# ---- periph_timer ----
Figure 1. Signal wires on met3 (periph_timer).
Bar = 50 um.
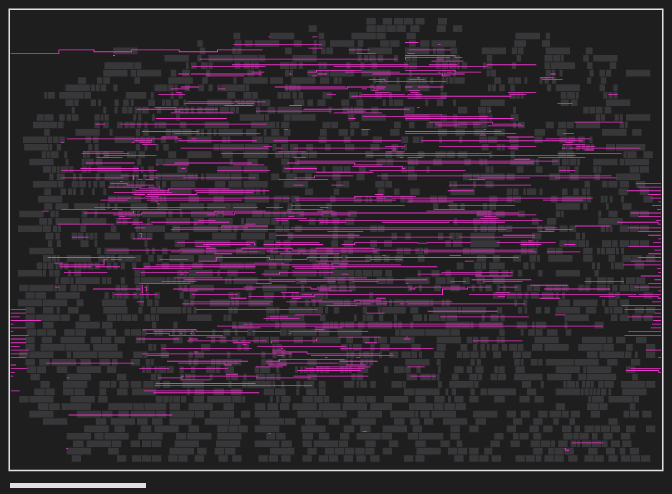
Figure 2. Metal layers overlaid (periph_timer).
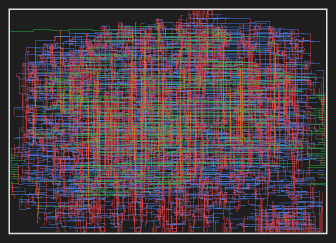
## src/rtl/structures.sv

```systemverilog
// Shared definitions for the peripheral data bus and the timer register map.
// Register offsets are 8-byte word indices, i.e. d_addr[5:3].
package structures;

  typedef enum logic [2:0] {
    MEM_STORE_NONE   = 3'd0,
    MEM_STORE_BYTE   = 3'd1,
    MEM_STORE_HALF   = 3'd2,
    MEM_STORE_WORD   = 3'd3,
    MEM_STORE_DOUBLE = 3'd4
  } mem_store_type_t;

  typedef enum logic [1:0] {
    IDLE = 2'd0,
    WAIT = 2'd1,
    RESP = 2'd2
  } timer_state_t;

  localparam logic [2:0] TIMER_CTRL_OFF     = 3'd0;
  localparam logic [2:0] TIMER_COUNT_OFF    = 3'd1;
  localparam logic [2:0] TIMER_COMPARE_OFF  = 3'd2;
  localparam logic [2:0] TIMER_STATUS_OFF   = 3'd3;
  localparam logic [2:0] TIMER_PRESCALE_OFF = 3'd4;

  localparam int CTRL_EN_BIT          = 0;
  localparam int CTRL_IRQ_EN_BIT      = 1;
  localparam int CTRL_AUTO_RELOAD_BIT = 2;

  // Byte-enable pattern of a store before it is shifted to its starting lane.
  function automatic logic [7:0] store_byte_mask(input mem_store_type_t st);
    case (st)
      MEM_STORE_BYTE:   return 8'h01;
      MEM_STORE_HALF:   return 8'h03;
      MEM_STORE_WORD:   return 8'h0F;
      MEM_STORE_DOUBLE: return 8'hFF;
      default:          return 8'h00;
    endcase
  endfunction

  function automatic logic store_aligned(input mem_store_type_t st, input logic [2:0] lane);
    case (st)
      MEM_STORE_HALF:   return lane[0] == 1'b0;
      MEM_STORE_WORD:   return lane[1:0] == 2'b00;
      MEM_STORE_DOUBLE: return lane == 3'b000;
      default:          return 1'b1;
    endcase
  endfunction

  function automatic logic [63:0] byte_merge(input logic [63:0] old_val,
                                             input logic [63:0] new_val,
                                             input logic [7:0]  be);
    logic [63:0] merged;
    merged = old_val;
    for (int i = 0; i < 8; i++) begin
      if (be[i]) merged[8*i +: 8] = new_val[8*i +: 8];
    end
    return merged;
  endfunction

endpackage

```

## src/rtl/periph_bus_resp.sv

```systemverilog
// Generic d_* bus front end: window decode, IDLE/WAIT/RESP handshake with fixed
// wait states, and byte-lane alignment of store data and read data.
module periph_bus_resp
  import structures::*;
#(
  parameter logic [63:0] BASE_ADDR   = 64'h2000_1000,
  parameter int          WAIT_STATES = 1
) (
  input  logic            clock,
  input  logic            reset,
  input  logic [63:0]     d_addr,
  input  logic [63:0]     d_wdata,
  input  mem_store_type_t d_store_type,
  input  logic            d_valid,
  output logic [63:0]     d_rdata,
  output logic            d_ready,
  output logic [2:0]      reg_off,
  output logic            wr_en,
  output logic [7:0]      wr_be,
  output logic [63:0]     wr_data,
  input  logic [63:0]     rd_data
);

  timer_state_t    state, state_next;
  logic [3:0]      wait_cnt, wait_cnt_next;
  logic [5:0]      addr_q;
  logic [63:0]     wdata_q;
  mem_store_type_t type_q;
  logic            hit;
  logic [2:0]      lane;

  // Only the upper address bits select the window; L2 traffic shares d_valid.
  assign hit = d_valid && (d_addr[63:6] == BASE_ADDR[63:6]);

  // NOTE: sequential state uses non-blocking assignments so every flop samples
  // pre-edge values regardless of block ordering.
  always_ff @(posedge clock or posedge reset) begin
    if (reset) begin
      state    <= IDLE;
      wait_cnt <= 4'd0;
      addr_q   <= 6'd0;
      wdata_q  <= 64'd0;
      type_q   <= MEM_STORE_NONE;
    end else begin
      state    <= state_next;
      wait_cnt <= wait_cnt_next;
      if (state == IDLE && hit) begin
        addr_q  <= d_addr[5:0];
        wdata_q <= d_wdata;
        type_q  <= d_store_type;
      end
    end
  end

  // NOTE: every output of this block gets a default first, so no path can
  // leave a variable unassigned and infer a latch.
  always_comb begin
    state_next    = state;
    wait_cnt_next = wait_cnt;
    case (state)
      IDLE: begin
        if (hit) begin
          if (WAIT_STATES == 0) begin
            state_next = RESP;
          end else begin
            state_next    = WAIT;
            wait_cnt_next = 4'(WAIT_STATES - 1);
          end
        end
      end
      WAIT: begin
        if (wait_cnt == 4'd0) state_next = RESP;
        else                  wait_cnt_next = wait_cnt - 4'd1;
      end
      RESP:    state_next = IDLE;
      default: state_next = IDLE;
    endcase
  end

  assign lane    = addr_q[2:0];
  assign reg_off = addr_q[5:3];
  assign d_ready = (state == RESP);
  assign d_rdata = d_ready ? (rd_data >> {lane, 3'b000}) : 64'd0;

  // Misaligned stores still get d_ready but never raise the write strobe.
  assign wr_be   = store_byte_mask(type_q) << lane;
  assign wr_data = wdata_q << {lane, 3'b000};
  assign wr_en   = d_ready && (type_q != MEM_STORE_NONE) && store_aligned(type_q, lane);

endmodule

```

## src/rtl/periph_timer.sv

```systemverilog
// 64-bit timer/compare peripheral on the d_* bus with a level interrupt.
// Optional prescaler is built when PERIPH_TIMER_PRESCALER_EN is defined.
module periph_timer
  import structures::*;
#(
  parameter logic [63:0] BASE_ADDR   = 64'h2000_1000,
  parameter int          WAIT_STATES = 1
) (
  input  logic            clock,
  input  logic            reset,
  input  logic [63:0]     d_addr,
  input  logic [63:0]     d_wdata,
  input  mem_store_type_t d_store_type,
  input  logic            d_valid,
  output logic [63:0]     d_rdata,
  output logic            d_ready,
  output logic            irq
);

  logic [2:0]  reg_off;
  logic        wr_en;
  logic [7:0]  wr_be;
  logic [63:0] wr_data;
  logic [63:0] rd_data;

  logic [2:0]  ctrl;
  logic [63:0] count;
  logic [63:0] compare;
  logic        match;
  logic        tick;
  logic        match_hit;
  logic        wr_ctrl, wr_count, wr_compare, wr_status;

  periph_bus_resp #(
    .BASE_ADDR   (BASE_ADDR),
    .WAIT_STATES (WAIT_STATES)
  ) u_bus (
    .clock        (clock),
    .reset        (reset),
    .d_addr       (d_addr),
    .d_wdata      (d_wdata),
    .d_store_type (d_store_type),
    .d_valid      (d_valid),
    .d_rdata      (d_rdata),
    .d_ready      (d_ready),
    .reg_off      (reg_off),
    .wr_en        (wr_en),
    .wr_be        (wr_be),
    .wr_data      (wr_data),
    .rd_data      (rd_data)
  );

  assign wr_ctrl    = wr_en && (reg_off == TIMER_CTRL_OFF);
  assign wr_count   = wr_en && (reg_off == TIMER_COUNT_OFF);
  assign wr_compare = wr_en && (reg_off == TIMER_COMPARE_OFF);
  assign wr_status  = wr_en && (reg_off == TIMER_STATUS_OFF);

`ifdef PERIPH_TIMER_PRESCALER_EN
  logic [15:0] prescale;
  logic [15:0] div;
  logic        wr_prescale;

  assign wr_prescale = wr_en && (reg_off == TIMER_PRESCALE_OFF);
  assign tick        = ctrl[CTRL_EN_BIT] && (div == prescale);

  always_ff @(posedge clock or posedge reset) begin
    if (reset) begin
      prescale <= 16'd0;
      div      <= 16'd0;
    end else begin
      if (wr_prescale && wr_be[0]) prescale[7:0]  <= wr_data[7:0];
      if (wr_prescale && wr_be[1]) prescale[15:8] <= wr_data[15:8];
      if (!ctrl[CTRL_EN_BIT] || wr_prescale || tick) div <= 16'd0;
      else                                           div <= div + 16'd1;
    end
  end
`else
  assign tick = ctrl[CTRL_EN_BIT];
`endif

  assign match_hit = tick && (count == compare);

  always_comb begin
    rd_data = 64'd0;
    case (reg_off)
      TIMER_CTRL_OFF:     rd_data = {61'd0, ctrl};
      TIMER_COUNT_OFF:    rd_data = count;
      TIMER_COMPARE_OFF:  rd_data = compare;
      TIMER_STATUS_OFF:   rd_data = {63'd0, match};
`ifdef PERIPH_TIMER_PRESCALER_EN
      TIMER_PRESCALE_OFF: rd_data = {48'd0, prescale};
`endif
      default:            rd_data = 64'd0;
    endcase
  end

  always_ff @(posedge clock or posedge reset) begin
    if (reset) begin
      ctrl    <= 3'd0;
      count   <= 64'd0;
      compare <= 64'd0;
      match   <= 1'b0;
      irq     <= 1'b0;
    end else begin
      if (wr_ctrl && wr_be[0]) ctrl <= wr_data[2:0];

      // A bus write replaces the tick update entirely.
      if (wr_count)
        count <= byte_merge(count, wr_data, wr_be);
      else if (tick)
        count <= (match_hit && ctrl[CTRL_AUTO_RELOAD_BIT]) ? 64'd0 : count + 64'd1;

      if (wr_compare) compare <= byte_merge(compare, wr_data, wr_be);

      if (match_hit)                             match <= 1'b1;
      else if (wr_status && wr_be[0] && wr_data[0]) match <= 1'b0;

      irq <= match & ctrl[CTRL_IRQ_EN_BIT];
    end
  end

endmodule

```

## config.mk

```make
export PLATFORM = sky130hd
export DESIGN_NAME = periph_timer
export DESIGN_NICKNAME = d
export VERILOG_FILES = /design/src/rtl/structures.sv /design/src/rtl/periph_bus_resp.sv /design/src/rtl/periph_timer.sv
export SDC_FILE = /design/constraint.sdc
export NUM_CORES = 1
export LEC_CHECK = 0
export CAP_MARGIN = 20
export CORE_ASPECT_RATIO = 0.7
export CORE_MARGIN = 2
export CORE_UTILIZATION = 40
export DETAILED_ROUTE_END_ITERATION = 10
export PLACE_DENSITY = 0.59
export SLEW_MARGIN = 25
export SYNTH_ARGS = -nofsm -noshare
export SYNTH_HDL_FRONTEND = slang
export SYNTH_SLANG_ARGS = --single-unit
```

## constraint.sdc

```tcl
create_clock -name clock -period 10.2 [get_ports clock]
set_input_delay 3.06 -clock clock [delete_from_list [all_inputs] [get_ports clock]]
set_output_delay 3.06 -clock clock [all_outputs]
set_load 0.01 [all_outputs]
```

==> flow_summary.json <==
{
  "netlist_instances": 1757,
  "leakagePower_nw": 6.868,
  "setup_viol": 0,
  "seq-cell-share": 0.2886,
  "lay_top_cells": "dfrtp_1 (209), clkdlybuf4s50_1 (199), nor2_1 (143)",
  "hold_depth": 1,
  "hold_end": "u_bus.wdata_q[60]$_DFFE_PP0P_",
  "die-area_um2": 40350,
  "nets": 1971,
  "inv_count": 39,
  "instances_no_fill": 2350,
  "post_drt_wl_per_cell_um": 29.58,
  "die-height_um": 168.7,
  "status": "finished clean",
  "crit_path_start_kind": "flip-flop"
}
Notes on Figure 1 above:
main direction: horizontal
longest straight run: 141 um
share of all routed wire: 12%
wire length on this layer: 8520 um
nets with wire on the layer: 339

Notes on Figure 2 above:
legend:
  M4:
    color: orange
    wire_length: 1980 um
  M2:
    color: red
    wire_length: 27.1 mm
  M1:
    color: blue
    wire_length: 31.9 mm
  M3:
    color: green
    wire_length: 8520 um

-- cell families after synthesis --
family	share of synthesized area
buffers and inverters	0.06072
adder cells (fa/ha/maj)	0.002423
AND/OR/NAND/NOR	0.2091
flip-flops	0.3424
XOR/XNOR	0.03052
multiplexers	0.1725
AND-OR/OR-AND	0.1824
-- worst max-delay path, stage by stage, from the launching register on --
cell	delay (ns)
dfrtp_1	0.58
nor3b_2	0.24
buf_4	0.60
a22oi_1	0.35
mux2i_1	0.62
mux2i_1	0.16
nor2_1	0.13
a21oi_1	0.16
nor2_1	0.17
clkdlybuf4s50_1	0.56
-- per-stage QoR --
stage,instance area [um^2],setup WS (ns)
after floorplan,15490,1.346
after global placement,17540,3.666
after detailed placement,17540,3.601
final,18420,2.970
after global routing,18420,2.847
after CTS,18420,2.994
-- per-layer routing --
layer | vias to the layer above | routed length (um)
met1 | 7713 | 31880
met4 | 0 | 1976
met5 | - | 0
li1 | 6701 | -
met2 | 944 | 27130
met3 | 101 | 8523
-- sequential cells by signal, indices dropped and copies added (netlist names) --
register	count
u_bus.state	2
u_bus.wdata_q	64
ctrl	3
irq	1
count	64
match	1
u_bus.wait_cnt	4
u_bus.type_q	3
compare	64
u_bus.addr_q	6

# ---- serial_subtractor_flat ----
### src/rtl/arith_pkg.sv
// Shared definitions for the bit-serial arithmetic blocks: FSM states,
// default operand width and counter sizing.
package arith_pkg;

    typedef enum logic [1:0] {
        IDLE = 2'd0,
        RUN  = 2'd1,
        DONE = 2'd2
    } state_t;

    localparam int DEFAULT_WIDTH = 8;

    // Bits needed to count 0..width-1; never narrower than one bit.
    function automatic int cntWidth(input int width);
        return (width > 2) ? $clog2(width) : 1;
    endfunction

endpackage

### src/rtl/serial_subtractor_if.sv
// Operand/result handshake bundle for serial_subtractor.
interface serial_subtractor_if
    import arith_pkg::*;
#(
    parameter int WIDTH = DEFAULT_WIDTH
);
    logic             io_in_valid;
    logic             io_in_ready;
    logic [WIDTH-1:0] io_A;
    logic [WIDTH-1:0] io_B;
    logic             io_Bin;
    logic             io_out_valid;
    logic             io_out_ready;
    logic [WIDTH-1:0] io_Diff;
    logic             io_Bout;
    logic             io_busy;

    modport master (
        output io_in_valid, io_A, io_B, io_Bin, io_out_ready,
        input  io_in_ready, io_out_valid, io_Diff, io_Bout, io_busy
    );

    modport slave (
        input  io_in_valid, io_A, io_B, io_Bin, io_out_ready,
        output io_in_ready, io_out_valid, io_Diff, io_Bout, io_busy
    );
endinterface

### src/rtl/full_subtractor.sv
// One-bit full subtractor: diff = a - b - bin, bout set when the bit borrows.
module full_subtractor (
    input  logic a,
    input  logic b,
    input  logic bin,
    output logic diff,
    output logic bout
);
    assign diff = a ^ b ^ bin;
    assign bout = (~a & b) | (~a & bin) | (b & bin);
endmodule

### src/rtl/serial_subtractor.sv
// Bit-serial subtractor: A - B - Bin, one bit per clock LSB first, with
// valid/ready handshakes on the operand and result sides.
module serial_subtractor
    import arith_pkg::*;
#(
    parameter int WIDTH = DEFAULT_WIDTH
) (
    input  logic               clock,
    input  logic               reset,
    serial_subtractor_if.slave io
);
    localparam int                CNT_W    = cntWidth(WIDTH);
    localparam logic [CNT_W-1:0]  LAST_BIT = CNT_W'(WIDTH - 1);

    state_t           stateReg, stateNext;
    logic [WIDTH-1:0] aShReg, aShNext;
    logic [WIDTH-1:0] bShReg, bShNext;
    logic [WIDTH-1:0] dShReg, dShNext;
    logic [WIDTH-1:0] diffReg, diffNext;
    logic             borrowReg, borrowNext;
    logic             boutReg, boutNext;
    logic [CNT_W-1:0] cntReg, cntNext;

    logic inReady, outValid, busy;
    logic inFire, outFire;
    logic bitDiff, bitBorrow;

    full_subtractor bitStep (
        .a    (aShReg[0]),
        .b    (bShReg[0]),
        .bin  (borrowReg),
        .diff (bitDiff),
        .bout (bitBorrow)
    );

    always_ff @(posedge clock or negedge reset) begin
        if (!reset) begin
            stateReg  <= IDLE;
            aShReg    <= '0;
            bShReg    <= '0;
            dShReg    <= '0;
            diffReg   <= '0;
            borrowReg <= 1'b0;
            boutReg   <= 1'b0;
            cntReg    <= '0;
        end else begin
            stateReg  <= stateNext;
            aShReg    <= aShNext;
            bShReg    <= bShNext;
            dShReg    <= dShNext;
            diffReg   <= diffNext;
            borrowReg <= borrowNext;
            boutReg   <= boutNext;
            cntReg    <= cntNext;
        end
    end

    always_comb begin
        stateNext  = stateReg;
        aShNext    = aShReg;
        bShNext    = bShReg;
        dShNext    = dShReg;
        diffNext   = diffReg;
        borrowNext = borrowReg;
        boutNext   = boutReg;
        cntNext    = cntReg;
        inReady    = 1'b0;
        outValid   = 1'b0;
        busy       = 1'b0;
        inFire     = 1'b0;
        outFire    = 1'b0;

        case (stateReg)
            IDLE: inReady = 1'b1;
            RUN:  busy    = 1'b1;
            DONE: begin
                outValid = 1'b1;
                inReady  = io.io_out_ready;
            end
            default: ;
        endcase

        inFire  = io.io_in_valid && inReady;
        outFire = outValid && io.io_out_ready;

        case (stateReg)
            IDLE: begin
                if (inFire) stateNext = RUN;
            end
            RUN: begin
                aShNext    = aShReg >> 1;
                bShNext    = bShReg >> 1;
                dShNext    = {bitDiff, dShReg[WIDTH-1:1]};
                borrowNext = bitBorrow;
                cntNext    = cntReg + CNT_W'(1);
                // Result registers are only touched here, so they hold the
                // last completed result through IDLE and the next RUN.
                if (cntReg == LAST_BIT) begin
                    stateNext = DONE;
                    diffNext  = {bitDiff, dShReg[WIDTH-1:1]};
                    boutNext  = bitBorrow;
                end
            end
            DONE: begin
                if (outFire) stateNext = inFire ? RUN : IDLE;
            end
            default: stateNext = IDLE;
        endcase

        // inFire is only possible in IDLE, or in DONE alongside outFire.
        if (inFire) begin
            aShNext    = io.io_A;
            bShNext    = io.io_B;
            borrowNext = io.io_Bin;
            cntNext    = '0;
        end
    end

    assign io.io_in_ready  = inReady;
    assign io.io_out_valid = outValid;
    assign io.io_busy      = busy;
    assign io.io_Diff      = diffReg;
    assign io.io_Bout      = boutReg;

endmodule

### src/flat_wrapper.sv
// flat-port wrapper written by rule: the top's interface ports become plain ports
module serial_subtractor_flat import arith_pkg::*;
#(
    parameter int WIDTH = DEFAULT_WIDTH
)
  (clock, reset, io_io_in_valid, io_io_A, io_io_B, io_io_Bin, io_io_out_ready, io_io_in_ready, io_io_out_valid, io_io_Diff, io_io_Bout, io_io_busy);
  serial_subtractor_if #(.WIDTH(WIDTH)) io_i ();
  input  logic clock;
  input  logic reset;
  input wire logic [$bits(io_i.io_in_valid)-1:0] io_io_in_valid;
  input wire logic [$bits(io_i.io_A)-1:0] io_io_A;
  input wire logic [$bits(io_i.io_B)-1:0] io_io_B;
  input wire logic [$bits(io_i.io_Bin)-1:0] io_io_Bin;
  input wire logic [$bits(io_i.io_out_ready)-1:0] io_io_out_ready;
  output wire logic [$bits(io_i.io_in_ready)-1:0] io_io_in_ready;
  output wire logic [$bits(io_i.io_out_valid)-1:0] io_io_out_valid;
  output wire logic [$bits(io_i.io_Diff)-1:0] io_io_Diff;
  output wire logic [$bits(io_i.io_Bout)-1:0] io_io_Bout;
  output wire logic [$bits(io_i.io_busy)-1:0] io_io_busy;
  assign io_i.io_in_valid = io_io_in_valid;
  assign io_i.io_A = io_io_A;
  assign io_i.io_B = io_io_B;
  assign io_i.io_Bin = io_io_Bin;
  assign io_i.io_out_ready = io_io_out_ready;
  assign io_io_in_ready = io_i.io_in_ready;
  assign io_io_out_valid = io_i.io_out_valid;
  assign io_io_Diff = io_i.io_Diff;
  assign io_io_Bout = io_i.io_Bout;
  assign io_io_busy = io_i.io_busy;
  serial_subtractor #(.WIDTH(WIDTH)) u_core (.clock(clock), .reset(reset), .io(io_i));
endmodule
### config.mk
export PLATFORM = sky130hd
export DESIGN_NAME = serial_subtractor_flat
export DESIGN_NICKNAME = d
export VERILOG_FILES = /design/src/rtl/arith_pkg.sv /design/src/rtl/serial_subtractor_if.sv /design/src/rtl/full_subtractor.sv /design/src/rtl/serial_subtractor.sv /design/src/flat_wrapper.sv
export SDC_FILE = /design/constraint.sdc
export NUM_CORES = 1
export LEC_CHECK = 0
export ABC_AREA = 1
export CORE_ASPECT_RATIO = 0.7
export CORE_MARGIN = 5
export CORE_UTILIZATION = 55
export CTS_BUF_LIST = sky130_fd_sc_hd__clkbuf_4 sky130_fd_sc_hd__clkbuf_8 sky130_fd_sc_hd__clkbuf_16
export DETAILED_ROUTE_END_ITERATION = 10
export GPL_ROUTABILITY_DRIVEN = 1
export PLACE_DENSITY = 0.87
export SYNTH_ARGS = -nofsm -noshare
export SYNTH_HDL_FRONTEND = slang
export SYNTH_SLANG_ARGS = --single-unit
export TNS_END_PERCENT = 10
### constraint.sdc
create_clock -name clock -period 2.3 [get_ports clock]
set_input_delay 0.23 -clock clock [delete_from_list [all_inputs] [get_ports clock]]
set_output_delay 0.23 -clock clock [all_outputs]
set_load 0.02 [all_outputs]
==> flow_summary.json <==
{
  "status": "finished clean",
  "logic_area_um2": 758.2,
  "totalWireLength_mm": 3.935,
  "cts_max_level": 2,
  "ys_sh_mux": 0,
  "cpPeakStageDelay_ns": 0.59,
  "crit_path_start_kind": "flip-flop",
  "core-area_um2": 3446,
  "numCtsBuffers": 5,
  "warnings": 26,
  "ys_types": 19,
  "diodes": 0,
  "buffers": 35,
  "fillCellCount": 282,
  "netlist_instances": 233,
  "fmax_mhz": 495.9,
  "syn-cell-area_um2": 1926,
  "ys_seq_share": 0.4938,
  "clockBufferDepth": 2,
  "area_delta_synth_final_pct": 22.61,
  "grt_busiest_layer": "met2",
  "root_buffer": "clkbuf_8",
  "finalCritPeriodShare": 0.8768,
  "dp.final_hpwl_mm": 2.548,
  "common_cells": "nand2_1 (93), dfrtp_1 (38), inv_1 (27)",
  "final-nonclk-buf-share": 0.1431,
  "slew_violations": 0
}
-- layout by cell type, fill, tap and decap left out, types with 3 or more instances in the layout --
master / count
nand2_1: 93
dfrtp_1: 38
clkdlybuf4s50_1: 31
inv_1: 27
nand3_1: 19
nand4_1: 15
o21ai_0: 8
o21ai_2: 7
clkbuf_8: 6
buf_4: 3
-- metrics by stage --
stage / cells / worst slack, ns
global placement: 305 / 0.5206
detailed placement: 305 / 0.5173
finish: 313 / 0.2833
floorplan: 233 / 1.079
global route: 313 / 0.1757
CTS: 313 / 0.2751
-- flip-flops by register name (all words and copies together), names as in the netlist --
name / cells
u_core.stateReg: 2
u_core.borrowReg: 1
u_core.io.io_Bout: 1
u_core.aShReg: 8
u_core.dShReg: 7
u_core.bShReg: 8
u_core.io.io_Diff: 8
u_core.cntReg: 3
-- critical path, delay by kind of cell (launching register included) --
family / cells / cell delay (ns)
buffers and inverters: 3 / 0.94
DFF: 1 / 0.43
and+or+nand+nor: 1 / 0.12
-- power breakdown --
group	internal [mW]	switching (mW)	total (mW)
registers	0.975	0.175	1.15
logic	0.526	0.837	1.36
clock network	0.463	0.240	0.702
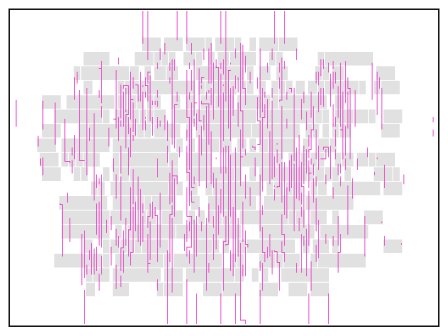
Figure 3: serial_subtractor_flat, met2 routing.
nets with wire on the layer: 230
main direction: vertical
share of all routed wire: 48%
longest straight run: 21.4 um
wire length on this layer: 1890 um

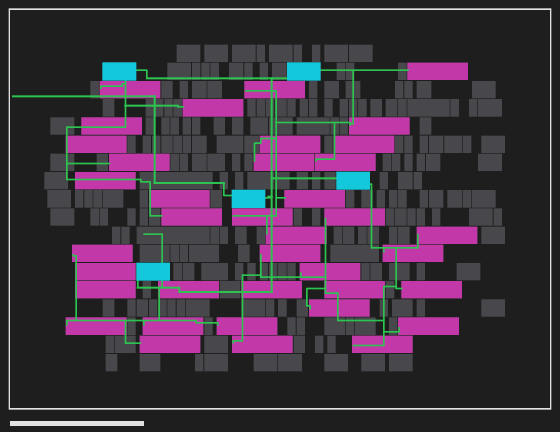
Figure 4: serial_subtractor_flat, clock network drawn from the DEF.
Bar = 20 um.
legend:
  clock wires:
    color: green
    length: 456 um
  flip-flops:
    color: magenta
    count: 38
  clock-net drivers:
    color: cyan
    count: 5
routed clock nets: 6


# ---- fifo_tx_flat ----
==> config.mk <==
export PLATFORM = sky130hd
export DESIGN_NAME = fifo_tx_flat
export DESIGN_NICKNAME = d
export VERILOG_FILES = /design/src/rtl/fifo_tx_if.sv /design/src/rtl/fifo_tx.sv /design/src/flat_wrapper.sv
export SDC_FILE = /design/constraint.sdc
export NUM_CORES = 1
export LEC_CHECK = 0
export CAP_MARGIN = 20
export CORE_MARGIN = 5
export CORE_UTILIZATION = 60
export CTS_CLUSTER_DIAMETER = 200
export DETAILED_ROUTE_END_ITERATION = 8
export HOLD_SLACK_MARGIN = 0.05
export PLACE_DENSITY_LB_ADDON = 0.1
export SKIP_LAST_GASP = 1
export SYNTH_ARGS = -nofsm -noshare
export SYNTH_HDL_FRONTEND = slang
export SYNTH_SLANG_ARGS = --single-unit
==> constraint.sdc <==
create_clock -name clk -period 5.05 [get_ports clk]
set_clock_uncertainty 0.05 [all_clocks]
set_input_delay 0.7575 -clock clk [delete_from_list [all_inputs] [get_ports clk]]
set_output_delay 0.7575 -clock clk [all_outputs]
set_load 0.02 [all_outputs]
==> src/rtl/fifo_tx_if.sv <==
// APB write-only slave bundle used by the transmit FIFO.
//   psel, penable, pwrite, pwdata : driven by the bus master (CPU side)
//   pready                        : always 1, the slave has no wait states
//   pslverr                       : write rejected because the FIFO was full
interface fifo_tx_if #(
  parameter int unsigned WIDTH = 8
);
  logic             psel;
  logic             penable;
  logic             pwrite;
  logic [WIDTH-1:0] pwdata;
  logic             pready;
  logic             pslverr;

  modport master (
    output psel,
    output penable,
    output pwrite,
    output pwdata,
    input  pready,
    input  pslverr
  );

  modport slave (
    input  psel,
    input  penable,
    input  pwrite,
    input  pwdata,
    output pready,
    output pslverr
  );
endinterface

==> src/rtl/fifo_tx.sv <==
// Transmit-side byte FIFO, parallel-in / serial-out.
// The CPU pushes bytes over an APB write-only slave port; bytes are serialised LSB first,
// one bit per rising edge of en_bit from the bit-rate generator.
// Ports:
//   clk      : system clock, everything on its rising edge
//   reset    : synchronous reset, active-high
//   apb      : APB slave bundle (psel/penable/pwrite/pwdata in, pready/pslverr out)
//   en_bit   : bit strobe; each 0->1 edge ends one bit period
//   data_out : serial bit toward the spreader
//   tx_busy  : high while a byte is being loaded or shifted
//   level    : FIFO fill level 0..DEPTH (only when FIFO_TX_LEVEL_EN is defined)
// Build option: define FIFO_TX_LEVEL_EN to add the level output.
module fifo_tx #(
  parameter int unsigned WIDTH = 8,
  parameter int unsigned DEPTH = 64
) (
  input  logic                    clk,
  input  logic                    reset,
  fifo_tx_if.slave                apb,
  input  logic                    en_bit,
  output logic                    data_out,
  output logic                    tx_busy
`ifdef FIFO_TX_LEVEL_EN
  ,
  output logic [$clog2(DEPTH):0]  level
`endif
);

  localparam int unsigned PtrW = $clog2(DEPTH);
  localparam int unsigned BitW = $clog2(WIDTH);
  localparam logic [PtrW:0] PtrOne = 1;
  localparam logic [BitW-1:0] BitOne = 1;
  localparam logic [BitW-1:0] BitLast = BitW'(WIDTH - 1);

  typedef enum logic [1:0] {StIdle, StLoad, StShift} state_e;

  state_e           state_q, state_d;
  logic [PtrW:0]    wr_ptr_q, wr_ptr_d;
  logic [PtrW:0]    rd_ptr_q, rd_ptr_d;
  logic [WIDTH-1:0] shift_q, shift_d;
  logic [BitW-1:0]  bit_cnt_q, bit_cnt_d;
  logic             en_bit_q;
  logic [WIDTH-1:0] mem [DEPTH];

  logic empty, full, wr_en, bit_tick;

  // Extra pointer MSB distinguishes full from empty when the index bits match.
  assign empty    = (wr_ptr_q == rd_ptr_q);
  assign full     = (wr_ptr_q[PtrW-1:0] == rd_ptr_q[PtrW-1:0]) &&
                    (wr_ptr_q[PtrW] != rd_ptr_q[PtrW]);
  assign wr_en    = apb.psel & apb.penable & apb.pwrite & ~full;
  assign bit_tick = en_bit & ~en_bit_q;

  assign apb.pready  = 1'b1;
  assign apb.pslverr = apb.psel & apb.penable & apb.pwrite & full;

`ifdef FIFO_TX_LEVEL_EN
  assign level = wr_ptr_q - rd_ptr_q;
`endif

  always_comb begin
    state_d   = state_q;
    rd_ptr_d  = rd_ptr_q;
    shift_d   = shift_q;
    bit_cnt_d = bit_cnt_q;
    wr_ptr_d  = wr_en ? (wr_ptr_q + PtrOne) : wr_ptr_q;
    data_out  = 1'b0;
    tx_busy   = 1'b0;
    case (state_q)
      StIdle: begin
        if (!empty) state_d = StLoad;
      end
      StLoad: begin
        tx_busy   = 1'b1;
        shift_d   = mem[rd_ptr_q[PtrW-1:0]];
        rd_ptr_d  = rd_ptr_q + PtrOne;
        bit_cnt_d = '0;
        state_d   = StShift;
      end
      StShift: begin
        tx_busy  = 1'b1;
        data_out = shift_q[0];
        if (bit_tick) begin
          shift_d   = shift_q >> 1;
          bit_cnt_d = bit_cnt_q + BitOne;
          if (bit_cnt_q == BitLast) state_d = empty ? StIdle : StLoad;
        end
      end
      default: state_d = StIdle;
    endcase
  end

  always_ff @(posedge clk) begin
    if (reset) begin
      state_q   <= StIdle;
      wr_ptr_q  <= '0;
      rd_ptr_q  <= '0;
      shift_q   <= '0;
      bit_cnt_q <= '0;
      en_bit_q  <= 1'b0;
    end else begin
      state_q   <= state_d;
      wr_ptr_q  <= wr_ptr_d;
      rd_ptr_q  <= rd_ptr_d;
      shift_q   <= shift_d;
      bit_cnt_q <= bit_cnt_d;
      en_bit_q  <= en_bit;
    end
  end

  // Storage is never cleared; the pointers alone decide what is valid.
  always_ff @(posedge clk) begin
    if (wr_en) mem[wr_ptr_q[PtrW-1:0]] <= apb.pwdata;
  end

endmodule
==> src/flat_wrapper.sv <==
// flat-port wrapper written by rule: the top's interface ports become plain ports
module fifo_tx_flat 
#(
  parameter int unsigned WIDTH = 8,
  parameter int unsigned DEPTH = 64
)
  (clk, reset, en_bit, data_out, tx_busy, apb_psel, apb_penable, apb_pwrite, apb_pwdata, apb_pready, apb_pslverr);
  fifo_tx_if #(.WIDTH(WIDTH)) apb_i ();
  input  logic clk;
  input  logic reset;
  input  logic en_bit;
  output logic data_out;
  output logic tx_busy;
  input wire logic [$bits(apb_i.psel)-1:0] apb_psel;
  input wire logic [$bits(apb_i.penable)-1:0] apb_penable;
  input wire logic [$bits(apb_i.pwrite)-1:0] apb_pwrite;
  input wire logic [$bits(apb_i.pwdata)-1:0] apb_pwdata;
  output wire logic [$bits(apb_i.pready)-1:0] apb_pready;
  output wire logic [$bits(apb_i.pslverr)-1:0] apb_pslverr;
  assign apb_i.psel = apb_psel;
  assign apb_i.penable = apb_penable;
  assign apb_i.pwrite = apb_pwrite;
  assign apb_i.pwdata = apb_pwdata;
  assign apb_pready = apb_i.pready;
  assign apb_pslverr = apb_i.pslverr;
  fifo_tx #(.WIDTH(WIDTH), .DEPTH(DEPTH)) u_core (.clk(clk), .reset(reset), .apb(apb_i), .en_bit(en_bit), .data_out(data_out), .tx_busy(tx_busy));
endmodule
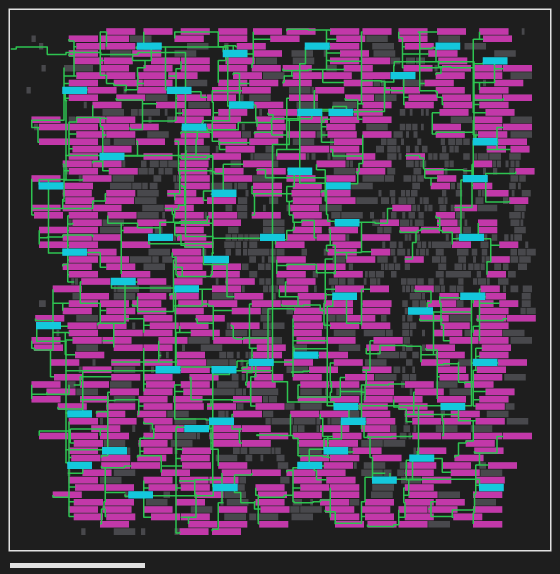
Figure 5: fifo_tx_flat, clock network drawn from the DEF.
Bar = 50 um.
legend:
  flip-flops:
    color: magenta
    count: 546
  clock wires:
    color: green
    length: 5590 um
  clock-net drivers:
    color: cyan
    count: 51
routed clock nets: 52
flops lie: widely spread

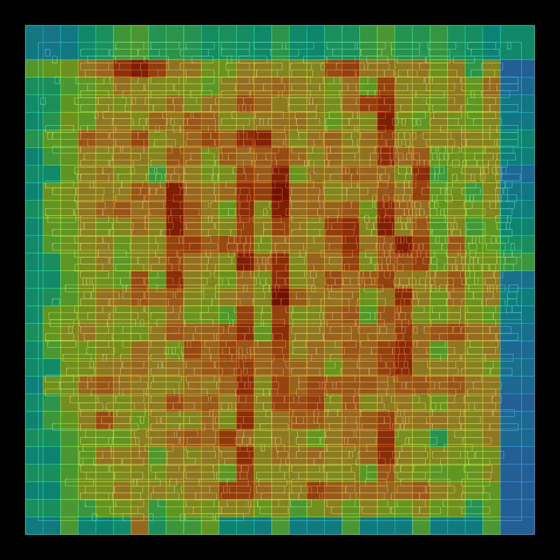
Figure 6: fifo_tx_flat, routing congestion map.
GR Util met2: 0.3794
Most Crowded Layer GR: met1
met3 Usage GRT: 0.05598
Final Core Density: 0.6705

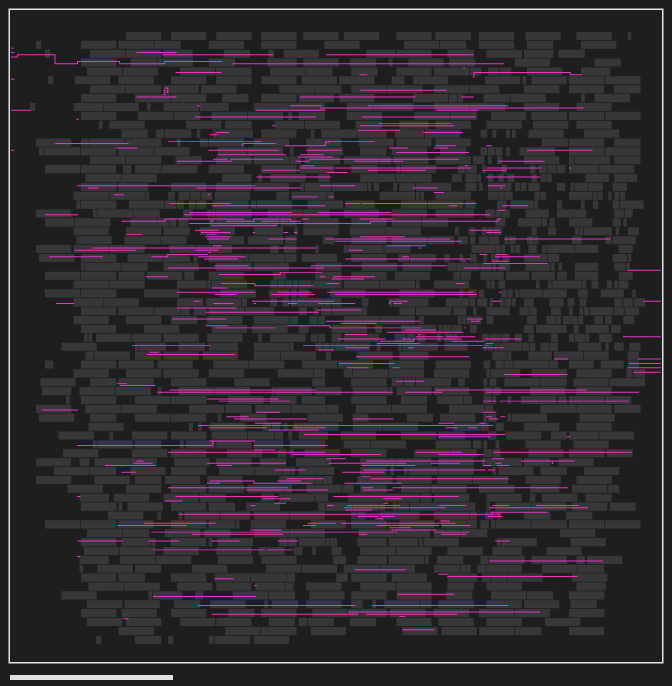
Figure 7: fifo_tx_flat, signal wires on met3.
Bar = 50 um.
wire length on this layer: 5630 um
main direction: horizontal
longest straight run: 98.4 um

==> flow_summary.json <==
{
  "status": "finished clean",
  "holdBufCountCts": 0,
  "clock_sinks": 546,
  "overflow": 0,
  "seqCellArea_um2": 16070,
  "root_buffer": "clkbuf_16",
  "crit_path_start_kind": "flip-flop",
  "seq-cell-share": 0.6736,
  "cts_max_level": 2,
  "clockBufferDepth": 3,
  "stdcell_area_um2": 23850,
  "finalCritPeriodShare": 0.6679,
  "die-area_um2": 39880,
  "yosysCellCount": 1127,
  "synth_dominant_cell_count": "edfxtp_1",
  "cellPowerDensity_nw_per_um2": 416.6,
  "totalWireLength_mm": 50.27,
  "relSlewSlack": 0.2124,
  "leakagePower_nw": 7.191,
  "clk_share": 0.06914,
  "dp_cells": 1557,
  "maxCapViolCount": 0,
  "gp_congestion": 0.8779
}
## kinds of logic (layout without fill, tap and decap cells)
logic type / after synthesis / in the layout / synth area share
compound gates: 96 / 96 / 0.03106
other cells: 1 / 2 / 0.0001737
fa+ha+maj: 8 / 8 / 0.004636
xor+xnor: 14 / 14 / 0.005679
buf+inv: 80 / 140 / 0.01680
mux: 167 / 167 / 0.1489
flops: 546 / 546 / 0.7436
simple gates: 215 / 215 / 0.04920
## path summary, 6_finish.rpt
path,startpoint,endpoint,slack (ns),cells past startpoint
max,u_core.wr_ptr_q[0]$_SDFFE_PP0P_,apb_pslverr,1.68,4
min,u_core.bit_cnt_q[2]$_SDFFE_PP0P_,u_core.bit_cnt_q[2]$_SDFFE_PP0P_,0.42,2
max reg2reg,u_core.wr_ptr_q[1]$_SDFFE_PP0P_,u_core.mem[19][4]$_DFFE_PP_,1.79,6
min reg2reg,u_core.bit_cnt_q[2]$_SDFFE_PP0P_,u_core.bit_cnt_q[2]$_SDFFE_PP0P_,0.42,2

# ---- pipe_stage_reg ----
[src/rtl/pipe_stage_reg.sv]
// pipe_stage_reg: generic inter-stage pipeline register with valid/ready
// flow control, hazard stall, branch flush (bubble insertion) and an
// optional 2-entry skid buffer (SKID=1) that decouples in_ready from
// out_ready.
// Optional feature macro: PIPE_PERF_CNT_EN adds saturating stall, bubble
// and flush performance counters together with the CNT_W parameter.
module pipe_stage_reg #(
  parameter int unsigned        DATA_W  = 32,
  parameter int unsigned        SKID    = 1,
  parameter logic [DATA_W-1:0]  NOP_VAL = '0
`ifdef PIPE_PERF_CNT_EN
  , parameter int unsigned      CNT_W   = 16
`endif
) (
  input  logic              clk,
  input  logic              rst_n,
  input  logic              flush,
  input  logic              stall,
  input  logic              in_valid,
  output logic              in_ready,
  input  logic [DATA_W-1:0] in_data,
  output logic              out_valid,
  input  logic              out_ready,
  output logic [DATA_W-1:0] out_data,
  output logic [1:0]        occupancy
`ifdef PIPE_PERF_CNT_EN
  , output logic [CNT_W-1:0] stall_cnt,
  output logic [CNT_W-1:0]  bubble_cnt,
  output logic [CNT_W-1:0]  flush_cnt
`endif
);

  // State value equals the number of held entries (main + skid).
  typedef enum logic [1:0] {
    ST_EMPTY = 2'd0,
    ST_ONE   = 2'd1,
    ST_TWO   = 2'd2
  } state_e;

  state_e              state_r;
  state_e              state_s;
  logic [DATA_W-1:0]   main_r;
  logic [DATA_W-1:0]   main_s;
  logic [DATA_W-1:0]   skid_r;
  logic [DATA_W-1:0]   skid_s;
  logic                out_valid_r;
  logic                in_ready_s;
  logic                in_xfer_s;
  logic                out_xfer_s;

  assign in_ready  = in_ready_s;
  assign out_valid = out_valid_r;
  assign out_data  = main_r;
  assign occupancy = state_r;

  // Acceptance: skid mode looks only at registered occupancy, bypass mode
  // lets a consuming downstream free the single slot in the same cycle.
  always_comb begin
    in_ready_s = 1'b0;
    if (SKID != 0) begin
      in_ready_s = rst_n & ~flush & ~stall & (state_r != ST_TWO);
    end else begin
      in_ready_s = rst_n & ~flush & ~stall & (~out_valid_r | out_ready);
    end
    in_xfer_s  = in_valid & in_ready_s;
    out_xfer_s = out_valid_r & out_ready;
  end

  // Next-state and datapath selection; FIFO order keeps skid older than input.
  always_comb begin
    state_s = state_r;
    main_s  = main_r;
    skid_s  = skid_r;
    case (state_r)
      ST_EMPTY: begin
        if (in_xfer_s) begin
          main_s  = in_data;
          state_s = ST_ONE;
        end else begin
          state_s = ST_EMPTY;
        end
      end
      ST_ONE: begin
        if (in_xfer_s && out_xfer_s) begin
          main_s  = in_data;
          state_s = ST_ONE;
        end else if (in_xfer_s) begin
          // Only reachable with SKID=1: downstream stalled, park new word.
          skid_s  = in_data;
          state_s = ST_TWO;
        end else if (out_xfer_s) begin
          state_s = ST_EMPTY;
        end else begin
          state_s = ST_ONE;
        end
      end
      ST_TWO: begin
        if (out_xfer_s) begin
          main_s  = skid_r;
          state_s = ST_ONE;
        end else begin
          state_s = ST_TWO;
        end
      end
      default: begin
        state_s = ST_EMPTY;
      end
    endcase
  end

  // State and payload registers: reset > flush > normal update.
  always_ff @(posedge clk) begin
    if (!rst_n) begin
      state_r     <= ST_EMPTY;
      main_r      <= NOP_VAL;
      skid_r      <= NOP_VAL;
      out_valid_r <= 1'b0;
    end else if (flush) begin
      state_r     <= ST_EMPTY;
      main_r      <= NOP_VAL;
      skid_r      <= NOP_VAL;
      out_valid_r <= 1'b0;
    end else begin
      state_r     <= state_s;
      main_r      <= main_s;
      skid_r      <= skid_s;
      out_valid_r <= (state_s != ST_EMPTY);
    end
  end

`ifdef PIPE_PERF_CNT_EN
  // Saturating increment: holds at all-ones instead of wrapping.
  function automatic logic [CNT_W-1:0] sat_inc(input logic [CNT_W-1:0] v,
                                                input logic             en);
    logic [CNT_W-1:0] r;
    if (en && (v != {CNT_W{1'b1}})) begin
      r = v + {{(CNT_W-1){1'b0}}, 1'b1};
    end else begin
      r = v;
    end
    return r;
  endfunction

  logic [CNT_W-1:0] stall_cnt_r;
  logic [CNT_W-1:0] bubble_cnt_r;
  logic [CNT_W-1:0] flush_cnt_r;

  assign stall_cnt  = stall_cnt_r;
  assign bubble_cnt = bubble_cnt_r;
  assign flush_cnt  = flush_cnt_r;

  // Performance counters; cleared only by reset, never by flush.
  always_ff @(posedge clk) begin
    if (!rst_n) begin
      stall_cnt_r  <= {CNT_W{1'b0}};
      bubble_cnt_r <= {CNT_W{1'b0}};
      flush_cnt_r  <= {CNT_W{1'b0}};
    end else begin
      stall_cnt_r  <= sat_inc(stall_cnt_r, out_valid_r & ~out_ready);
      bubble_cnt_r <= sat_inc(bubble_cnt_r, out_ready & ~out_valid_r);
      flush_cnt_r  <= sat_inc(flush_cnt_r, flush & (state_r != ST_EMPTY));
    end
  end
`endif

endmodule

[config.mk]
export PLATFORM = sky130hd
export DESIGN_NAME = pipe_stage_reg
export DESIGN_NICKNAME = d
export VERILOG_FILES = /design/src/rtl/pipe_stage_reg.sv
export SDC_FILE = /design/constraint.sdc
export NUM_CORES = 1
export LEC_CHECK = 0
export CAP_MARGIN = 25
export CORE_ASPECT_RATIO = 1.1
export CORE_MARGIN = 5
export CORE_UTILIZATION = 35
export DETAILED_ROUTE_END_ITERATION = 7
export PLACE_DENSITY_LB_ADDON = 0.3
export SLEW_MARGIN = 20
export SYNTH_ARGS = -nofsm -noshare
export SYNTH_HDL_FRONTEND = slang
export SYNTH_SLANG_ARGS = --single-unit
[constraint.sdc]
create_clock -name clk -period 3.7 [get_ports clk]
set_input_delay 0.74 -clock clk [delete_from_list [all_inputs] [get_ports clk]]
set_output_delay 0.74 -clock clk [all_outputs]
set_load 0.03 [all_outputs]
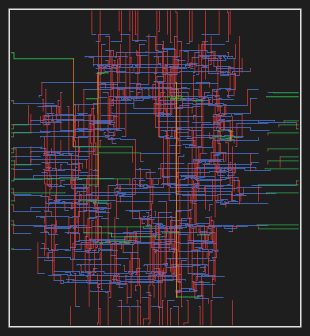
Figure 8: pipe_stage_reg, metal layers overlaid.
legend:
  M2:
    color: red
    wire_length: 3650 um
  M1:
    color: blue
    wire_length: 3510 um
  M4:
    color: orange
    wire_length: 144 um
  M3:
    color: green
    wire_length: 418 um

==> flow_summary.json <==
{
  "instances_no_fill": 494,
  "worst_slack_ns": 0.6770,
  "drt_iter0_markers": 140,
  "overflow": 0,
  "hold_violations": 0,
  "status": "finished clean",
  "rsz0062_at_grt": "no",
  "diodes": 0,
  "slew_violations": 0,
  "stdcell_area_um2": 4039,
  "buffers": 81,
  "grt_pass1_vias": 2493,
  "wl_met2_mm": 3.654,
  "final-nonclk-buf-share": 0.1989,
  "regToRegSetupSlack_ns": 1.35,
  "relSlewSlack": 0.4770,
  "powerSeq_mw": 0.731,
  "top_layer_used": "met4",
  "drtPass1Iterations": 4,
  "dp.final_hpwl_mm": 5.007,
  "io_pins": 74
}
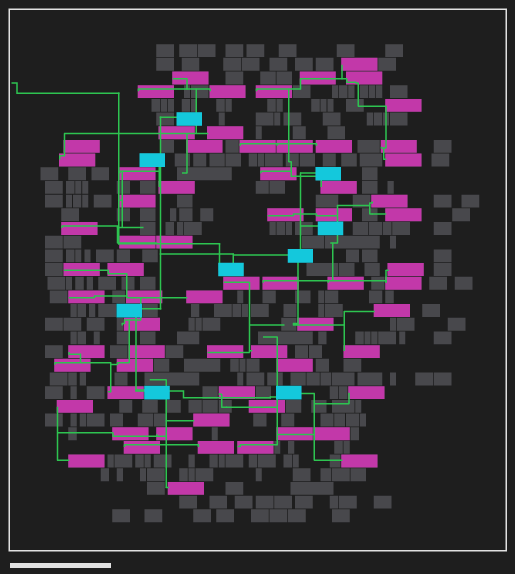
Figure 9: pipe_stage_reg, clock network drawn from the DEF.
Bar = 20 um.
legend:
  flip-flops:
    color: magenta
    count: 67
  clock wires:
    color: green
    length: 859 um
  clock-net drivers:
    color: cyan
    count: 9
routed clock nets: 10

## synthesized netlist by cell type
| library cell | instances |
|---|---|
| or3b_2 | 1 |
| o21ai_0 | 1 |
| clkbuf_1 | 25 |
| and3_1 | 1 |
| and3b_1 | 2 |
| nor3_1 | 1 |
| nor2_1 | 1 |
| a211o_4 | 1 |
| nor2b_1 | 4 |
| ha_1 | 2 |
| o21bai_1 | 1 |
| a21oi_1 | 35 |
| nand3b_1 | 1 |
| and4b_4 | 1 |
| a2111oi_1 | 2 |
| buf_2 | 7 |
| inv_1 | 1 |
| dfxtp_1 | 67 |
| buf_4 | 1 |
| a211oi_1 | 27 |
| o21a_1 | 1 |
| buf_6 | 5 |
| mux2i_1 | 32 |
| nand2_1 | 66 |
| a211oi_2 | 5 |
| a2111oi_0 | 30 |
| nand2b_1 | 2 |
| nor4b_4 | 1 |
## cells by family after synthesis
family / count (synthesis)
mux: 32
simple gates: 81
buf+inv: 39
flops: 67
compound gates: 103
fa+ha+maj: 2
## critical path: stages
cell and delay [ns]:
clkdlybuf4s50_1 0.43, nand2b_2 0.24, nor3_1 0.18, clkdlybuf4s50_1 0.69

# ---- expr_eval_arbiter ----
Figure 10. Metal layers overlaid (expr_eval_arbiter).
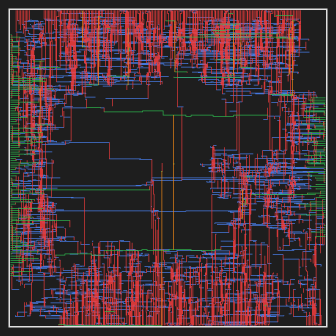
`src/rtl/expr_eval_arbiter.sv`:
```
// Round-robin front end that time-shares one fixed-latency expression evaluator
// among NREQ requesters, with a single transaction in flight at a time.
module expr_eval_arbiter #(
    parameter int NREQ = 4,
    parameter int OPW  = 60,
    parameter int RESW = 90,
    parameter int LAT  = 2,
    parameter int CNTW = 16
) (
    input  logic                 clk,
    input  logic                 rst,
    input  logic [NREQ-1:0]      req_valid,
    input  logic [NREQ*OPW-1:0]  req_ops,
    output logic [NREQ-1:0]      req_ready,
    output logic [OPW-1:0]       ev_ops,
    input  logic [RESW-1:0]      ev_res,
    output logic [NREQ-1:0]      rsp_valid,
    output logic [RESW-1:0]      rsp_res,
    input  logic [NREQ-1:0]      rsp_ready,
    output logic                 busy,
    output logic [CNTW-1:0]      done_cnt
);

    localparam int IDXW = $clog2(NREQ);
    localparam int CW   = 4;

    typedef enum logic [1:0] {
        S_IDLE = 2'd0,
        S_WAIT = 2'd1,
        S_RESP = 2'd2
    } state_t;

    state_t             r_state;
    logic [IDXW-1:0]    r_rr_ptr;
    logic [IDXW-1:0]    r_owner;
    logic [CW-1:0]      r_cnt;
    logic [OPW-1:0]     r_ev_ops;
    logic [RESW-1:0]    r_rsp_res;
    logic [NREQ-1:0]    r_rsp_valid;
    logic [CNTW-1:0]    r_done_cnt;

    logic [IDXW-1:0]    w_rot_idx [NREQ];
    logic [NREQ-1:0]    w_cand;
    logic [OPW-1:0]     w_ops [NREQ];
    logic [IDXW-1:0]    w_grant_idx;
    logic               w_found;
    logic [IDXW-1:0]    w_next_ptr;

    // Candidate k is requester (rr_ptr + k) mod NREQ; the extra bit keeps the sum exact.
    genvar gi;
    generate
        for (gi = 0; gi < NREQ; gi++) begin : g_rot
            logic [IDXW:0] w_sum;
            assign w_sum          = {1'b0, r_rr_ptr} + (IDXW+1)'(gi);
            assign w_rot_idx[gi]  = (w_sum >= (IDXW+1)'(NREQ)) ?
                                    IDXW'(w_sum - (IDXW+1)'(NREQ)) : IDXW'(w_sum);
            assign w_cand[gi]     = req_valid[w_rot_idx[gi]];
            assign w_ops[gi]      = req_ops[gi*OPW +: OPW];
        end
    endgenerate

    always_comb begin
        w_grant_idx = '0;
        for (int k = NREQ - 1; k >= 0; k--) begin
            if (w_cand[k]) begin
                w_grant_idx = w_rot_idx[k];
            end
        end
    end

    assign w_found    = |req_valid;
    assign w_next_ptr = (r_owner == IDXW'(NREQ - 1)) ? '0 : r_owner + 1'b1;

    always_comb begin
        req_ready = '0;
        if (!rst && (r_state == S_IDLE) && w_found) begin
            req_ready[w_grant_idx] = 1'b1;
        end
    end

    always_ff @(posedge clk or posedge rst) begin
        if (rst) begin
            r_state     <= S_IDLE;
            r_rr_ptr    <= '0;
            r_owner     <= '0;
            r_cnt       <= '0;
            r_ev_ops    <= '0;
            r_rsp_res   <= '0;
            r_rsp_valid <= '0;
            r_done_cnt  <= '0;
        end else begin
            case (r_state)
                S_IDLE: begin
                    if (w_found) begin
                        r_ev_ops <= w_ops[w_grant_idx];
                        r_owner  <= w_grant_idx;
                        r_cnt    <= CW'(LAT - 1);
                        r_state  <= S_WAIT;
                    end
                end
                S_WAIT: begin
                    if (r_cnt != '0) begin
                        r_cnt <= r_cnt - 1'b1;
                    end else begin
                        r_rsp_res            <= ev_res;
                        r_rsp_valid[r_owner] <= 1'b1;
                        r_state              <= S_RESP;
                    end
                end
                S_RESP: begin
                    // Pointer moves only on completion so a grant alone never costs priority.
                    if (rsp_ready[r_owner]) begin
                        r_rsp_valid <= '0;
                        r_rr_ptr    <= w_next_ptr;
                        r_done_cnt  <= r_done_cnt + 1'b1;
                        r_state     <= S_IDLE;
                    end
                end
                default: r_state <= S_IDLE;
            endcase
        end
    end

    assign ev_ops    = r_ev_ops;
    assign rsp_res   = r_rsp_res;
    assign rsp_valid = r_rsp_valid;
    assign done_cnt  = r_done_cnt;
    assign busy      = (r_state != S_IDLE);

endmodule

```
`config.mk`:
```
export PLATFORM = sky130hd
export DESIGN_NAME = expr_eval_arbiter
export DESIGN_NICKNAME = d
export VERILOG_FILES = /design/src/rtl/expr_eval_arbiter.sv
export SDC_FILE = /design/constraint.sdc
export NUM_CORES = 1
export LEC_CHECK = 0
export CORE_MARGIN = 3
export CORE_UTILIZATION = 23
export CTS_CLUSTER_DIAMETER = 60
export CTS_CLUSTER_SIZE = 16
export DETAILED_ROUTE_END_ITERATION = 6
export HOLD_SLACK_MARGIN = 0.03
export PLACE_DENSITY = 0.63
export SLEW_MARGIN = 20
export SYNTH_ARGS = -nofsm -noshare
export SYNTH_HDL_FRONTEND = slang
export SYNTH_SLANG_ARGS = --single-unit
```
`constraint.sdc`:
```
create_clock -name clk -period 8.2 [get_ports clk]
set_input_delay 1.64 -clock clk [delete_from_list [all_inputs] [get_ports clk]]
set_output_delay 1.64 -clock clk [all_outputs]
set_load 0.03 [all_outputs]
```
==> flow_summary.json <==
{
  "final.setup.tns_ns": 0,
  "period_minus_slack_ns": 5.783,
  "overflow": 0,
  "p_seq_frac": 0.279,
  "ff_type": "dfrtp_1",
  "worstSetupPathType": "primary input to primary output",
  "ir_worst_vdd_v": 0.0001524,
  "clockBufferDepth": 2,
  "status": "finished clean",
  "worstPathArrival_ns": 4.14,
  "seqCellArea_um2": 4504,
  "leakagePower_nw": 6.096,
  "hold_start": "done_cnt[15]$_DFFE_PP0P_",
  "utilization": 0.4078,
  "netlist_instances": 669,
  "numCtsBuffers": 17,
  "cpMaxStageDelayCell": "clkdlybuf4s50_1"
}
About Figure 10:
legend:
  M2:
    color: red
    wire_length: 17300 um
  M1:
    color: blue
    wire_length: 12300 um
  M3:
    color: green
    wire_length: 2070 um
  M4:
    color: orange
    wire_length: 511 um

[layer usage]
| layer | share of wire | wire [um] |
|---|---|---|
| met1 | 0.38 | 12290 |
| met2 | 0.54 | 17290 |
| met5 | 0 | 0 |
| met4 | 0.016 | 511 |
| met3 | 0.064 | 2070 |
[cell usage after synthesis, drive strengths merged, types with 2 or more instances]
| library cell | instances | share of area |
|---|---|---|
| dfrtp | 180 | 0.53 |
| mux2i | 120 | 0.14 |
| mux2 | 91 | 0.12 |
| nand2 | 79 | 0.035 |
| o221ai | 60 | 0.063 |
| buf | 26 | 0.022 |
| clkbuf | 19 | 0.0084 |
| xnor2 | 15 | 0.016 |
| nor2 | 11 | 0.0052 |
| a21oi | 7 | 0.0041 |
| ha | 7 | 0.010 |
| inv | 6 | 0.0026 |
| nor3 | 5 | 0.0029 |
| nand2b | 4 | 0.0038 |
| nand4 | 4 | 0.0029 |
| and3 | 3 | 0.0024 |
| nand3 | 3 | 0.0018 |
| nor4 | 3 | 0.0022 |
| o21ai | 3 | 0.0018 |
| o22ai | 3 | 0.0022 |
| nor2b | 2 | 0.0018 |
| nor3b | 2 | 0.0018 |
| or2 | 2 | 0.0015 |
| xor2 | 2 | 0.0021 |

# ---- mem_port_arbiter ----
Figure 11. Metal layers overlaid (mem_port_arbiter).
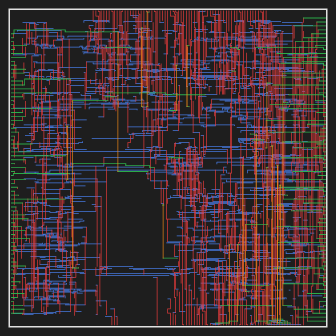
Figure 12. Signal wires on met3 (mem_port_arbiter).
Bar = 20 um.
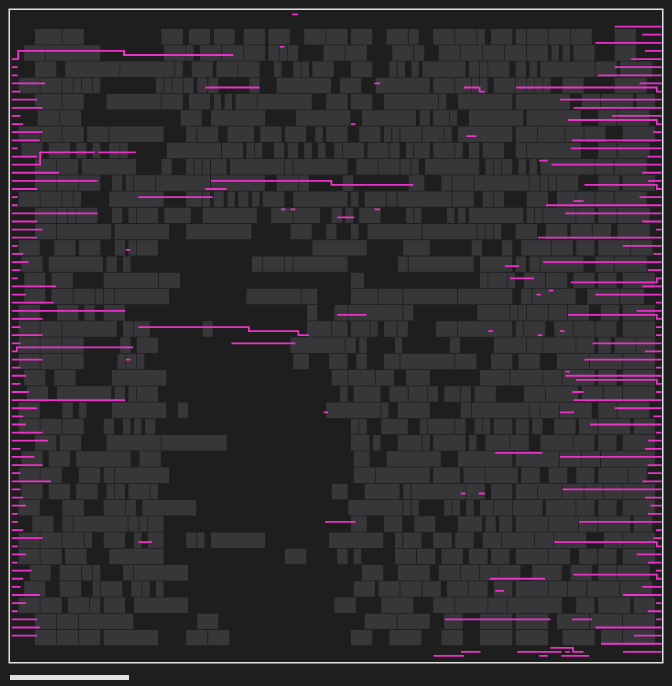
$ cat src/rtl/mem_arb_pkg.sv
// Shared encodings for the memory-port arbiter: FSM states, mux select values
// and the latency/loss counter width.
package mem_arb_pkg;
    typedef enum logic [1:0] {
        IDLE  = 2'd0,
        ISSUE = 2'd1,
        WAIT  = 2'd2,
        DONE  = 2'd3
    } state_t;

    localparam logic SEL_IF  = 1'b0;
    localparam logic SEL_MEM = 1'b1;
    localparam int   NB_CNT  = 4;
endpackage

$ cat src/rtl/arb_lat_counter.sv
// Down-counter tracking the remaining memory latency; o_last flags the final
// wait cycle so the sequencer can step to DONE.
module arb_lat_counter
    import mem_arb_pkg::*;
(
    input  logic              i_clk,
    input  logic              i_reset,
    input  logic              i_load,
    input  logic [NB_CNT-1:0] i_load_val,
    input  logic              i_en,
    output logic              o_last
);
    logic [NB_CNT-1:0] cnt;

    always_ff @(posedge i_clk or posedge i_reset) begin
        if (i_reset)
            cnt <= '0;
        else if (i_load)
            cnt <= i_load_val;
        else if (i_en && cnt != '0)
            cnt <= cnt - 1'b1;
    end

    assign o_last = (cnt == NB_CNT'(1));
endmodule

$ cat src/rtl/mem_port_arbiter.sv
// Shares the single memory port between IF and MEM, sequences the fixed latency
// and returns a completion strobe. ARB_STARVE_GUARD_EN enables the IF anti-starvation override.
module mem_port_arbiter
    import mem_arb_pkg::*;
#(
    parameter int NB_ADDR  = 32,
    parameter int NB_DATA  = 32,
    parameter int MEM_LAT  = 2,
    parameter int MAX_WAIT = 2
) (
    input  logic               i_clk,
    input  logic               i_reset,
    input  logic               i_if_req,
    input  logic [NB_ADDR-1:0] i_if_addr,
    output logic               o_if_gnt,
    output logic               o_if_valid,
    output logic [NB_DATA-1:0] o_if_rdata,
    input  logic               i_mem_req,
    input  logic               i_mem_we,
    input  logic [NB_ADDR-1:0] i_mem_addr,
    input  logic [NB_DATA-1:0] i_mem_wdata,
    output logic               o_mem_gnt,
    output logic               o_mem_valid,
    output logic [NB_DATA-1:0] o_mem_rdata,
    output logic               o_mux_sel,
    output logic               o_port_en,
    output logic               o_port_we,
    output logic [NB_ADDR-1:0] o_port_addr,
    output logic [NB_DATA-1:0] o_port_wdata,
    input  logic [NB_DATA-1:0] i_port_rdata,
    output logic               o_busy
);
    state_t             state, next_state;
    logic               sel_q;
    logic               we_q;
    logic [NB_ADDR-1:0] addr_q;
    logic [NB_DATA-1:0] wdata_q;
    logic               any_req, both_req, sel_mem, force_if, arb_fire, lat_last;

    assign any_req  = i_if_req | i_mem_req;
    assign both_req = i_if_req & i_mem_req;
    assign arb_fire = (state == IDLE) && any_req;
    assign sel_mem  = i_mem_req & ~(i_if_req & force_if);

`ifdef ARB_STARVE_GUARD_EN
    logic [NB_CNT-1:0] if_loss_cnt;

    assign force_if = (if_loss_cnt >= NB_CNT'(MAX_WAIT));

    always_ff @(posedge i_clk or posedge i_reset) begin
        if (i_reset)
            if_loss_cnt <= '0;
        else if (arb_fire) begin
            if (both_req && sel_mem) begin
                if (if_loss_cnt < NB_CNT'(MAX_WAIT))
                    if_loss_cnt <= if_loss_cnt + 1'b1;
            end else if (!sel_mem)
                if_loss_cnt <= '0;
        end
    end
`else
    // Strict MEM priority; MAX_WAIT has no effect in this build.
    logic unused_both;
    assign unused_both = both_req;
    assign force_if    = 1'b0 & (MAX_WAIT == 0);
`endif

    always_ff @(posedge i_clk or posedge i_reset) begin
        if (i_reset) begin
            sel_q   <= SEL_IF;
            we_q    <= 1'b0;
            addr_q  <= '0;
            wdata_q <= '0;
        end else if (arb_fire) begin
            sel_q   <= sel_mem ? SEL_MEM : SEL_IF;
            we_q    <= sel_mem & i_mem_we;
            addr_q  <= sel_mem ? i_mem_addr : i_if_addr;
            wdata_q <= sel_mem ? i_mem_wdata : '0;
        end
    end

    arb_lat_counter u_lat (
        .i_clk      (i_clk),
        .i_reset    (i_reset),
        .i_load     (arb_fire),
        .i_load_val (NB_CNT'(MEM_LAT - 1)),
        .i_en       (state == WAIT),
        .o_last     (lat_last)
    );

    always_ff @(posedge i_clk or posedge i_reset) begin
        if (i_reset)
            state <= IDLE;
        else
            state <= next_state;
    end

    always_comb begin
        next_state = state;
        case (state)
            IDLE:    if (any_req) next_state = ISSUE;
            ISSUE:   next_state = (MEM_LAT > 1) ? WAIT : DONE;
            WAIT:    if (lat_last) next_state = DONE;
            DONE:    next_state = IDLE;
            default: next_state = IDLE;
        endcase
    end

    // Handshake strobes decode straight from state; read data is a pass-through.
    always_comb begin
        o_port_en   = (state == ISSUE);
        o_if_gnt    = o_port_en && (sel_q == SEL_IF);
        o_mem_gnt   = o_port_en && (sel_q == SEL_MEM);
        o_port_we   = o_port_en && we_q;
        o_if_valid  = (state == DONE) && (sel_q == SEL_IF);
        o_mem_valid = (state == DONE) && (sel_q == SEL_MEM);
        o_if_rdata  = o_if_valid ? i_port_rdata : '0;
        o_mem_rdata = (o_mem_valid && !we_q) ? i_port_rdata : '0;
    end

    assign o_mux_sel    = sel_q;
    assign o_port_addr  = addr_q;
    assign o_port_wdata = wdata_q;
    assign o_busy       = (state != IDLE);
endmodule

$ cat config.mk
export PLATFORM = sky130hd
export DESIGN_NAME = mem_port_arbiter
export DESIGN_NICKNAME = d
export VERILOG_FILES = /design/src/rtl/mem_arb_pkg.sv /design/src/rtl/arb_lat_counter.sv /design/src/rtl/mem_port_arbiter.sv
export SDC_FILE = /design/constraint.sdc
export NUM_CORES = 1
export LEC_CHECK = 0
export CAP_MARGIN = 30
export CORE_MARGIN = 1
export CORE_UTILIZATION = 32
export CTS_BUF_LIST = sky130_fd_sc_hd__clkbuf_4
export DETAILED_ROUTE_END_ITERATION = 10
export GPL_TIMING_DRIVEN = 0
export PLACE_DENSITY = 0.8
export SYNTH_ARGS = -nofsm -noshare
export SYNTH_HDL_FRONTEND = slang
export SYNTH_SLANG_ARGS = --single-unit
$ cat constraint.sdc
create_clock -name i_clk -period 2.2 [get_ports i_clk]
set_clock_uncertainty 0.05 [all_clocks]
set_input_delay 0.44 -clock i_clk [delete_from_list [all_inputs] [get_ports i_clk]]
set_output_delay 0.44 -clock i_clk [all_outputs]
set_load 0.05 [all_outputs]
==> flow_summary.json <==
{
  "status": "finished, violations left",
  "violations": "negative setup slack",
  "finalPower_mw": 10.55,
  "clkTransAtPathRegs_ns": 0.12,
  "dominant-cell-class": "buffers",
  "die-height_um": 109.2,
  "seqCellArea_um2": 1803,
  "leakagePower_nw": 3.578,
  "p_clk_frac": 0.103,
  "ir_worst_vdd_v": 0.0007813,
  "wl_met3_mm": 1.115,
  "drtPass1Iterations": 5,
  "worst_slack_ns": -0.1927,
  "worstPathArrival_ns": 1.90,
  "io_pins": 269,
  "numSynthFlops": 72,
  "fillCellCount": 808,
  "p_seq_frac": 0.216,
  "final.setup.tns_ns": -7.942,
  "setup_viol": 60
}
## Picture notes: Figure 11
legend:
  M1:
    color: blue
    wire_length: 5050 um
  M4:
    color: orange
    wire_length: 736 um
  M3:
    color: green
    wire_length: 1120 um
  M2:
    color: red
    wire_length: 8030 um

## Picture notes: Figure 12
main direction: horizontal
wire length on this layer: 1120 um
share of all routed wire: 7.5%
nets with wire on the layer: 176
longest straight run: 23.5 um

==> logic make-up (layout without fill, tap and decap cells) <==
| family | count (synthesis) | after routing | synth area share |
|---|---|---|---|
| AND-OR/OR-AND | 40 | 40 | 0.06227 |
| AND/OR/NAND/NOR | 216 | 216 | 0.2879 |
| flip-flops | 72 | 72 | 0.4900 |
| multiplexers | 33 | 33 | 0.09017 |
| buffers and inverters | 36 | 330 | 0.04593 |
| adder cells (fa/ha/maj) | 7 | 7 | 0.02382 |
==> cell usage in the layout, fill, tap and decap left out, types with 5 or more instances in the layout <==
cell type	instances
buf_4	5
nand2_1	102
buf_6	5
dfrtp_1	71
clkdlybuf4s50_1	188
clkbuf_4	10
o21ai_0	32
dlymetal6s2s_1	7
mux2i_1	32
clkbuf_8	6
ha_1	5
and2_4	63
inv_1	6
nand3_1	33
buf_8	65
buf_2	16
==> state kept, by name, indices dropped and copies added, names as in the netlist <==
signal        flops
o_port_addr      32
state             2
o_mux_sel         1
o_port_wdata     32
we_q              1
u_lat.cnt         4
==> worst max-delay path: stages, from the launching register on <==
cell	delay [ns]
dfrtp_1	0.42
ha_2	0.21
and2_4	0.14
and2b_4	0.23
clkbuf_8	0.18
and2_4	0.16
buf_8	0.14

# ---- redmule_cfg_dispatcher ----
## config.mk

```make
export PLATFORM = sky130hd
export DESIGN_NAME = redmule_cfg_dispatcher
export DESIGN_NICKNAME = d
export VERILOG_FILES = /design/src/rtl/redmule_pkg.sv /design/src/rtl/redmule_cfg_dispatcher.sv
export SDC_FILE = /design/constraint.sdc
export NUM_CORES = 1
export LEC_CHECK = 0
export ABC_AREA = 1
export ABC_CLOCK_PERIOD_IN_PS = 39600
export CELL_PAD_IN_SITES_DETAIL_PLACEMENT = 0
export CELL_PAD_IN_SITES_GLOBAL_PLACEMENT = 1
export CORE_ASPECT_RATIO = 0.75
export CORE_MARGIN = 10
export CORE_UTILIZATION = 37
export CTS_BUF_LIST = sky130_fd_sc_hd__clkbuf_4 sky130_fd_sc_hd__clkbuf_8 sky130_fd_sc_hd__clkbuf_16
export DETAILED_ROUTE_END_ITERATION = 8
export PLACE_DENSITY_LB_ADDON = 0.1
export SLEW_MARGIN = 20
export SYNTH_ARGS = -nofsm -noshare
export SYNTH_HDL_FRONTEND = slang
export SYNTH_SLANG_ARGS = --single-unit
```

## constraint.sdc

```tcl
create_clock -name clk_i -period 39.6 [get_ports clk_i]
set_input_delay 7.92 -clock clk_i [delete_from_list [all_inputs] [get_ports clk_i]]
set_output_delay 7.92 -clock clk_i [all_outputs]
set_load 0.01 [all_outputs]
```

## src/rtl/redmule_pkg.sv

```systemverilog
// Shared constants and types for the RedMulE config-port dispatcher:
// register offsets on the accelerator slave port and the dispatcher FSM states.
package redmule_pkg;

    localparam int unsigned REDMULE_REGS = 6;

    localparam logic [31:0] TRIGGER_OFFS    = 32'h00;
    localparam logic [31:0] ACQUIRE_OFFS    = 32'h04;
    localparam logic [31:0] SOFT_CLEAR_OFFS = 32'h14;
    localparam logic [31:0] JOB_BASE        = 32'h40;

    typedef enum logic [3:0] {
        IDLE,
        ACQ_REQ,
        ACQ_RSP,
        BACKOFF,
        WR_REGS,
        TRIG,
        WAIT_EVT,
        SCLR,
        DONE
    } dispatch_state_e;

    // Byte address of job register idx.
    function automatic logic [31:0] job_reg_addr(input logic [31:0] idx);
        return JOB_BASE + (idx << 2);
    endfunction

endpackage

```

## src/rtl/redmule_cfg_dispatcher.sv

```systemverilog
// Config-port master: acquires a RedMulE context, writes the job registers, triggers and waits for completion.
// Optional REDMULE_DISPATCH_TIMEOUT_EN adds a completion watchdog that soft-clears the accelerator.
module redmule_cfg_dispatcher
    import redmule_pkg::*;
#(
    parameter int unsigned NumRegs    = REDMULE_REGS,
    parameter int unsigned ID_WIDTH   = 8,
    parameter int unsigned BackoffCyc = 16,
    parameter int unsigned TimeoutCyc = 2**20
) (
    input  logic                    clk_i,
    input  logic                    rst_ni,
    input  logic                    clear_i,
    input  logic                    job_valid_i,
    output logic                    job_ready_o,
    input  logic [NumRegs*32-1:0]   job_regs_i,
    output logic                    periph_req_o,
    input  logic                    periph_gnt_i,
    output logic [31:0]             periph_add_o,
    output logic                    periph_wen_o,
    output logic [3:0]              periph_be_o,
    output logic [31:0]             periph_data_o,
    output logic [ID_WIDTH-1:0]     periph_id_o,
    input  logic [31:0]             periph_r_data_i,
    input  logic                    periph_r_valid_i,
    input  logic                    evt_i,
    output logic                    busy_o,
    output logic                    done_o,
    output logic [7:0]              job_id_o,
    output logic                    err_o,
    output logic [3:0]              state_o
);

    // Config port: a request keeps req/add/wen/data stable until gnt and retires on the gnt
    // cycle; read data returns with r_valid no earlier than the cycle after gnt, and no new
    // request is raised while that read is outstanding (ACQ_RSP drives req low).

    localparam int unsigned IdxW = (NumRegs > 1) ? $clog2(NumRegs) : 1;
    localparam int unsigned BoW  = (BackoffCyc > 1) ? $clog2(BackoffCyc) : 1;
    localparam logic [IdxW-1:0] LastIdx = IdxW'(NumRegs - 1);
    localparam logic [BoW-1:0]  LastBo  = BoW'(BackoffCyc - 1);

    dispatch_state_e state_q, state_d;
    logic [IdxW-1:0] idx_q, idx_d;
    logic [BoW-1:0]  bo_q, bo_d;
    logic [7:0]      job_id_q, job_id_d;
    logic [31:0]     regs_q [NumRegs];
    logic            accept;
    logic            timeout;

    assign job_ready_o = (state_q == IDLE) && !clear_i;
    assign accept      = job_valid_i && job_ready_o;

    // Descriptor storage is plain data; it is only meaningful after an accept.
    always_ff @(posedge clk_i) begin
        if (accept) begin
            for (int k = 0; k < NumRegs; k++) begin
                regs_q[k] <= job_regs_i[32*k +: 32];
            end
        end
    end

`ifdef REDMULE_DISPATCH_TIMEOUT_EN
    localparam int unsigned TW = $clog2(TimeoutCyc + 1);
    logic [TW-1:0] tcnt_q;
    logic          err_q;

    // Counter is held at zero outside WAIT_EVT, so every wait starts from zero.
    always_ff @(posedge clk_i or negedge rst_ni) begin
        if (!rst_ni) begin
            tcnt_q <= '0;
        end else if (clear_i || state_q != WAIT_EVT) begin
            tcnt_q <= '0;
        end else begin
            tcnt_q <= tcnt_q + TW'(1);
        end
    end

    always_ff @(posedge clk_i or negedge rst_ni) begin
        if (!rst_ni) begin
            err_q <= 1'b0;
        end else if (clear_i || accept) begin
            err_q <= 1'b0;
        end else if (state_q == SCLR && periph_gnt_i) begin
            err_q <= 1'b1;
        end
    end

    assign timeout = (state_q == WAIT_EVT) && (tcnt_q == TW'(TimeoutCyc - 1));
    assign err_o   = err_q;
`else
    localparam int unsigned unused_timeout_cyc = TimeoutCyc;
    assign timeout = 1'b0;
    assign err_o   = 1'b0;
`endif

    always_ff @(posedge clk_i or negedge rst_ni) begin
        if (!rst_ni) begin
            state_q  <= IDLE;
            idx_q    <= '0;
            bo_q     <= '0;
            job_id_q <= '0;
        end else if (clear_i) begin
            state_q  <= IDLE;
            idx_q    <= '0;
            bo_q     <= '0;
            job_id_q <= '0;
        end else begin
            state_q  <= state_d;
            idx_q    <= idx_d;
            bo_q     <= bo_d;
            job_id_q <= job_id_d;
        end
    end

    always_comb begin
        state_d  = state_q;
        idx_d    = idx_q;
        bo_d     = bo_q;
        job_id_d = job_id_q;
        case (state_q)
            IDLE: begin
                if (accept) state_d = ACQ_REQ;
            end
            ACQ_REQ: begin
                if (periph_gnt_i) state_d = ACQ_RSP;
            end
            ACQ_RSP: begin
                // Bit 31 of the acquire read flags "no free context".
                if (periph_r_valid_i) begin
                    if (periph_r_data_i[31]) begin
                        state_d = BACKOFF;
                        bo_d    = '0;
                    end else begin
                        job_id_d = periph_r_data_i[7:0];
                        idx_d    = '0;
                        state_d  = WR_REGS;
                    end
                end
            end
            BACKOFF: begin
                if (bo_q == LastBo) state_d = ACQ_REQ;
                else                bo_d    = bo_q + BoW'(1);
            end
            WR_REGS: begin
                if (periph_gnt_i) begin
                    if (idx_q == LastIdx) state_d = TRIG;
                    else                  idx_d   = idx_q + IdxW'(1);
                end
            end
            TRIG: begin
                if (periph_gnt_i) state_d = WAIT_EVT;
            end
            WAIT_EVT: begin
                if (evt_i)        state_d = DONE;
                else if (timeout) state_d = SCLR;
            end
            SCLR: begin
                if (periph_gnt_i) state_d = DONE;
            end
            DONE: begin
                state_d = IDLE;
            end
            default: state_d = IDLE;
        endcase
    end

    always_comb begin
        periph_req_o  = 1'b0;
        periph_add_o  = '0;
        periph_wen_o  = 1'b1;
        periph_data_o = '0;
        case (state_q)
            ACQ_REQ: begin
                periph_req_o = 1'b1;
                periph_add_o = ACQUIRE_OFFS;
            end
            WR_REGS: begin
                periph_req_o  = 1'b1;
                periph_add_o  = job_reg_addr(32'(idx_q));
                periph_wen_o  = 1'b0;
                periph_data_o = regs_q[idx_q];
            end
            TRIG: begin
                periph_req_o = 1'b1;
                periph_add_o = TRIGGER_OFFS;
                periph_wen_o = 1'b0;
            end
            SCLR: begin
                periph_req_o = 1'b1;
                periph_add_o = SOFT_CLEAR_OFFS;
                periph_wen_o = 1'b0;
            end
            default: ;
        endcase
    end

    logic unused_rdata;
    assign unused_rdata = ^periph_r_data_i[30:8];

    assign periph_be_o = 4'hF;
    assign periph_id_o = '0;
    assign busy_o      = (state_q != IDLE);
    assign done_o      = (state_q == DONE);
    assign job_id_o    = job_id_q;
    assign state_o     = state_q;

endmodule

```

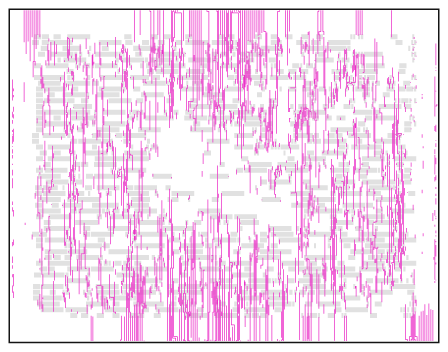
Figure 13: redmule_cfg_dispatcher, met2 routing.
share of all routed wire: 42%
nets with wire on the layer: 941
main direction: vertical

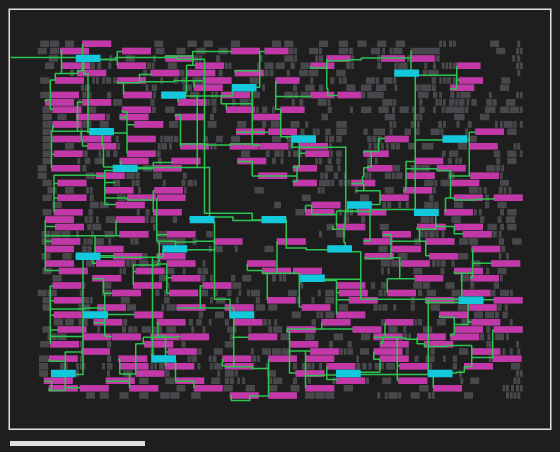
Figure 14: redmule_cfg_dispatcher, clock network drawn from the DEF.
Bar = 50 um.
legend:
  flip-flops:
    color: magenta
    count: 211
  clock wires:
    color: green
    length: 2800 um
  clock-net drivers:
    color: cyan
    count: 23
flops lie: widely spread

==> flow_summary.json <==
{
  "status": "finished clean",
  "hold_end": "bo_q[1]$_DFFE_PN0P_",
  "num_tap_cells": 331,
  "crit_chain": "clkdlybuf4s50_1 > nor2_1 > clkdlybuf4s50_1",
  "holdBufCountCts": 0,
  "syn_area_per_cell_um2": 11.81,
  "leakagePower_nw": 4.543,
  "ctsResizeCount": 0,
  "numSynthFlops": 211,
  "clock_sinks": 211,
  "ys_sh_simple": 0.1368,
  "die_width_um": 200.4,
  "critPathCaptureType": "primary output",
  "rsz0062_at_grt": "no",
  "synth_dominant_cell_count": "edfxtp_1",
  "reg2regPathDepth": 5,
  "vias_per_cell": 4.679,
  "period_minus_slack_ns": 17.32,
  "met1_length_mm": 12.00,
  "hold_depth": 2,
  "cp.depth": 3,
  "cpMaxStageDelayCell": "clkdlybuf4s50_1",
  "cpLargestDelayFamily": "buffers and inverters",
  "clockBufferDepth": 3,
  "powerSeq_mw": 0.291,
  "die-area_um2": 31130
}
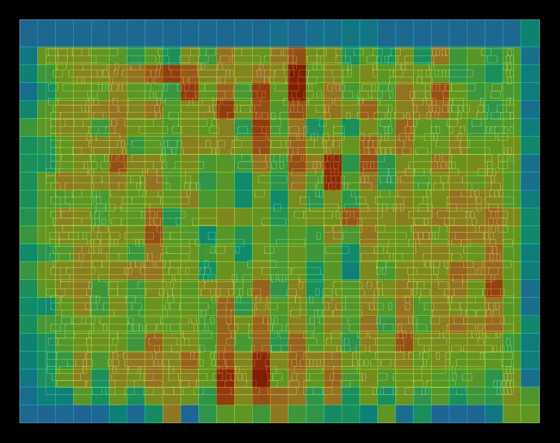
Figure 15: redmule_cfg_dispatcher, routing congestion map.
met1 global-route usage: 0.2130
met3 Usage GRT: 0.06308
Total GRT Usage: 0.1596

## through the flow
step	instance area [um^2]	power (mW)	cells	worst slack (ns)
final	12480	0.6125	1368	22.28
after global routing	12470	0.6416	1363	22.23
after CTS	12470	0.6214	1361	22.26
after detailed placement	11750	0.4117	1322	22.25
after global placement	11750	0.4105	1322	22.25
after floorplan	9181	0.3733	804	17.62
## placed cells by master, fill, tap and decap left out, drive strengths merged
cell type	count
bufinv	2
conb	41
nor3	5
clkinv	9
a21boi	1
or2	1
inv	18
buf	9
o22ai	32
clkdlybuf4s50	260
xor2	1
o211ai	1
a21oi	35
o21ai	102
nand2	81
nor2	162
nand3	23
dfrtp	19
edfxtp	192
ha	3
clkbuf	27
xnor2	1
nand4	4
nand3b	1
diode	7
## kinds of logic (layout without fill, tap and decap cells)
| family | count (synthesis) | count (layout) |
|---|---|---|
| AND-OR/OR-AND | 171 | 171 |
| XOR/XNOR | 2 | 2 |
| adder cells (fa/ha/maj) | 3 | 3 |
| buffers and inverters | 99 | 325 |
| flip-flops | 211 | 211 |
| other | 2 | 48 |
| AND/OR/NAND/NOR | 277 | 277 |
## state kept, by name (all words and copies together) (netlist names)
register,cells
job_id_o,8
state_o,4
idx_q,3
regs_q,192
bo_q,4

# ---- nfc_cmd_arbiter ----
Figure 16. Metal layers overlaid (nfc_cmd_arbiter).
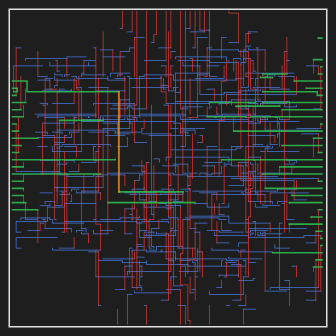
Figure 17. Met2 routing (nfc_cmd_arbiter).
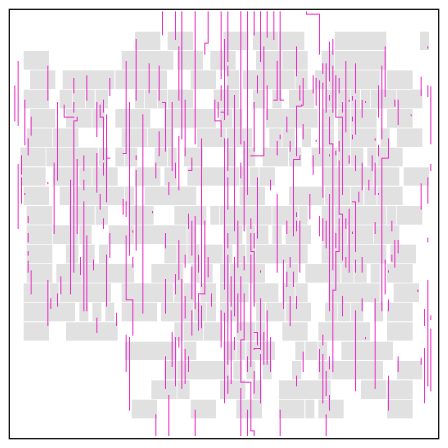
==> src/rtl/nfc_cmd_arbiter.sv <==
// nfc_cmd_arbiter: two-requester round-robin front end for the NAND flash controller
// host command port. It grants one requester, issues start/cmd/address, waits for
// completion and returns done/err to the owner.
// Optional WAIT-state watchdog: define NFC_ARB_TIMEOUT_EN.
module nfc_cmd_arbiter #(
    parameter int unsigned AddressWidth  = 16,
    parameter int unsigned CommandWidth  = 3,
    parameter int unsigned TimeoutCycles = 1024
) (
    input  logic                    clk,
    input  logic                    Reset,
    input  logic                    req0,
    input  logic                    req1,
    input  logic [CommandWidth-1:0] cmd0,
    input  logic [CommandWidth-1:0] cmd1,
    input  logic [AddressWidth-1:0] addr0,
    input  logic [AddressWidth-1:0] addr1,
    output logic                    ack0,
    output logic                    ack1,
    output logic                    done0,
    output logic                    done1,
    output logic                    err0,
    output logic                    err1,
    output logic                    nfc_start,
    output logic [CommandWidth-1:0] nfc_cmd,
    output logic [AddressWidth-1:0] RWA,
    input  logic                    nfc_done,
    input  logic                    command_error,
    output logic                    busy,
    output logic                    owner,
    output logic                    timeout
);

    typedef enum logic [1:0] {
        ST_IDLE  = 2'd0,
        ST_ISSUE = 2'd1,
        ST_WAIT  = 2'd2,
        ST_RESP  = 2'd3
    } state_e;

    state_e state_q;
    logic   prio_q;

    logic grant_c;
    logic wait_exit_c;
    logic wait_err_c;
    logic wd_expire_c;

    // Winner in IDLE: the lone requester, or the priority pointer on a tie.
    assign grant_c = (req0 && req1) ? prio_q : req1;

    // A TimeoutCycles below 2 leaves no WAIT cycle before expiry; this empty
    // guard marks that range as unsupported.
    if (TimeoutCycles < 2) begin : g_unsupported_timeout
    end

`ifdef NFC_ARB_TIMEOUT_EN
    localparam int unsigned CntWidth = (TimeoutCycles > 2) ? $clog2(TimeoutCycles) : 1;

    logic [CntWidth-1:0] wd_cnt_q;

    // Watchdog fires when the WAIT counter reaches its last value.
    assign wd_expire_c = (state_q == ST_WAIT) &&
                         (wd_cnt_q == CntWidth'(TimeoutCycles - 1));
`else
    assign wd_expire_c = 1'b0;
`endif

    // nfc_done has priority over a coincident watchdog expiry.
    assign wait_exit_c = nfc_done || wd_expire_c;
    assign wait_err_c  = nfc_done ? command_error : 1'b1;

    // Arbitration FSM with registered controller and requester outputs.
    always_ff @(posedge clk) begin
        if (Reset) begin
            state_q   <= ST_IDLE;
            prio_q    <= 1'b0;
            ack0      <= 1'b0;
            ack1      <= 1'b0;
            done0     <= 1'b0;
            done1     <= 1'b0;
            err0      <= 1'b0;
            err1      <= 1'b0;
            nfc_start <= 1'b0;
            nfc_cmd   <= '0;
            RWA       <= '0;
            busy      <= 1'b0;
            owner     <= 1'b0;
            timeout   <= 1'b0;
`ifdef NFC_ARB_TIMEOUT_EN
            wd_cnt_q  <= '0;
`endif
        end else begin
            ack0      <= 1'b0;
            ack1      <= 1'b0;
            nfc_start <= 1'b0;
            done0     <= 1'b0;
            done1     <= 1'b0;
            err0      <= 1'b0;
            err1      <= 1'b0;
            unique case (state_q)
                ST_IDLE: begin
                    if (req0 || req1) begin
                        state_q   <= ST_ISSUE;
                        busy      <= 1'b1;
                        owner     <= grant_c;
                        nfc_cmd   <= grant_c ? cmd1 : cmd0;
                        RWA       <= grant_c ? addr1 : addr0;
                        ack0      <= ~grant_c;
                        ack1      <= grant_c;
                        nfc_start <= 1'b1;
                    end
                end
                ST_ISSUE: begin
                    state_q  <= ST_WAIT;
`ifdef NFC_ARB_TIMEOUT_EN
                    wd_cnt_q <= '0;
`endif
                end
                ST_WAIT: begin
`ifdef NFC_ARB_TIMEOUT_EN
                    wd_cnt_q <= wd_cnt_q + CntWidth'(1);
`endif
                    if (wait_exit_c) begin
                        state_q <= ST_RESP;
                        done0   <= ~owner;
                        done1   <= owner;
                        err0    <= ~owner & wait_err_c;
                        err1    <= owner & wait_err_c;
                        if (wd_expire_c && !nfc_done) begin
                            timeout <= 1'b1;
                        end
                    end
                end
                ST_RESP: begin
                    state_q <= ST_IDLE;
                    busy    <= 1'b0;
                    prio_q  <= ~owner;
                end
                default: begin
                    state_q <= ST_IDLE;
                end
            endcase
        end
    end

endmodule
==> config.mk <==
export PLATFORM = sky130hd
export DESIGN_NAME = nfc_cmd_arbiter
export DESIGN_NICKNAME = d
export VERILOG_FILES = /design/src/rtl/nfc_cmd_arbiter.sv
export SDC_FILE = /design/constraint.sdc
export NUM_CORES = 1
export LEC_CHECK = 0
export ABC_AREA = 1
export CORE_UTILIZATION = 40
export CTS_BUF_LIST = sky130_fd_sc_hd__clkbuf_8
export CTS_CLUSTER_SIZE = 12
export DETAILED_ROUTE_END_ITERATION = 7
export PLACE_DENSITY = 0.82
export SLEW_MARGIN = 40
export SYNTH_ARGS = -nofsm -noshare
export SYNTH_HDL_FRONTEND = slang
export SYNTH_SLANG_ARGS = --single-unit
==> constraint.sdc <==
create_clock -name clk -period 1.9 [get_ports clk]
set_clock_uncertainty 0.2 [all_clocks]
set_input_delay 0.19 -clock clk [delete_from_list [all_inputs] [get_ports clk]]
set_output_delay 0.19 -clock clk [all_outputs]
set_load 0.02 [all_outputs]
==> flow_summary.json <==
{
  "status": "finished clean",
  "post_drt_wl_per_cell_um": 11.71,
  "floorplan.core_util": 0.4316,
  "synth_dominant_cell_count": "nand3_1",
  "crit_chain": "clkdlybuf4s50_1",
  "worstSetupPathType": "flip-flop to primary output",
  "regMostFlops": "RWA",
  "crit_start": "owner$_SDFFE_PP0P_",
  "ys_sh_mux": 0,
  "holdCritPathClass": "flip-flop to flip-flop",
  "reg2regPathDepth": 6,
  "dp_cells": 278,
  "cpLargestDelayFamily": "buffers and inverters",
  "diodes": 0,
  "tightest_slew_ns": 0.6105,
  "post-place-ws_ns": -0.1295,
  "stdcell_area_um2": 2160,
  "placedInstanceArea_um2": 2076,
  "holdBufCountCts": 0,
  "regToRegSetupSlack_ns": 0.18,
  "ir_worst_vdd_v": 0.0006033,
  "dominant-cell-class": "buffers"
}
Notes on Figure 16 above:
legend:
  M2:
    color: red
    wire_length: 1520 um
  M1:
    color: blue
    wire_length: 1470 um
  M4:
    color: orange
    wire_length: 19.0 um
  M3:
    color: green
    wire_length: 329 um

Notes on Figure 17 above:
main direction: vertical
nets with wire on the layer: 226
wire length on this layer: 1520 um
share of all routed wire: 46%

per-layer routing:
metal	vias to the layer above	GRT usage	part of all wire
met4	0	0.08970	0.0057
li1	697	-	-
met1	567	0.2513	0.44
met5	-	0	0
met2	65	0.3397	0.46
met3	2	0.06926	0.098
cells in the final DEF, fill, tap and decap left out, drive strengths merged:
cell | synthesis | layout
nor3 | 2 | 2
buf | 11 | 6
clkbuf | 0 | 5
o21ai | 3 | 3
a21oi | 4 | 4
nand2 | 33 | 33
conb | 1 | 1
dfxtp | 31 | 31
a21boi | 1 | 1
inv | 13 | 14
nand3 | 56 | 56
or2 | 1 | 1
clkdlybuf4s50 | 0 | 71
nor2 | 9 | 10
ha | 3 | 3
report_power, final:
| group | switching, mW | internal (mW) | total, mW |
|---|---|---|---|
| clock | 0.208 | 0.238 | 0.446 |
| sequential | 0.0775 | 0.806 | 0.883 |
| combinational | 0.529 | 0.444 | 0.974 |
kinds of logic after synthesis:
family / after synthesis
fa+ha+maj: 3
buf+inv: 24
flops: 31
compound gates: 8
simple gates: 101
other cells: 1

# ---- s08_uart ----
Figure 18. Met2 routing (s08_uart).
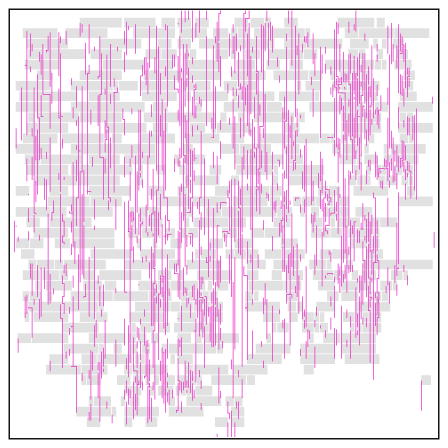
Figure 19. Metal layers overlaid (s08_uart).
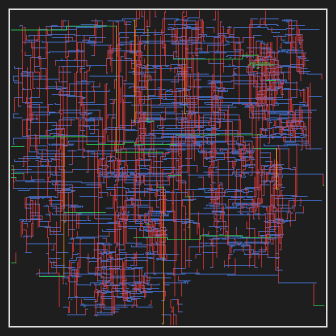
Figure 20. Signal wires on met3 (s08_uart).
Bar = 20 um.
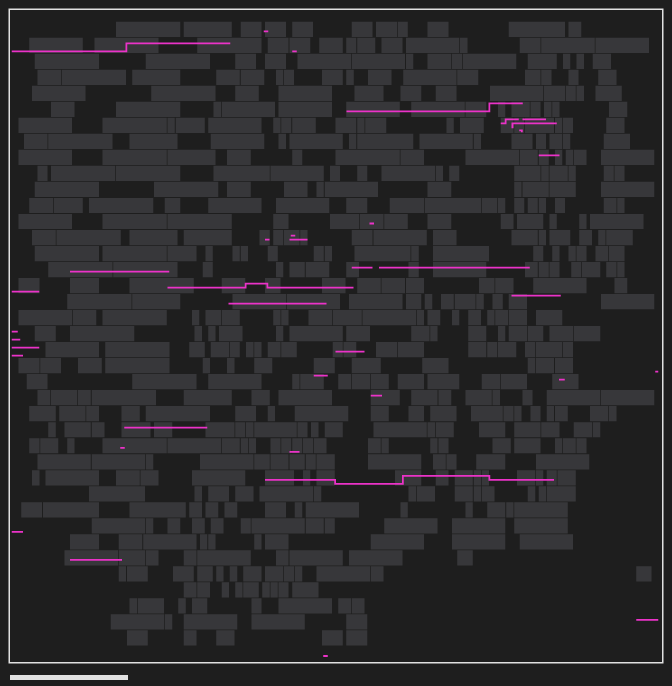
## src/rtl/s08_uart_pkg.sv

```systemverilog
// s08_uart_pkg: shared constants for the MiniS08 serial port.
// Holds the register offsets inside the I/O window, the STATUS bit positions,
// the TX/RX state encodings and the baud divisor width.
package s08_uart_pkg;

  localparam int unsigned DIV_W = 12;

  // Register offsets on abus[2:0]; offsets 0-3 belong to the FPU window.
  localparam logic [2:0] REG_STATUS = 3'd4;
  localparam logic [2:0] REG_DATA   = 3'd5;
  localparam logic [2:0] REG_BDL    = 3'd6;
  localparam logic [2:0] REG_BDH    = 3'd7;

  // STATUS bit positions.
  localparam int unsigned ST_RDRF   = 0;
  localparam int unsigned ST_TDRE   = 1;
  localparam int unsigned ST_TC     = 2;
  localparam int unsigned ST_OR     = 3;
  localparam int unsigned ST_FE     = 4;
  localparam int unsigned ST_RXFULL = 5;

  // Transmit engine states.
  localparam logic [1:0] TX_IDLE  = 2'd0;
  localparam logic [1:0] TX_START = 2'd1;
  localparam logic [1:0] TX_DATA  = 2'd2;
  localparam logic [1:0] TX_STOP  = 2'd3;

  // Receive engine states.
  localparam logic [1:0] RX_IDLE  = 2'd0;
  localparam logic [1:0] RX_START = 2'd1;
  localparam logic [1:0] RX_DATA  = 2'd2;
  localparam logic [1:0] RX_STOP  = 2'd3;

endpackage

```

## src/rtl/s08_uart_rx_fifo.sv

```systemverilog
// s08_uart_rx_fifo: receive byte FIFO for the serial port.
// Ports: clk50/resetin (async active-low), push/wdata write side,
// pop/head read side (head is the oldest byte, valid while !empty),
// count of stored bytes, full/empty flags.
// A pop and a push in the same cycle while full both succeed.
module s08_uart_rx_fifo #(
  parameter int unsigned DEPTH = 4
) (
  input  logic                     clk50,
  input  logic                     resetin,
  input  logic                     push,
  input  logic [7:0]               wdata,
  input  logic                     pop,
  output logic [7:0]               head,
  output logic [$clog2(DEPTH):0]   count,
  output logic                     full,
  output logic                     empty
);

  localparam int unsigned AW = $clog2(DEPTH);
  localparam int unsigned CW = AW + 1;

  logic [AW-1:0] wr_ptr_q, wr_ptr_d;
  logic [AW-1:0] rd_ptr_q, rd_ptr_d;
  logic [CW-1:0] count_q, count_d;
  logic [7:0]    mem_q [DEPTH];
  logic          do_push, do_pop;

  assign empty   = (count_q == '0);
  assign full    = (count_q == CW'(DEPTH));
  assign do_pop  = pop & ~empty;
  // The pop frees a slot first, so a push into a full FIFO still lands.
  assign do_push = push & (~full | do_pop);

  // Pointer and occupancy update; pointers wrap naturally modulo DEPTH.
  always_comb begin
    wr_ptr_d = wr_ptr_q;
    rd_ptr_d = rd_ptr_q;
    count_d  = count_q;
    if (do_push) wr_ptr_d = wr_ptr_q + AW'(1);
    if (do_pop)  rd_ptr_d = rd_ptr_q + AW'(1);
    case ({do_push, do_pop})
      2'b10:   count_d = count_q + CW'(1);
      2'b01:   count_d = count_q - CW'(1);
      default: count_d = count_q;
    endcase
  end

  always_ff @(posedge clk50 or negedge resetin) begin
    if (!resetin) begin
      wr_ptr_q <= '0;
      rd_ptr_q <= '0;
      count_q  <= '0;
    end else begin
      wr_ptr_q <= wr_ptr_d;
      rd_ptr_q <= rd_ptr_d;
      count_q  <= count_d;
    end
  end

  // Storage array; contents are only meaningful behind the occupancy count.
  always_ff @(posedge clk50) begin
    if (do_push) mem_q[wr_ptr_q] <= wdata;
  end

  assign head  = mem_q[rd_ptr_q];
  assign count = count_q;

endmodule

```

## src/rtl/s08_uart.sv

```systemverilog
// s08_uart: 8N1 serial port on the MiniS08 I/O window (abus 0x004-0x007).
// Ports: clk50/resetin (async active-low), CPU bus din/dout/sel/addr/rd/wr,
// serial rxd (idle high) and txd (idle high).
// Registers: 4 STATUS (W1C OR/FE), 5 DATA (RX FIFO head / TX holding),
// 6 BDL and 7 BDH (12-bit baud divisor). dout is combinational while sel&rd.
module s08_uart
  import s08_uart_pkg::*;
#(
  parameter int unsigned RX_DEPTH    = 4,
  parameter int unsigned DEFAULT_DIV = 326,
  parameter int unsigned OVS         = 16
) (
  input  logic       clk50,
  input  logic       resetin,
  input  logic [7:0] din,
  output logic [7:0] dout,
  input  logic       sel,
  input  logic [2:0] addr,
  input  logic       rd,
  input  logic       wr,
  input  logic       rxd,
  output logic       txd
);

  localparam int unsigned CW  = (OVS > 1) ? $clog2(OVS) : 1;
  localparam int unsigned FCW = $clog2(RX_DEPTH) + 1;
  localparam logic [CW-1:0] TICK_LAST = CW'(OVS - 1);
  localparam logic [CW-1:0] TICK_MID  = CW'(OVS / 2 - 1);

  logic             sel_wr_c, sel_rd_c;
  logic             wr_s_q, wr_s_d, wr_fire_q, wr_fire_d;
  logic             rd_s_q, rd_s_d;
  logic [2:0]       rd_addr_q, rd_addr_d;
  logic             rxd_s1_q, rxd_s1_d, rxd_s2_q, rxd_s2_d, rxd_d1_q, rxd_d1_d;
  logic             rx_fall_c;
  logic [DIV_W-1:0] div_q, div_d, presc_q, presc_d, div_eff_c;
  logic             tick_c;
  logic [1:0]       tx_state_q, tx_state_d;
  logic [CW-1:0]    tx_cnt_q, tx_cnt_d;
  logic [2:0]       tx_bit_q, tx_bit_d;
  logic [7:0]       tx_shift_q, tx_shift_d, tx_hold_q, tx_hold_d;
  logic             tdre_q, tdre_d, txd_q, txd_d, tx_load_c;
  logic [1:0]       rx_state_q, rx_state_d;
  logic [CW-1:0]    rx_cnt_q, rx_cnt_d;
  logic [2:0]       rx_bit_q, rx_bit_d;
  logic [7:0]       rx_shift_q, rx_shift_d;
  logic             rx_push_c, rx_fe_set_c;
  logic             or_q, or_d, fe_q, fe_d, or_set_c;
  logic             fifo_pop_c, fifo_full, fifo_empty;
  logic [7:0]       fifo_head, status_c;
  logic [FCW-1:0]   fifo_count;

  assign sel_wr_c = sel & wr;
  assign sel_rd_c = sel & rd;

  // Strobe edge detection and rxd synchroniser.
  always_comb begin
    wr_s_d    = sel_wr_c;
    wr_fire_d = sel_wr_c & ~wr_s_q;
    rd_s_d    = sel_rd_c;
    rd_addr_d = (sel_rd_c & ~rd_s_q) ? addr : rd_addr_q;
    rxd_s1_d  = rxd;
    rxd_s2_d  = rxd_s1_q;
    rxd_d1_d  = rxd_s2_q;
  end

  assign rx_fall_c  = rxd_d1_q & ~rxd_s2_q;
  // The DATA pop waits for the read strobe to end so the CPU sees a stable head.
  assign fifo_pop_c = rd_s_q & ~sel_rd_c & (rd_addr_q == REG_DATA) & ~fifo_empty;
  assign or_set_c   = rx_push_c & fifo_full & ~fifo_pop_c;

  assign div_eff_c = (div_q == '0) ? DIV_W'(1) : div_q;
  assign tick_c    = (presc_q >= div_eff_c - DIV_W'(1));

  // Register writes, sticky flags and prescaler.
  always_comb begin
    div_d     = div_q;
    tx_hold_d = tx_hold_q;
    tdre_d    = tdre_q;
    or_d      = or_q;
    fe_d      = fe_q;
    presc_d   = tick_c ? '0 : presc_q + DIV_W'(1);
    if (tx_load_c) tdre_d = 1'b1;
    if (wr_fire_q) begin
      case (addr)
        REG_STATUS: begin
          if (din[ST_OR]) or_d = 1'b0;
          if (din[ST_FE]) fe_d = 1'b0;
        end
        REG_DATA: begin
          if (tdre_q) begin
            tx_hold_d = din;
            tdre_d    = 1'b0;
          end
        end
        REG_BDL: begin
          div_d[7:0] = din;
          presc_d    = '0;
        end
        REG_BDH: begin
          div_d[11:8] = din[3:0];
          presc_d     = '0;
        end
        default: ;
      endcase
    end
    if (or_set_c)    or_d = 1'b1;
    if (rx_fe_set_c) fe_d = 1'b1;
  end

  // Transmit engine: one bit per OVS ticks, reloads without a gap when a byte waits.
  always_comb begin
    tx_state_d = tx_state_q;
    tx_cnt_d   = tx_cnt_q;
    tx_bit_d   = tx_bit_q;
    tx_shift_d = tx_shift_q;
    tx_load_c  = 1'b0;
    case (tx_state_q)
      TX_IDLE: begin
        if (!tdre_q) begin
          tx_load_c  = 1'b1;
          tx_state_d = TX_START;
          tx_cnt_d   = '0;
        end
      end
      TX_START: begin
        if (tick_c) begin
          if (tx_cnt_q == TICK_LAST) begin
            tx_state_d = TX_DATA;
            tx_cnt_d   = '0;
            tx_bit_d   = '0;
          end else begin
            tx_cnt_d = tx_cnt_q + CW'(1);
          end
        end
      end
      TX_DATA: begin
        if (tick_c) begin
          if (tx_cnt_q == TICK_LAST) begin
            tx_cnt_d   = '0;
            tx_shift_d = {1'b0, tx_shift_q[7:1]};
            if (tx_bit_q == 3'd7) tx_state_d = TX_STOP;
            else                  tx_bit_d   = tx_bit_q + 3'd1;
          end else begin
            tx_cnt_d = tx_cnt_q + CW'(1);
          end
        end
      end
      TX_STOP: begin
        if (tick_c) begin
          if (tx_cnt_q == TICK_LAST) begin
            tx_cnt_d = '0;
            if (!tdre_q) begin
              tx_load_c  = 1'b1;
              tx_state_d = TX_START;
            end else begin
              tx_state_d = TX_IDLE;
            end
          end else begin
            tx_cnt_d = tx_cnt_q + CW'(1);
          end
        end
      end
      default: tx_state_d = TX_IDLE;
    endcase
    if (tx_load_c) tx_shift_d = tx_hold_q;
    case (tx_state_d)
      TX_START: txd_d = 1'b0;
      TX_DATA:  txd_d = tx_shift_d[0];
      default:  txd_d = 1'b1;
    endcase
  end

  // Receive engine: realigns to mid start bit, then samples every OVS ticks.
  always_comb begin
    rx_state_d  = rx_state_q;
    rx_cnt_d    = rx_cnt_q;
    rx_bit_d    = rx_bit_q;
    rx_shift_d  = rx_shift_q;
    rx_push_c   = 1'b0;
    rx_fe_set_c = 1'b0;
    case (rx_state_q)
      RX_IDLE: begin
        if (rx_fall_c) begin
          rx_state_d = RX_START;
          rx_cnt_d   = '0;
        end
      end
      RX_START: begin
        if (tick_c) begin
          if (rx_cnt_q == TICK_MID) begin
            rx_cnt_d = '0;
            rx_bit_d = '0;
            rx_state_d = rxd_s2_q ? RX_IDLE : RX_DATA;
          end else begin
            rx_cnt_d = rx_cnt_q + CW'(1);
          end
        end
      end
      RX_DATA: begin
        if (tick_c) begin
          if (rx_cnt_q == TICK_LAST) begin
            rx_cnt_d   = '0;
            rx_shift_d = {rxd_s2_q, rx_shift_q[7:1]};
            if (rx_bit_q == 3'd7) rx_state_d = RX_STOP;
            else                  rx_bit_d   = rx_bit_q + 3'd1;
          end else begin
            rx_cnt_d = rx_cnt_q + CW'(1);
          end
        end
      end
      RX_STOP: begin
        if (tick_c) begin
          if (rx_cnt_q == TICK_LAST) begin
            rx_cnt_d    = '0;
            rx_push_c   = rxd_s2_q;
            rx_fe_set_c = ~rxd_s2_q;
            rx_state_d  = RX_IDLE;
          end else begin
            rx_cnt_d = rx_cnt_q + CW'(1);
          end
        end
      end
      default: rx_state_d = RX_IDLE;
    endcase
  end

  always_ff @(posedge clk50 or negedge resetin) begin
    if (!resetin) begin
      wr_s_q     <= 1'b0;
      wr_fire_q  <= 1'b0;
      rd_s_q     <= 1'b0;
      rd_addr_q  <= '0;
      rxd_s1_q   <= 1'b1;
      rxd_s2_q   <= 1'b1;
      rxd_d1_q   <= 1'b1;
      div_q      <= DIV_W'(DEFAULT_DIV);
      presc_q    <= '0;
      tx_state_q <= TX_IDLE;
      tx_cnt_q   <= '0;
      tx_bit_q   <= '0;
      tx_shift_q <= '0;
      tx_hold_q  <= '0;
      tdre_q     <= 1'b1;
      txd_q      <= 1'b1;
      rx_state_q <= RX_IDLE;
      rx_cnt_q   <= '0;
      rx_bit_q   <= '0;
      rx_shift_q <= '0;
      or_q       <= 1'b0;
      fe_q       <= 1'b0;
    end else begin
      wr_s_q     <= wr_s_d;
      wr_fire_q  <= wr_fire_d;
      rd_s_q     <= rd_s_d;
      rd_addr_q  <= rd_addr_d;
      rxd_s1_q   <= rxd_s1_d;
      rxd_s2_q   <= rxd_s2_d;
      rxd_d1_q   <= rxd_d1_d;
      div_q      <= div_d;
      presc_q    <= presc_d;
      tx_state_q <= tx_state_d;
      tx_cnt_q   <= tx_cnt_d;
      tx_bit_q   <= tx_bit_d;
      tx_shift_q <= tx_shift_d;
      tx_hold_q  <= tx_hold_d;
      tdre_q     <= tdre_d;
      txd_q      <= txd_d;
      rx_state_q <= rx_state_d;
      rx_cnt_q   <= rx_cnt_d;
      rx_bit_q   <= rx_bit_d;
      rx_shift_q <= rx_shift_d;
      or_q       <= or_d;
      fe_q       <= fe_d;
    end
  end

  s08_uart_rx_fifo #(.DEPTH(RX_DEPTH)) u_rx_fifo (
    .clk50   (clk50),
    .resetin (resetin),
    .push    (rx_push_c),
    .wdata   (rx_shift_q),
    .pop     (fifo_pop_c),
    .head    (fifo_head),
    .count   (fifo_count),
    .full    (fifo_full),
    .empty   (fifo_empty)
  );

  // STATUS image.
  always_comb begin
    status_c            = '0;
    status_c[ST_RDRF]   = ~fifo_empty;
    status_c[ST_TDRE]   = tdre_q;
    status_c[ST_TC]     = tdre_q & (tx_state_q == TX_IDLE);
    status_c[ST_OR]     = or_q;
    status_c[ST_FE]     = fe_q;
    status_c[ST_RXFULL] = (fifo_count == FCW'(RX_DEPTH));
  end

  // Read mux; the bus sees 0x00 whenever it is not reading this window.
  always_comb begin
    dout = 8'h00;
    if (sel_rd_c) begin
      case (addr)
        REG_STATUS: dout = status_c;
        REG_DATA:   dout = fifo_empty ? 8'h00 : fifo_head;
        REG_BDL:    dout = div_q[7:0];
        REG_BDH:    dout = {4'h0, div_q[11:8]};
        default:    dout = 8'h00;
      endcase
    end
  end

  assign txd = txd_q;

endmodule
```

## config.mk

```make
export PLATFORM = sky130hd
export DESIGN_NAME = s08_uart
export DESIGN_NICKNAME = d
export VERILOG_FILES = /design/src/rtl/s08_uart_pkg.sv /design/src/rtl/s08_uart_rx_fifo.sv /design/src/rtl/s08_uart.sv
export SDC_FILE = /design/constraint.sdc
export NUM_CORES = 1
export LEC_CHECK = 0
export ABC_CLOCK_PERIOD_IN_PS = 14790
export CORE_UTILIZATION = 50
export CTS_BUF_LIST = sky130_fd_sc_hd__clkbuf_2 sky130_fd_sc_hd__clkbuf_4 sky130_fd_sc_hd__clkbuf_8
export CTS_CLUSTER_SIZE = 30
export DETAILED_ROUTE_END_ITERATION = 6
export PLACE_DENSITY = 0.66
export SYNTH_ARGS = -nofsm -noshare
export SYNTH_HDL_FRONTEND = slang
export SYNTH_SLANG_ARGS = --single-unit
export TNS_END_PERCENT = 10
```

## constraint.sdc

```tcl
create_clock -name clk50 -period 14.79 [get_ports clk50]
set_clock_uncertainty 0.15 [all_clocks]
set_input_delay 2.958 -clock clk50 [delete_from_list [all_inputs] [get_ports clk50]]
set_output_delay 2.958 -clock clk50 [all_outputs]
set_load 0.02 [all_outputs]
```

==> flow_summary.json <==
{
  "setup_viol": 0,
  "post-place-ws_ns": 6.411,
  "nets": 583,
  "dp.final_hpwl_mm": 8.387,
  "placedInstanceArea_um2": 6289,
  "fillCellCount": 949,
  "die-area_um2": 12260,
  "relSlewSlack": 0.4182,
  "status": "finished clean",
  "reg2reg_from": "div_q[5]$_DFFE_PN0P_",
  "maxCapViolCount": 0,
  "lay_top_cells": "dfrtp_1 (77), nand2_1 (45), nor2_1 (43)",
  "yosys_warnings": 0,
  "numCtsBuffers": 17,
  "ant_nets": 0,
  "leakagePower_nw": 2.827,
  "power_frac_comb": 0.253
}
## Picture notes: Figure 18
wire length on this layer: 5860 um
share of all routed wire: 50%

## Picture notes: Figure 19
legend:
  M3:
    color: green
    wire_length: 296 um
  M2:
    color: red
    wire_length: 5860 um
  M1:
    color: blue
    wire_length: 5350 um
  M4:
    color: orange
    wire_length: 260 um

## Picture notes: Figure 20
wire length on this layer: 296 um
share of all routed wire: 2.5%
main direction: horizontal
longest straight run: 25.3 um

==> area by class of cell <==
| type | count | area (um^2) | share of cell area |
|---|---|---|---|
| sequential | 118 | 3124 | 0.4673 |
| multi-input combinational | 352 | 2651 | 0.3966 |
| timing repair buffer | 26 | 255.2 | 0.03818 |
| clock buffer | 17 | 234.0 | 0.03500 |
| tap | 143 | 178.9 | 0.02676 |
| clock inverter | 15 | 162.7 | 0.02433 |
| inverter | 21 | 78.83 | 0.01179 |
==> critical path, delay by kind of cell <==
kind,cells,cell delay (ns)
buffers and inverters,2,1.32
AND/OR/NAND/NOR,3,0.77
AND-OR/OR-AND,1,0.24
==> registers in the layout (all words and copies together) (netlist names), 3 cells and up, named ones only <==
register         count
presc_q             12
rd_addr_q            3
rx_cnt_q             4
rx_shift_q           8
tx_bit_q             3
div_q               12
tx_hold_q            8
rx_bit_q             3
tx_cnt_q             4
u_rx_fifo.mem_q     32
tx_shift_q           8
u_rx_fifo.count      3
==> cells by family (layout without fill, tap and decap cells) <==
group | after synthesis | in the layout
buf+inv | 35 | 79
mux | 57 | 57
flops | 118 | 118
fa+ha+maj | 30 | 30
compound gates | 84 | 84
simple gates | 155 | 155
xor+xnor | 26 | 26

# ---- instr_encoder ----
--- src/rtl/instr_encoder.sv ---
// instr_encoder: turns mnemonic-level requests into 32-bit MIPS words for the P4 subset,
// tagging each word with its instruction-memory address. Expands li into one or two words,
// flags unencodable requests, and has a single registered output stage with valid/ready.
module instr_encoder #(
  parameter logic [31:0] PC_BASE = 32'h0000_3000
) (
  input  logic        clk,
  input  logic        reset,
  input  logic        req_valid,
  output logic        req_ready,
  input  logic [4:0]  req_mnem,
  input  logic [4:0]  req_rs,
  input  logic [4:0]  req_rt,
  input  logic [4:0]  req_rd,
  input  logic [4:0]  req_shamt,
  input  logic [31:0] req_imm,
  output logic        out_valid,
  input  logic        out_ready,
  output logic [31:0] out_instr,
  output logic [31:0] out_addr,
  output logic        err,
  output logic [1:0]  err_code
);

  localparam logic ST_IDLE  = 1'b0;
  localparam logic ST_LI_LO = 1'b1;

  localparam logic [4:0] M_NOP   = 5'd0;
  localparam logic [4:0] M_ADDU  = 5'd1;
  localparam logic [4:0] M_SUBU  = 5'd2;
  localparam logic [4:0] M_AND   = 5'd3;
  localparam logic [4:0] M_SLT   = 5'd4;
  localparam logic [4:0] M_SLL   = 5'd5;
  localparam logic [4:0] M_JR    = 5'd6;
  localparam logic [4:0] M_ORI   = 5'd7;
  localparam logic [4:0] M_ADDIU = 5'd8;
  localparam logic [4:0] M_LUI   = 5'd9;
  localparam logic [4:0] M_LW    = 5'd10;
  localparam logic [4:0] M_SW    = 5'd11;
  localparam logic [4:0] M_LB    = 5'd12;
  localparam logic [4:0] M_SB    = 5'd13;
  localparam logic [4:0] M_BEQ   = 5'd14;
  localparam logic [4:0] M_BLEZ  = 5'd15;
  localparam logic [4:0] M_J     = 5'd16;
  localparam logic [4:0] M_JAL   = 5'd17;
  localparam logic [4:0] M_LI    = 5'd18;

  localparam logic [1:0] E_ILLEGAL = 2'd1;
  localparam logic [1:0] E_BRANCH  = 2'd2;
  localparam logic [1:0] E_JUMP    = 2'd3;

  logic        r_state;
  logic        r_out_valid;
  logic [31:0] r_out_instr;
  logic [31:0] r_out_addr;
  logic [31:0] r_next_addr;
  logic        r_err;
  logic [1:0]  r_err_code;
  logic [4:0]  r_li_rt;
  logic [15:0] r_li_lo;

  logic [31:0] w_pc4;
  logic [31:0] w_br_diff;
  logic        w_br_bad;
  logic        w_j_bad;
  logic [31:0] w_word;
  logic        w_bad;
  logic [1:0]  w_code;
  logic        w_li_two;
  logic        w_accept;
  logic        w_good;
  logic        w_li_lo_load;
  logic        w_load;
  logic [31:0] w_load_word;

  assign w_pc4     = r_next_addr + 32'd4;
  assign w_br_diff = req_imm - w_pc4;
  // In range iff diff is a sign-extended 18-bit value: bits [31:17] all equal.
  assign w_br_bad  = (w_br_diff[1:0] != 2'b00) ||
                     !((w_br_diff[31:17] == 15'h0000) || (w_br_diff[31:17] == 15'h7fff));
  assign w_j_bad   = (req_imm[1:0] != 2'b00) || (req_imm[31:28] != w_pc4[31:28]);

  // Combinational encode of the incoming request.
  always_comb begin
    w_word   = 32'h0;
    w_bad    = 1'b0;
    w_code   = 2'd0;
    w_li_two = 1'b0;
    case (req_mnem)
      M_NOP:   w_word = 32'h0;
      M_ADDU:  w_word = {6'h00, req_rs, req_rt, req_rd, 5'd0, 6'h21};
      M_SUBU:  w_word = {6'h00, req_rs, req_rt, req_rd, 5'd0, 6'h23};
      M_AND:   w_word = {6'h00, req_rs, req_rt, req_rd, 5'd0, 6'h24};
      M_SLT:   w_word = {6'h00, req_rs, req_rt, req_rd, 5'd0, 6'h2A};
      M_SLL:   w_word = {6'h00, 5'd0, req_rt, req_rd, req_shamt, 6'h00};
      M_JR:    w_word = {6'h00, req_rs, 15'd0, 6'h08};
      M_ORI:   w_word = {6'h0D, req_rs, req_rt, req_imm[15:0]};
      M_ADDIU: w_word = {6'h09, req_rs, req_rt, req_imm[15:0]};
      M_LUI:   w_word = {6'h0F, 5'd0, req_rt, req_imm[15:0]};
      M_LW:    w_word = {6'h23, req_rs, req_rt, req_imm[15:0]};
      M_SW:    w_word = {6'h2B, req_rs, req_rt, req_imm[15:0]};
      M_LB:    w_word = {6'h20, req_rs, req_rt, req_imm[15:0]};
      M_SB:    w_word = {6'h28, req_rs, req_rt, req_imm[15:0]};
      M_BEQ: begin
        w_word = {6'h04, req_rs, req_rt, w_br_diff[17:2]};
        w_bad  = w_br_bad;
        w_code = E_BRANCH;
      end
      M_BLEZ: begin
        w_word = {6'h06, req_rs, 5'd0, w_br_diff[17:2]};
        w_bad  = w_br_bad;
        w_code = E_BRANCH;
      end
      M_J: begin
        w_word = {6'h02, req_imm[27:2]};
        w_bad  = w_j_bad;
        w_code = E_JUMP;
      end
      M_JAL: begin
        w_word = {6'h03, req_imm[27:2]};
        w_bad  = w_j_bad;
        w_code = E_JUMP;
      end
      M_LI: begin
        if (req_imm[31:16] == 16'h0000) begin
          w_word = {6'h0D, 5'd0, req_rt, req_imm[15:0]};
        end else begin
          w_word   = {6'h0F, 5'd0, req_rt, req_imm[31:16]};
          w_li_two = 1'b1;
        end
      end
      default: begin
        w_bad  = 1'b1;
        w_code = E_ILLEGAL;
      end
    endcase
  end

  assign req_ready    = (r_state == ST_IDLE) && (!r_out_valid || out_ready);
  assign w_accept     = req_valid && req_ready;
  assign w_good       = w_accept && !w_bad;
  // The lui half is always the word pending in LI_LO, so its consumption loads the ori half.
  assign w_li_lo_load = (r_state == ST_LI_LO) && r_out_valid && out_ready;
  assign w_load       = w_good || w_li_lo_load;
  assign w_load_word  = w_li_lo_load ? {6'h0D, r_li_rt, r_li_rt, r_li_lo} : w_word;

  // Output register and address counter.
  always_ff @(posedge clk) begin
    if (reset) begin
      r_out_valid <= 1'b0;
      r_out_instr <= 32'h0;
      r_out_addr  <= 32'h0;
      r_next_addr <= PC_BASE;
    end else if (w_load) begin
      r_out_valid <= 1'b1;
      r_out_instr <= w_load_word;
      r_out_addr  <= r_next_addr;
      r_next_addr <= r_next_addr + 32'd4;
    end else if (r_out_valid && out_ready) begin
      r_out_valid <= 1'b0;
    end
  end

  // li sequencing: latch the low half and wait for the lui word to drain.
  always_ff @(posedge clk) begin
    if (reset) begin
      r_state <= ST_IDLE;
      r_li_rt <= 5'd0;
      r_li_lo <= 16'h0;
    end else if (w_good && w_li_two) begin
      r_state <= ST_LI_LO;
      r_li_rt <= req_rt;
      r_li_lo <= req_imm[15:0];
    end else if (w_li_lo_load) begin
      r_state <= ST_IDLE;
    end
  end

  // One-cycle error pulse for an accepted unencodable request.
  always_ff @(posedge clk) begin
    if (reset) begin
      r_err      <= 1'b0;
      r_err_code <= 2'd0;
    end else begin
      r_err      <= w_accept && w_bad;
      r_err_code <= (w_accept && w_bad) ? w_code : 2'd0;
    end
  end

  assign out_valid = r_out_valid;
  assign out_instr = r_out_instr;
  assign out_addr  = r_out_addr;
  assign err       = r_err;
  assign err_code  = r_err_code;

endmodule

--- config.mk ---
export PLATFORM = sky130hd
export DESIGN_NAME = instr_encoder
export DESIGN_NICKNAME = d
export VERILOG_FILES = /design/src/rtl/instr_encoder.sv
export SDC_FILE = /design/constraint.sdc
export NUM_CORES = 1
export LEC_CHECK = 0
export ABC_AREA = 1
export CAP_MARGIN = 20
export CORE_AREA = 2 2 140 142
export CTS_BUF_LIST = sky130_fd_sc_hd__clkbuf_16
export CTS_CLUSTER_DIAMETER = 200
export DETAILED_ROUTE_END_ITERATION = 12
export DIE_AREA = 0 0 142 144
export PLACE_DENSITY = 0.68
export SETUP_SLACK_MARGIN = 0.5
export SYNTH_ARGS = -nofsm -noshare
export SYNTH_HDL_FRONTEND = slang
export SYNTH_SLANG_ARGS = --single-unit
export TNS_END_PERCENT = 1
--- constraint.sdc ---
create_clock -name clk -period 5.45 [get_ports clk]
set_input_delay 0.8175 -clock clk [delete_from_list [all_inputs] [get_ports clk]]
set_output_delay 0.8175 -clock clk [all_outputs]
set_load 0.03 [all_outputs]
==> flow_summary.json <==
{
  "inv_count": 162,
  "instances_no_fill": 1732,
  "crit_path_start_kind": "flip-flop",
  "seqCellArea_um2": 2345,
  "worst_slack_ns": 0.7308,
  "core-area_um2": 19080,
  "grt_pass1_vias": 8408,
  "maxCapViolCount": 0,
  "cts_tree": "yes",
  "relSlewSlack": 0.1099,
  "fmax_mhz": 211.9,
  "totalWireLength_mm": 30.83,
  "ctsResizeCount": 0,
  "grt_max_degree": 86,
  "met1_length_mm": 13.64,
  "cts_max_level": 4,
  "status": "finished clean",
  "logic_area_um2": 5310,
  "nets": 1566,
  "hold_depth": 2,
  "wl_met3_mm": 2.733,
  "cpPeakStageDelay_ns": 0.41
}
[kinds of logic after synthesis]
group / count (synthesis) / synth area share
and+or+nand+nor: 745 / 0.3848
AOI/OAI and AO/OA: 229 / 0.1545
buffers and inverters: 223 / 0.1104
DFF: 117 / 0.2807
xor gates and xnor gates: 29 / 0.03224
adders and majority gates: 24 / 0.03689
other: 1 / 0.0004495
[cells in the mapped netlist (7+ instances only)]
master,count,share of area
nor2_1,135,0.061
buf_2,13,0.0078
dfxtp_1,117,0.28
xor2_1,24,0.025
a21oi_1,128,0.077
nand2_1,379,0.17
buf_6,7,0.0094
nand4_1,35,0.026
nor3_1,19,0.011
nand3_1,141,0.085
nor2_2,7,0.0052
ha_1,23,0.034
nor4_1,8,0.0060
inv_1,156,0.070
clkbuf_1,36,0.016
a221oi_1,9,0.0094
nand2_2,10,0.0075
o21ai_0,48,0.029
o22ai_1,7,0.0052
a22oi_1,10,0.0090
[power by group]
group	switching (mW)	internal (mW)	leakage, nW	total (mW)
clock network	0.463	0.731	0.305	1.19
logic	0.414	0.239	3.29	0.652
registers	0.0265	0.884	0.949	0.911
total	0.904	1.85	4.55	2.76
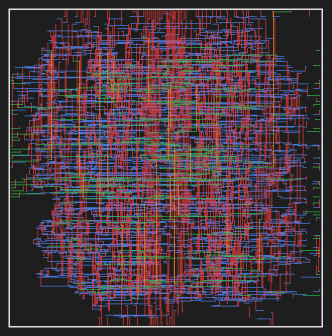
Figure 21: instr_encoder, metal layers overlaid.
legend:
  M1:
    color: blue
    wire_length: 13600 um
  M2:
    color: red
    wire_length: 13600 um
  M3:
    color: green
    wire_length: 2730 um
  M4:
    color: orange
    wire_length: 803 um


# ---- fetch_stage ----
[src/rtl/fetch_stage.sv]
// Instruction-fetch stage: program counter, instruction-memory address and IF/ID register.
// Optional perf counters (fetch_count, stall_count) are built only when FETCH_PERF_EN is defined.
module fetch_stage #(
  parameter logic [31:0] RESET_PC = 32'h0000_0000
) (
  input  logic        clk,
  input  logic        rst_n,
  input  logic        stall,
  input  logic        flush,
  input  logic        redirect,
  input  logic [31:0] redirect_pc,
  output logic [31:0] im_address,
  input  logic [31:0] im_instruction,
  output logic [31:0] if_id_instruction,
  output logic [31:0] if_id_pc_plus4,
  output logic        if_id_valid
`ifdef FETCH_PERF_EN
  ,
  output logic [31:0] fetch_count,
  output logic [31:0] stall_count
`endif
);

  localparam logic [31:0] RESET_PC_ALIGNED = {RESET_PC[31:2], 2'b00};

  logic [31:0] r_pc;
  logic [31:0] r_if_id_instruction;
  logic [31:0] r_if_id_pc_plus4;
  logic        r_if_id_valid;
  logic [31:0] w_pc_plus4;
  logic [31:0] w_redirect_target;
  logic        w_unused_rpc_lo;

  assign w_pc_plus4        = r_pc + 32'd4;
  assign w_redirect_target = {redirect_pc[31:2], 2'b00};
  // Target is word aligned by construction; the low byte-offset bits are dropped.
  assign w_unused_rpc_lo   = ^redirect_pc[1:0];

  // Stall dominates redirect: the hazard unit re-issues the redirect afterwards.
  always_ff @(posedge clk or negedge rst_n) begin
    if (!rst_n) begin
      r_pc <= RESET_PC_ALIGNED;
    end else if (!stall) begin
      r_pc <= redirect ? w_redirect_target : w_pc_plus4;
    end
  end

  // Flush dominates stall so a squashed slot never survives a held cycle.
  always_ff @(posedge clk or negedge rst_n) begin
    if (!rst_n) begin
      r_if_id_instruction <= 32'h0;
      r_if_id_pc_plus4    <= 32'h0;
      r_if_id_valid       <= 1'b0;
    end else if (flush) begin
      r_if_id_instruction <= 32'h0;
      r_if_id_pc_plus4    <= 32'h0;
      r_if_id_valid       <= 1'b0;
    end else if (!stall) begin
      r_if_id_instruction <= im_instruction;
      r_if_id_pc_plus4    <= w_pc_plus4;
      r_if_id_valid       <= 1'b1;
    end
  end

  assign im_address        = r_pc;
  assign if_id_instruction = r_if_id_instruction;
  assign if_id_pc_plus4    = r_if_id_pc_plus4;
  assign if_id_valid       = r_if_id_valid;

`ifdef FETCH_PERF_EN
  logic [31:0] r_fetch_count;
  logic [31:0] r_stall_count;

  always_ff @(posedge clk or negedge rst_n) begin
    if (!rst_n) begin
      r_fetch_count <= 32'h0;
      r_stall_count <= 32'h0;
    end else begin
      if (!flush && !stall) r_fetch_count <= r_fetch_count + 32'd1;
      if (stall)            r_stall_count <= r_stall_count + 32'd1;
    end
  end

  assign fetch_count = r_fetch_count;
  assign stall_count = r_stall_count;
`endif

endmodule

[config.mk]
export PLATFORM = sky130hd
export DESIGN_NAME = fetch_stage
export DESIGN_NICKNAME = d
export VERILOG_FILES = /design/src/rtl/fetch_stage.sv
export SDC_FILE = /design/constraint.sdc
export NUM_CORES = 1
export LEC_CHECK = 0
export CAP_MARGIN = 20
export CORE_MARGIN = 2
export CORE_UTILIZATION = 45
export CTS_CLUSTER_DIAMETER = 150
export DETAILED_ROUTE_END_ITERATION = 12
export MAX_ROUTING_LAYER = met4
export PLACE_DENSITY = 0.79
export SYNTH_ARGS = -nofsm -noshare
export SYNTH_HDL_FRONTEND = slang
export SYNTH_SLANG_ARGS = --single-unit
export TNS_END_PERCENT = 30
[constraint.sdc]
create_clock -name clk -period 3.7 [get_ports clk]
set_input_delay 1.11 -clock clk [delete_from_list [all_inputs] [get_ports clk]]
set_output_delay 1.11 -clock clk [all_outputs]
set_load 0.01 [all_outputs]
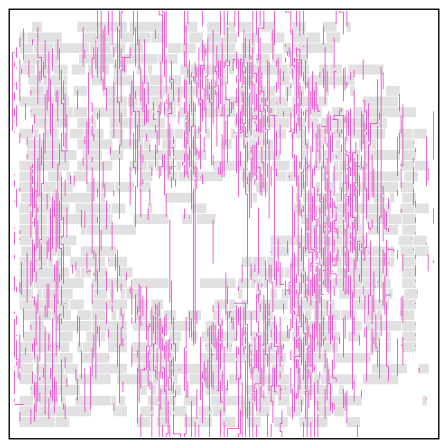
Figure 22: fetch_stage, met2 routing.
wire length on this layer: 6730 um
main direction: vertical
share of all routed wire: 47%
longest straight run: 41.8 um

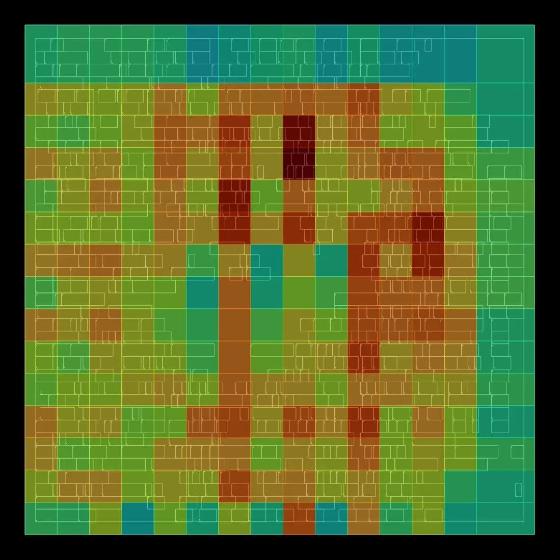
Figure 23: fetch_stage, routing congestion map.
met3 Usage GRT: 0.05798
Final Core Density: 0.6317
Most Crowded Layer GR: met2
per-cell routed wire length: 17.79 um

==> flow_summary.json <==
{
  "dp.final_hpwl_mm": 9.801,
  "cellPowerDensity_nw_per_um2": 380.5,
  "drive_above_1_share": 0.05830,
  "die_width_um": 109.0,
  "period_minus_slack_ns": 2.650,
  "floorplan.core_util": 0.4597,
  "wl_met3_mm": 1.208,
  "drtPass1Iterations": 7,
  "status": "finished clean",
  "ys_area_um2": 4961,
  "cpLargestDelayFamily": "simple AND/OR/NAND/NOR gates",
  "rsz0062_at_grt": "no",
  "inv_count": 14,
  "comb_share": 0.3465,
  "numCtsBuffers": 9
}
[stage by stage]
stage               instances  cell area [um^2]  setup slack, ns  utilization  power (mW)
floorplan                 528              4965            1.180            -       1.568
global placement          793              6631           0.8903       0.6144       1.927
detailed placement        793              6631           0.8811       0.6144       1.950
CTS                       809              6818            1.047       0.6317       2.605
global route              809              6818           0.7870       0.6317       2.722
finish                    809              6818            1.050       0.6317       2.594
[registers in the layout, summed over array words and instances (netlist names)]
signal             count
if_id_instruction     32
if_id_pc_plus4        31
im_address            30
if_id_valid            1
[cell usage in the layout, fill, tap and decap left out, drive strengths merged, types with 5 or more instances in the layout]
master and instances:
o211ai 7, nand2 26, o21ai 20, dfrtp 94, o311ai 8, a22oi 19
and3 5, inv 13, xnor2 8, mux2i 34, nand3 23, a311oi 10
nor4 15, a211oi 11, clkbuf 13, a21oi 15, and4 5, a2111oi 6
buf 13, clkdlybuf4s50 158, nor3 8, or4 8, nand4 17, nor2 83
[power groups by stage]
stage	sequential, mW	clock [mW]	combinational [mW]
3_5_place_dp	1.28	0	0.667
4_1_cts	1.26	0.672	0.670
5_1_grt	1.28	0.712	0.725
2_1_floorplan	1.28	0	0.285
6_report	1.27	0.662	0.666
3_3_place_gp	1.27	0	0.653


==> layout pictures side by side <==
Metal layers overlaid.
panel A
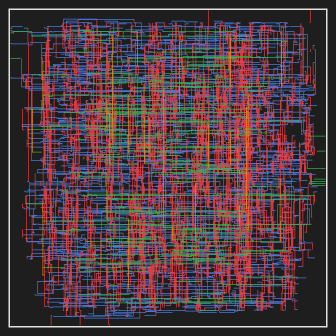
panel B
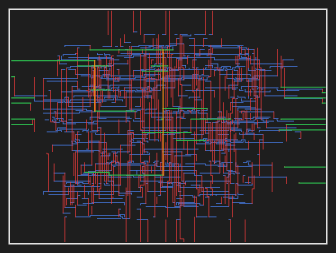
panel C
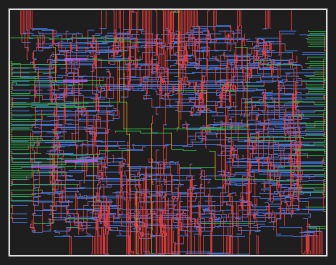
panel D
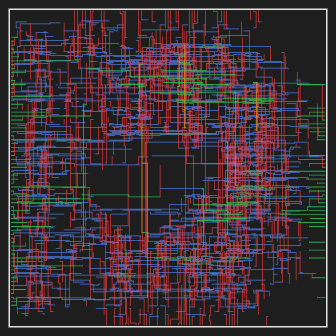
For fifo_tx_flat, see panel A.
For redmule_cfg_dispatcher, see panel C.
For fetch_stage, see panel D.
For serial_subtractor_flat, see panel B.


==> gallery <==
Signal wires on met3.
image #1
Bar = 20 um.
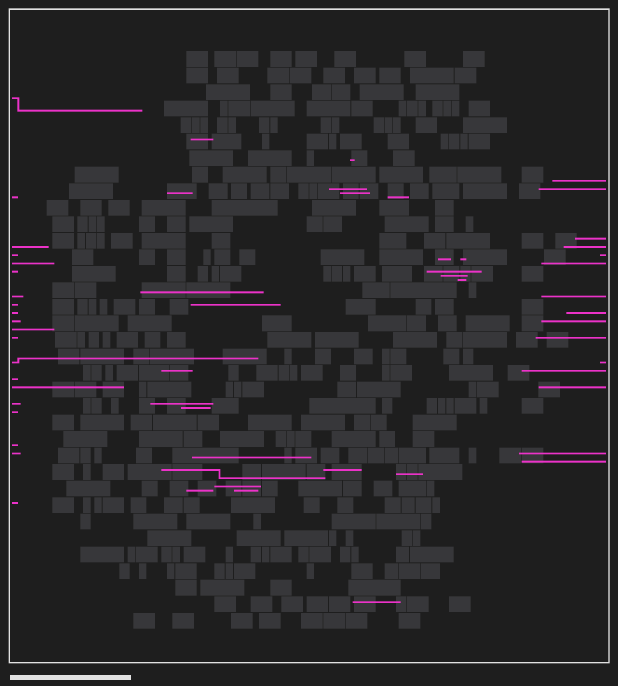
image #2
Bar = 50 um.
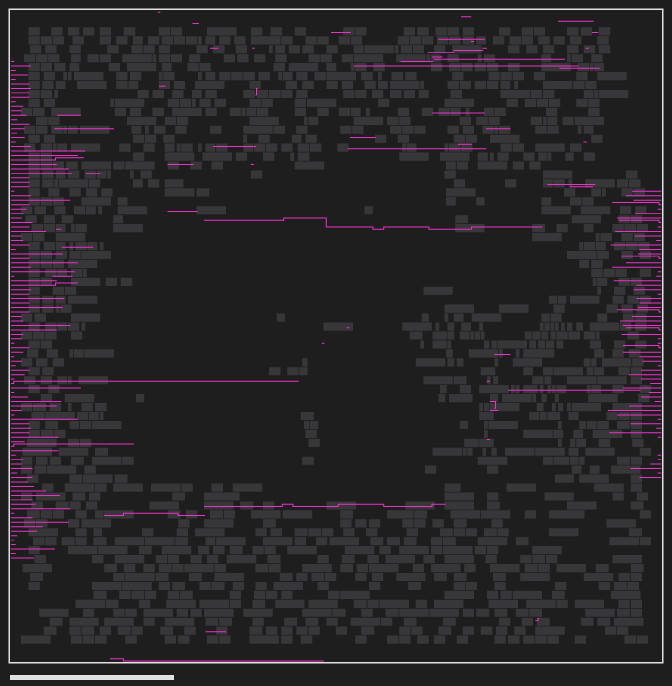
image #3
Bar = 50 um.
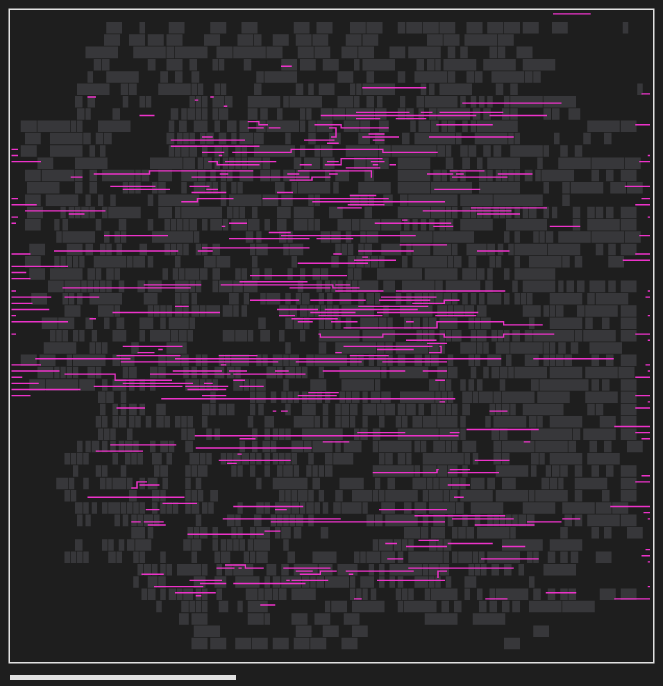
image #4
Bar = 20 um.
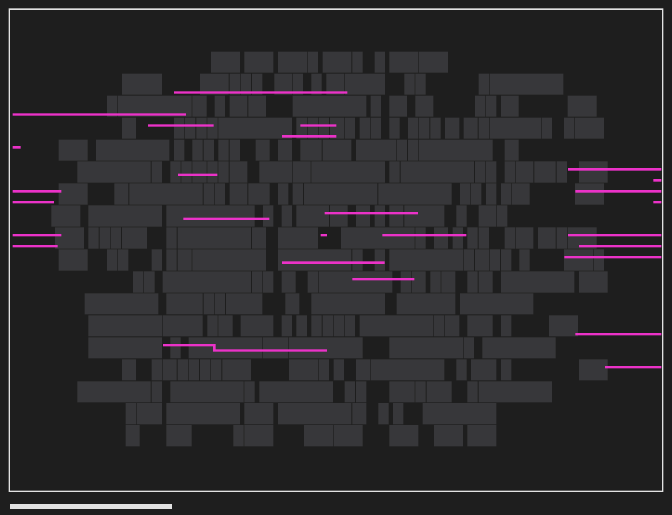
image #5
Bar = 50 um.
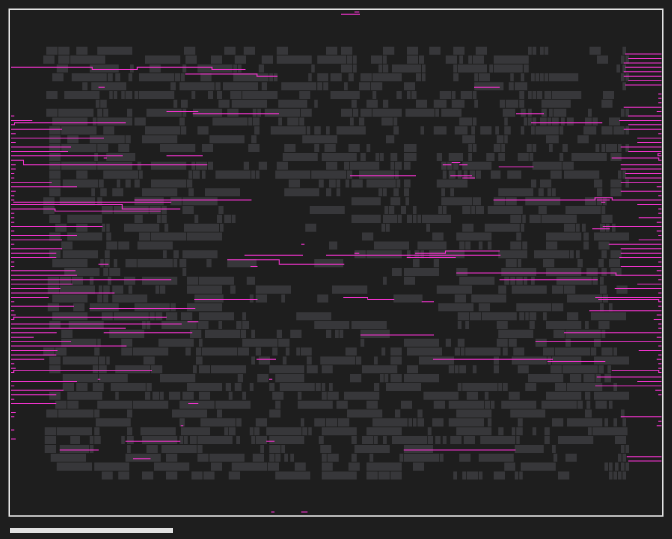
image #6
Bar = 20 um.
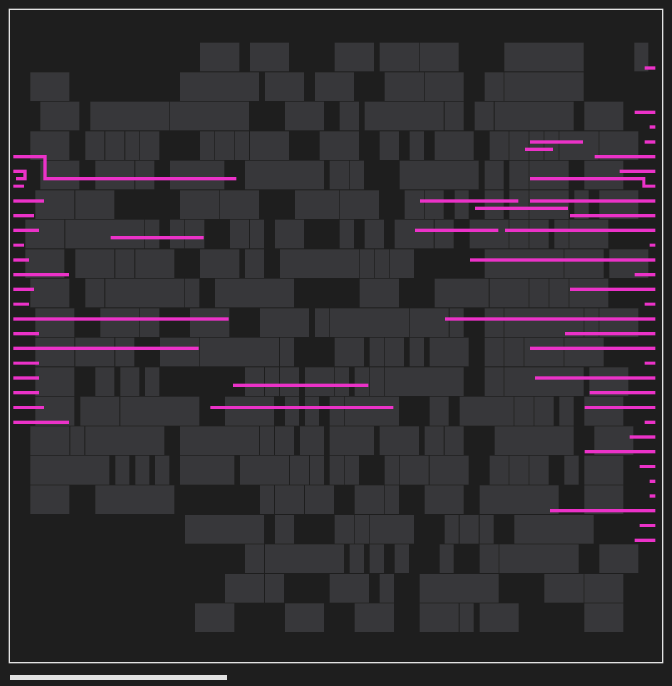
- image #6 = nfc_cmd_arbiter
- image #3 = instr_encoder
- image #4 = serial_subtractor_flat
- image #1 = pipe_stage_reg
- image #2 = expr_eval_arbiter
- image #5 = redmule_cfg_dispatcher
Of these, largest die: image #2
Of these, smallest die: image #6

Key to image #4:
main direction: horizontal
nets with wire on the layer: 20
longest straight run: 21.2 um
share of all routed wire: 5.9%
wire length on this layer: 233 um

Power figures rest on the tool's default switching activity, not on a simulated workload.
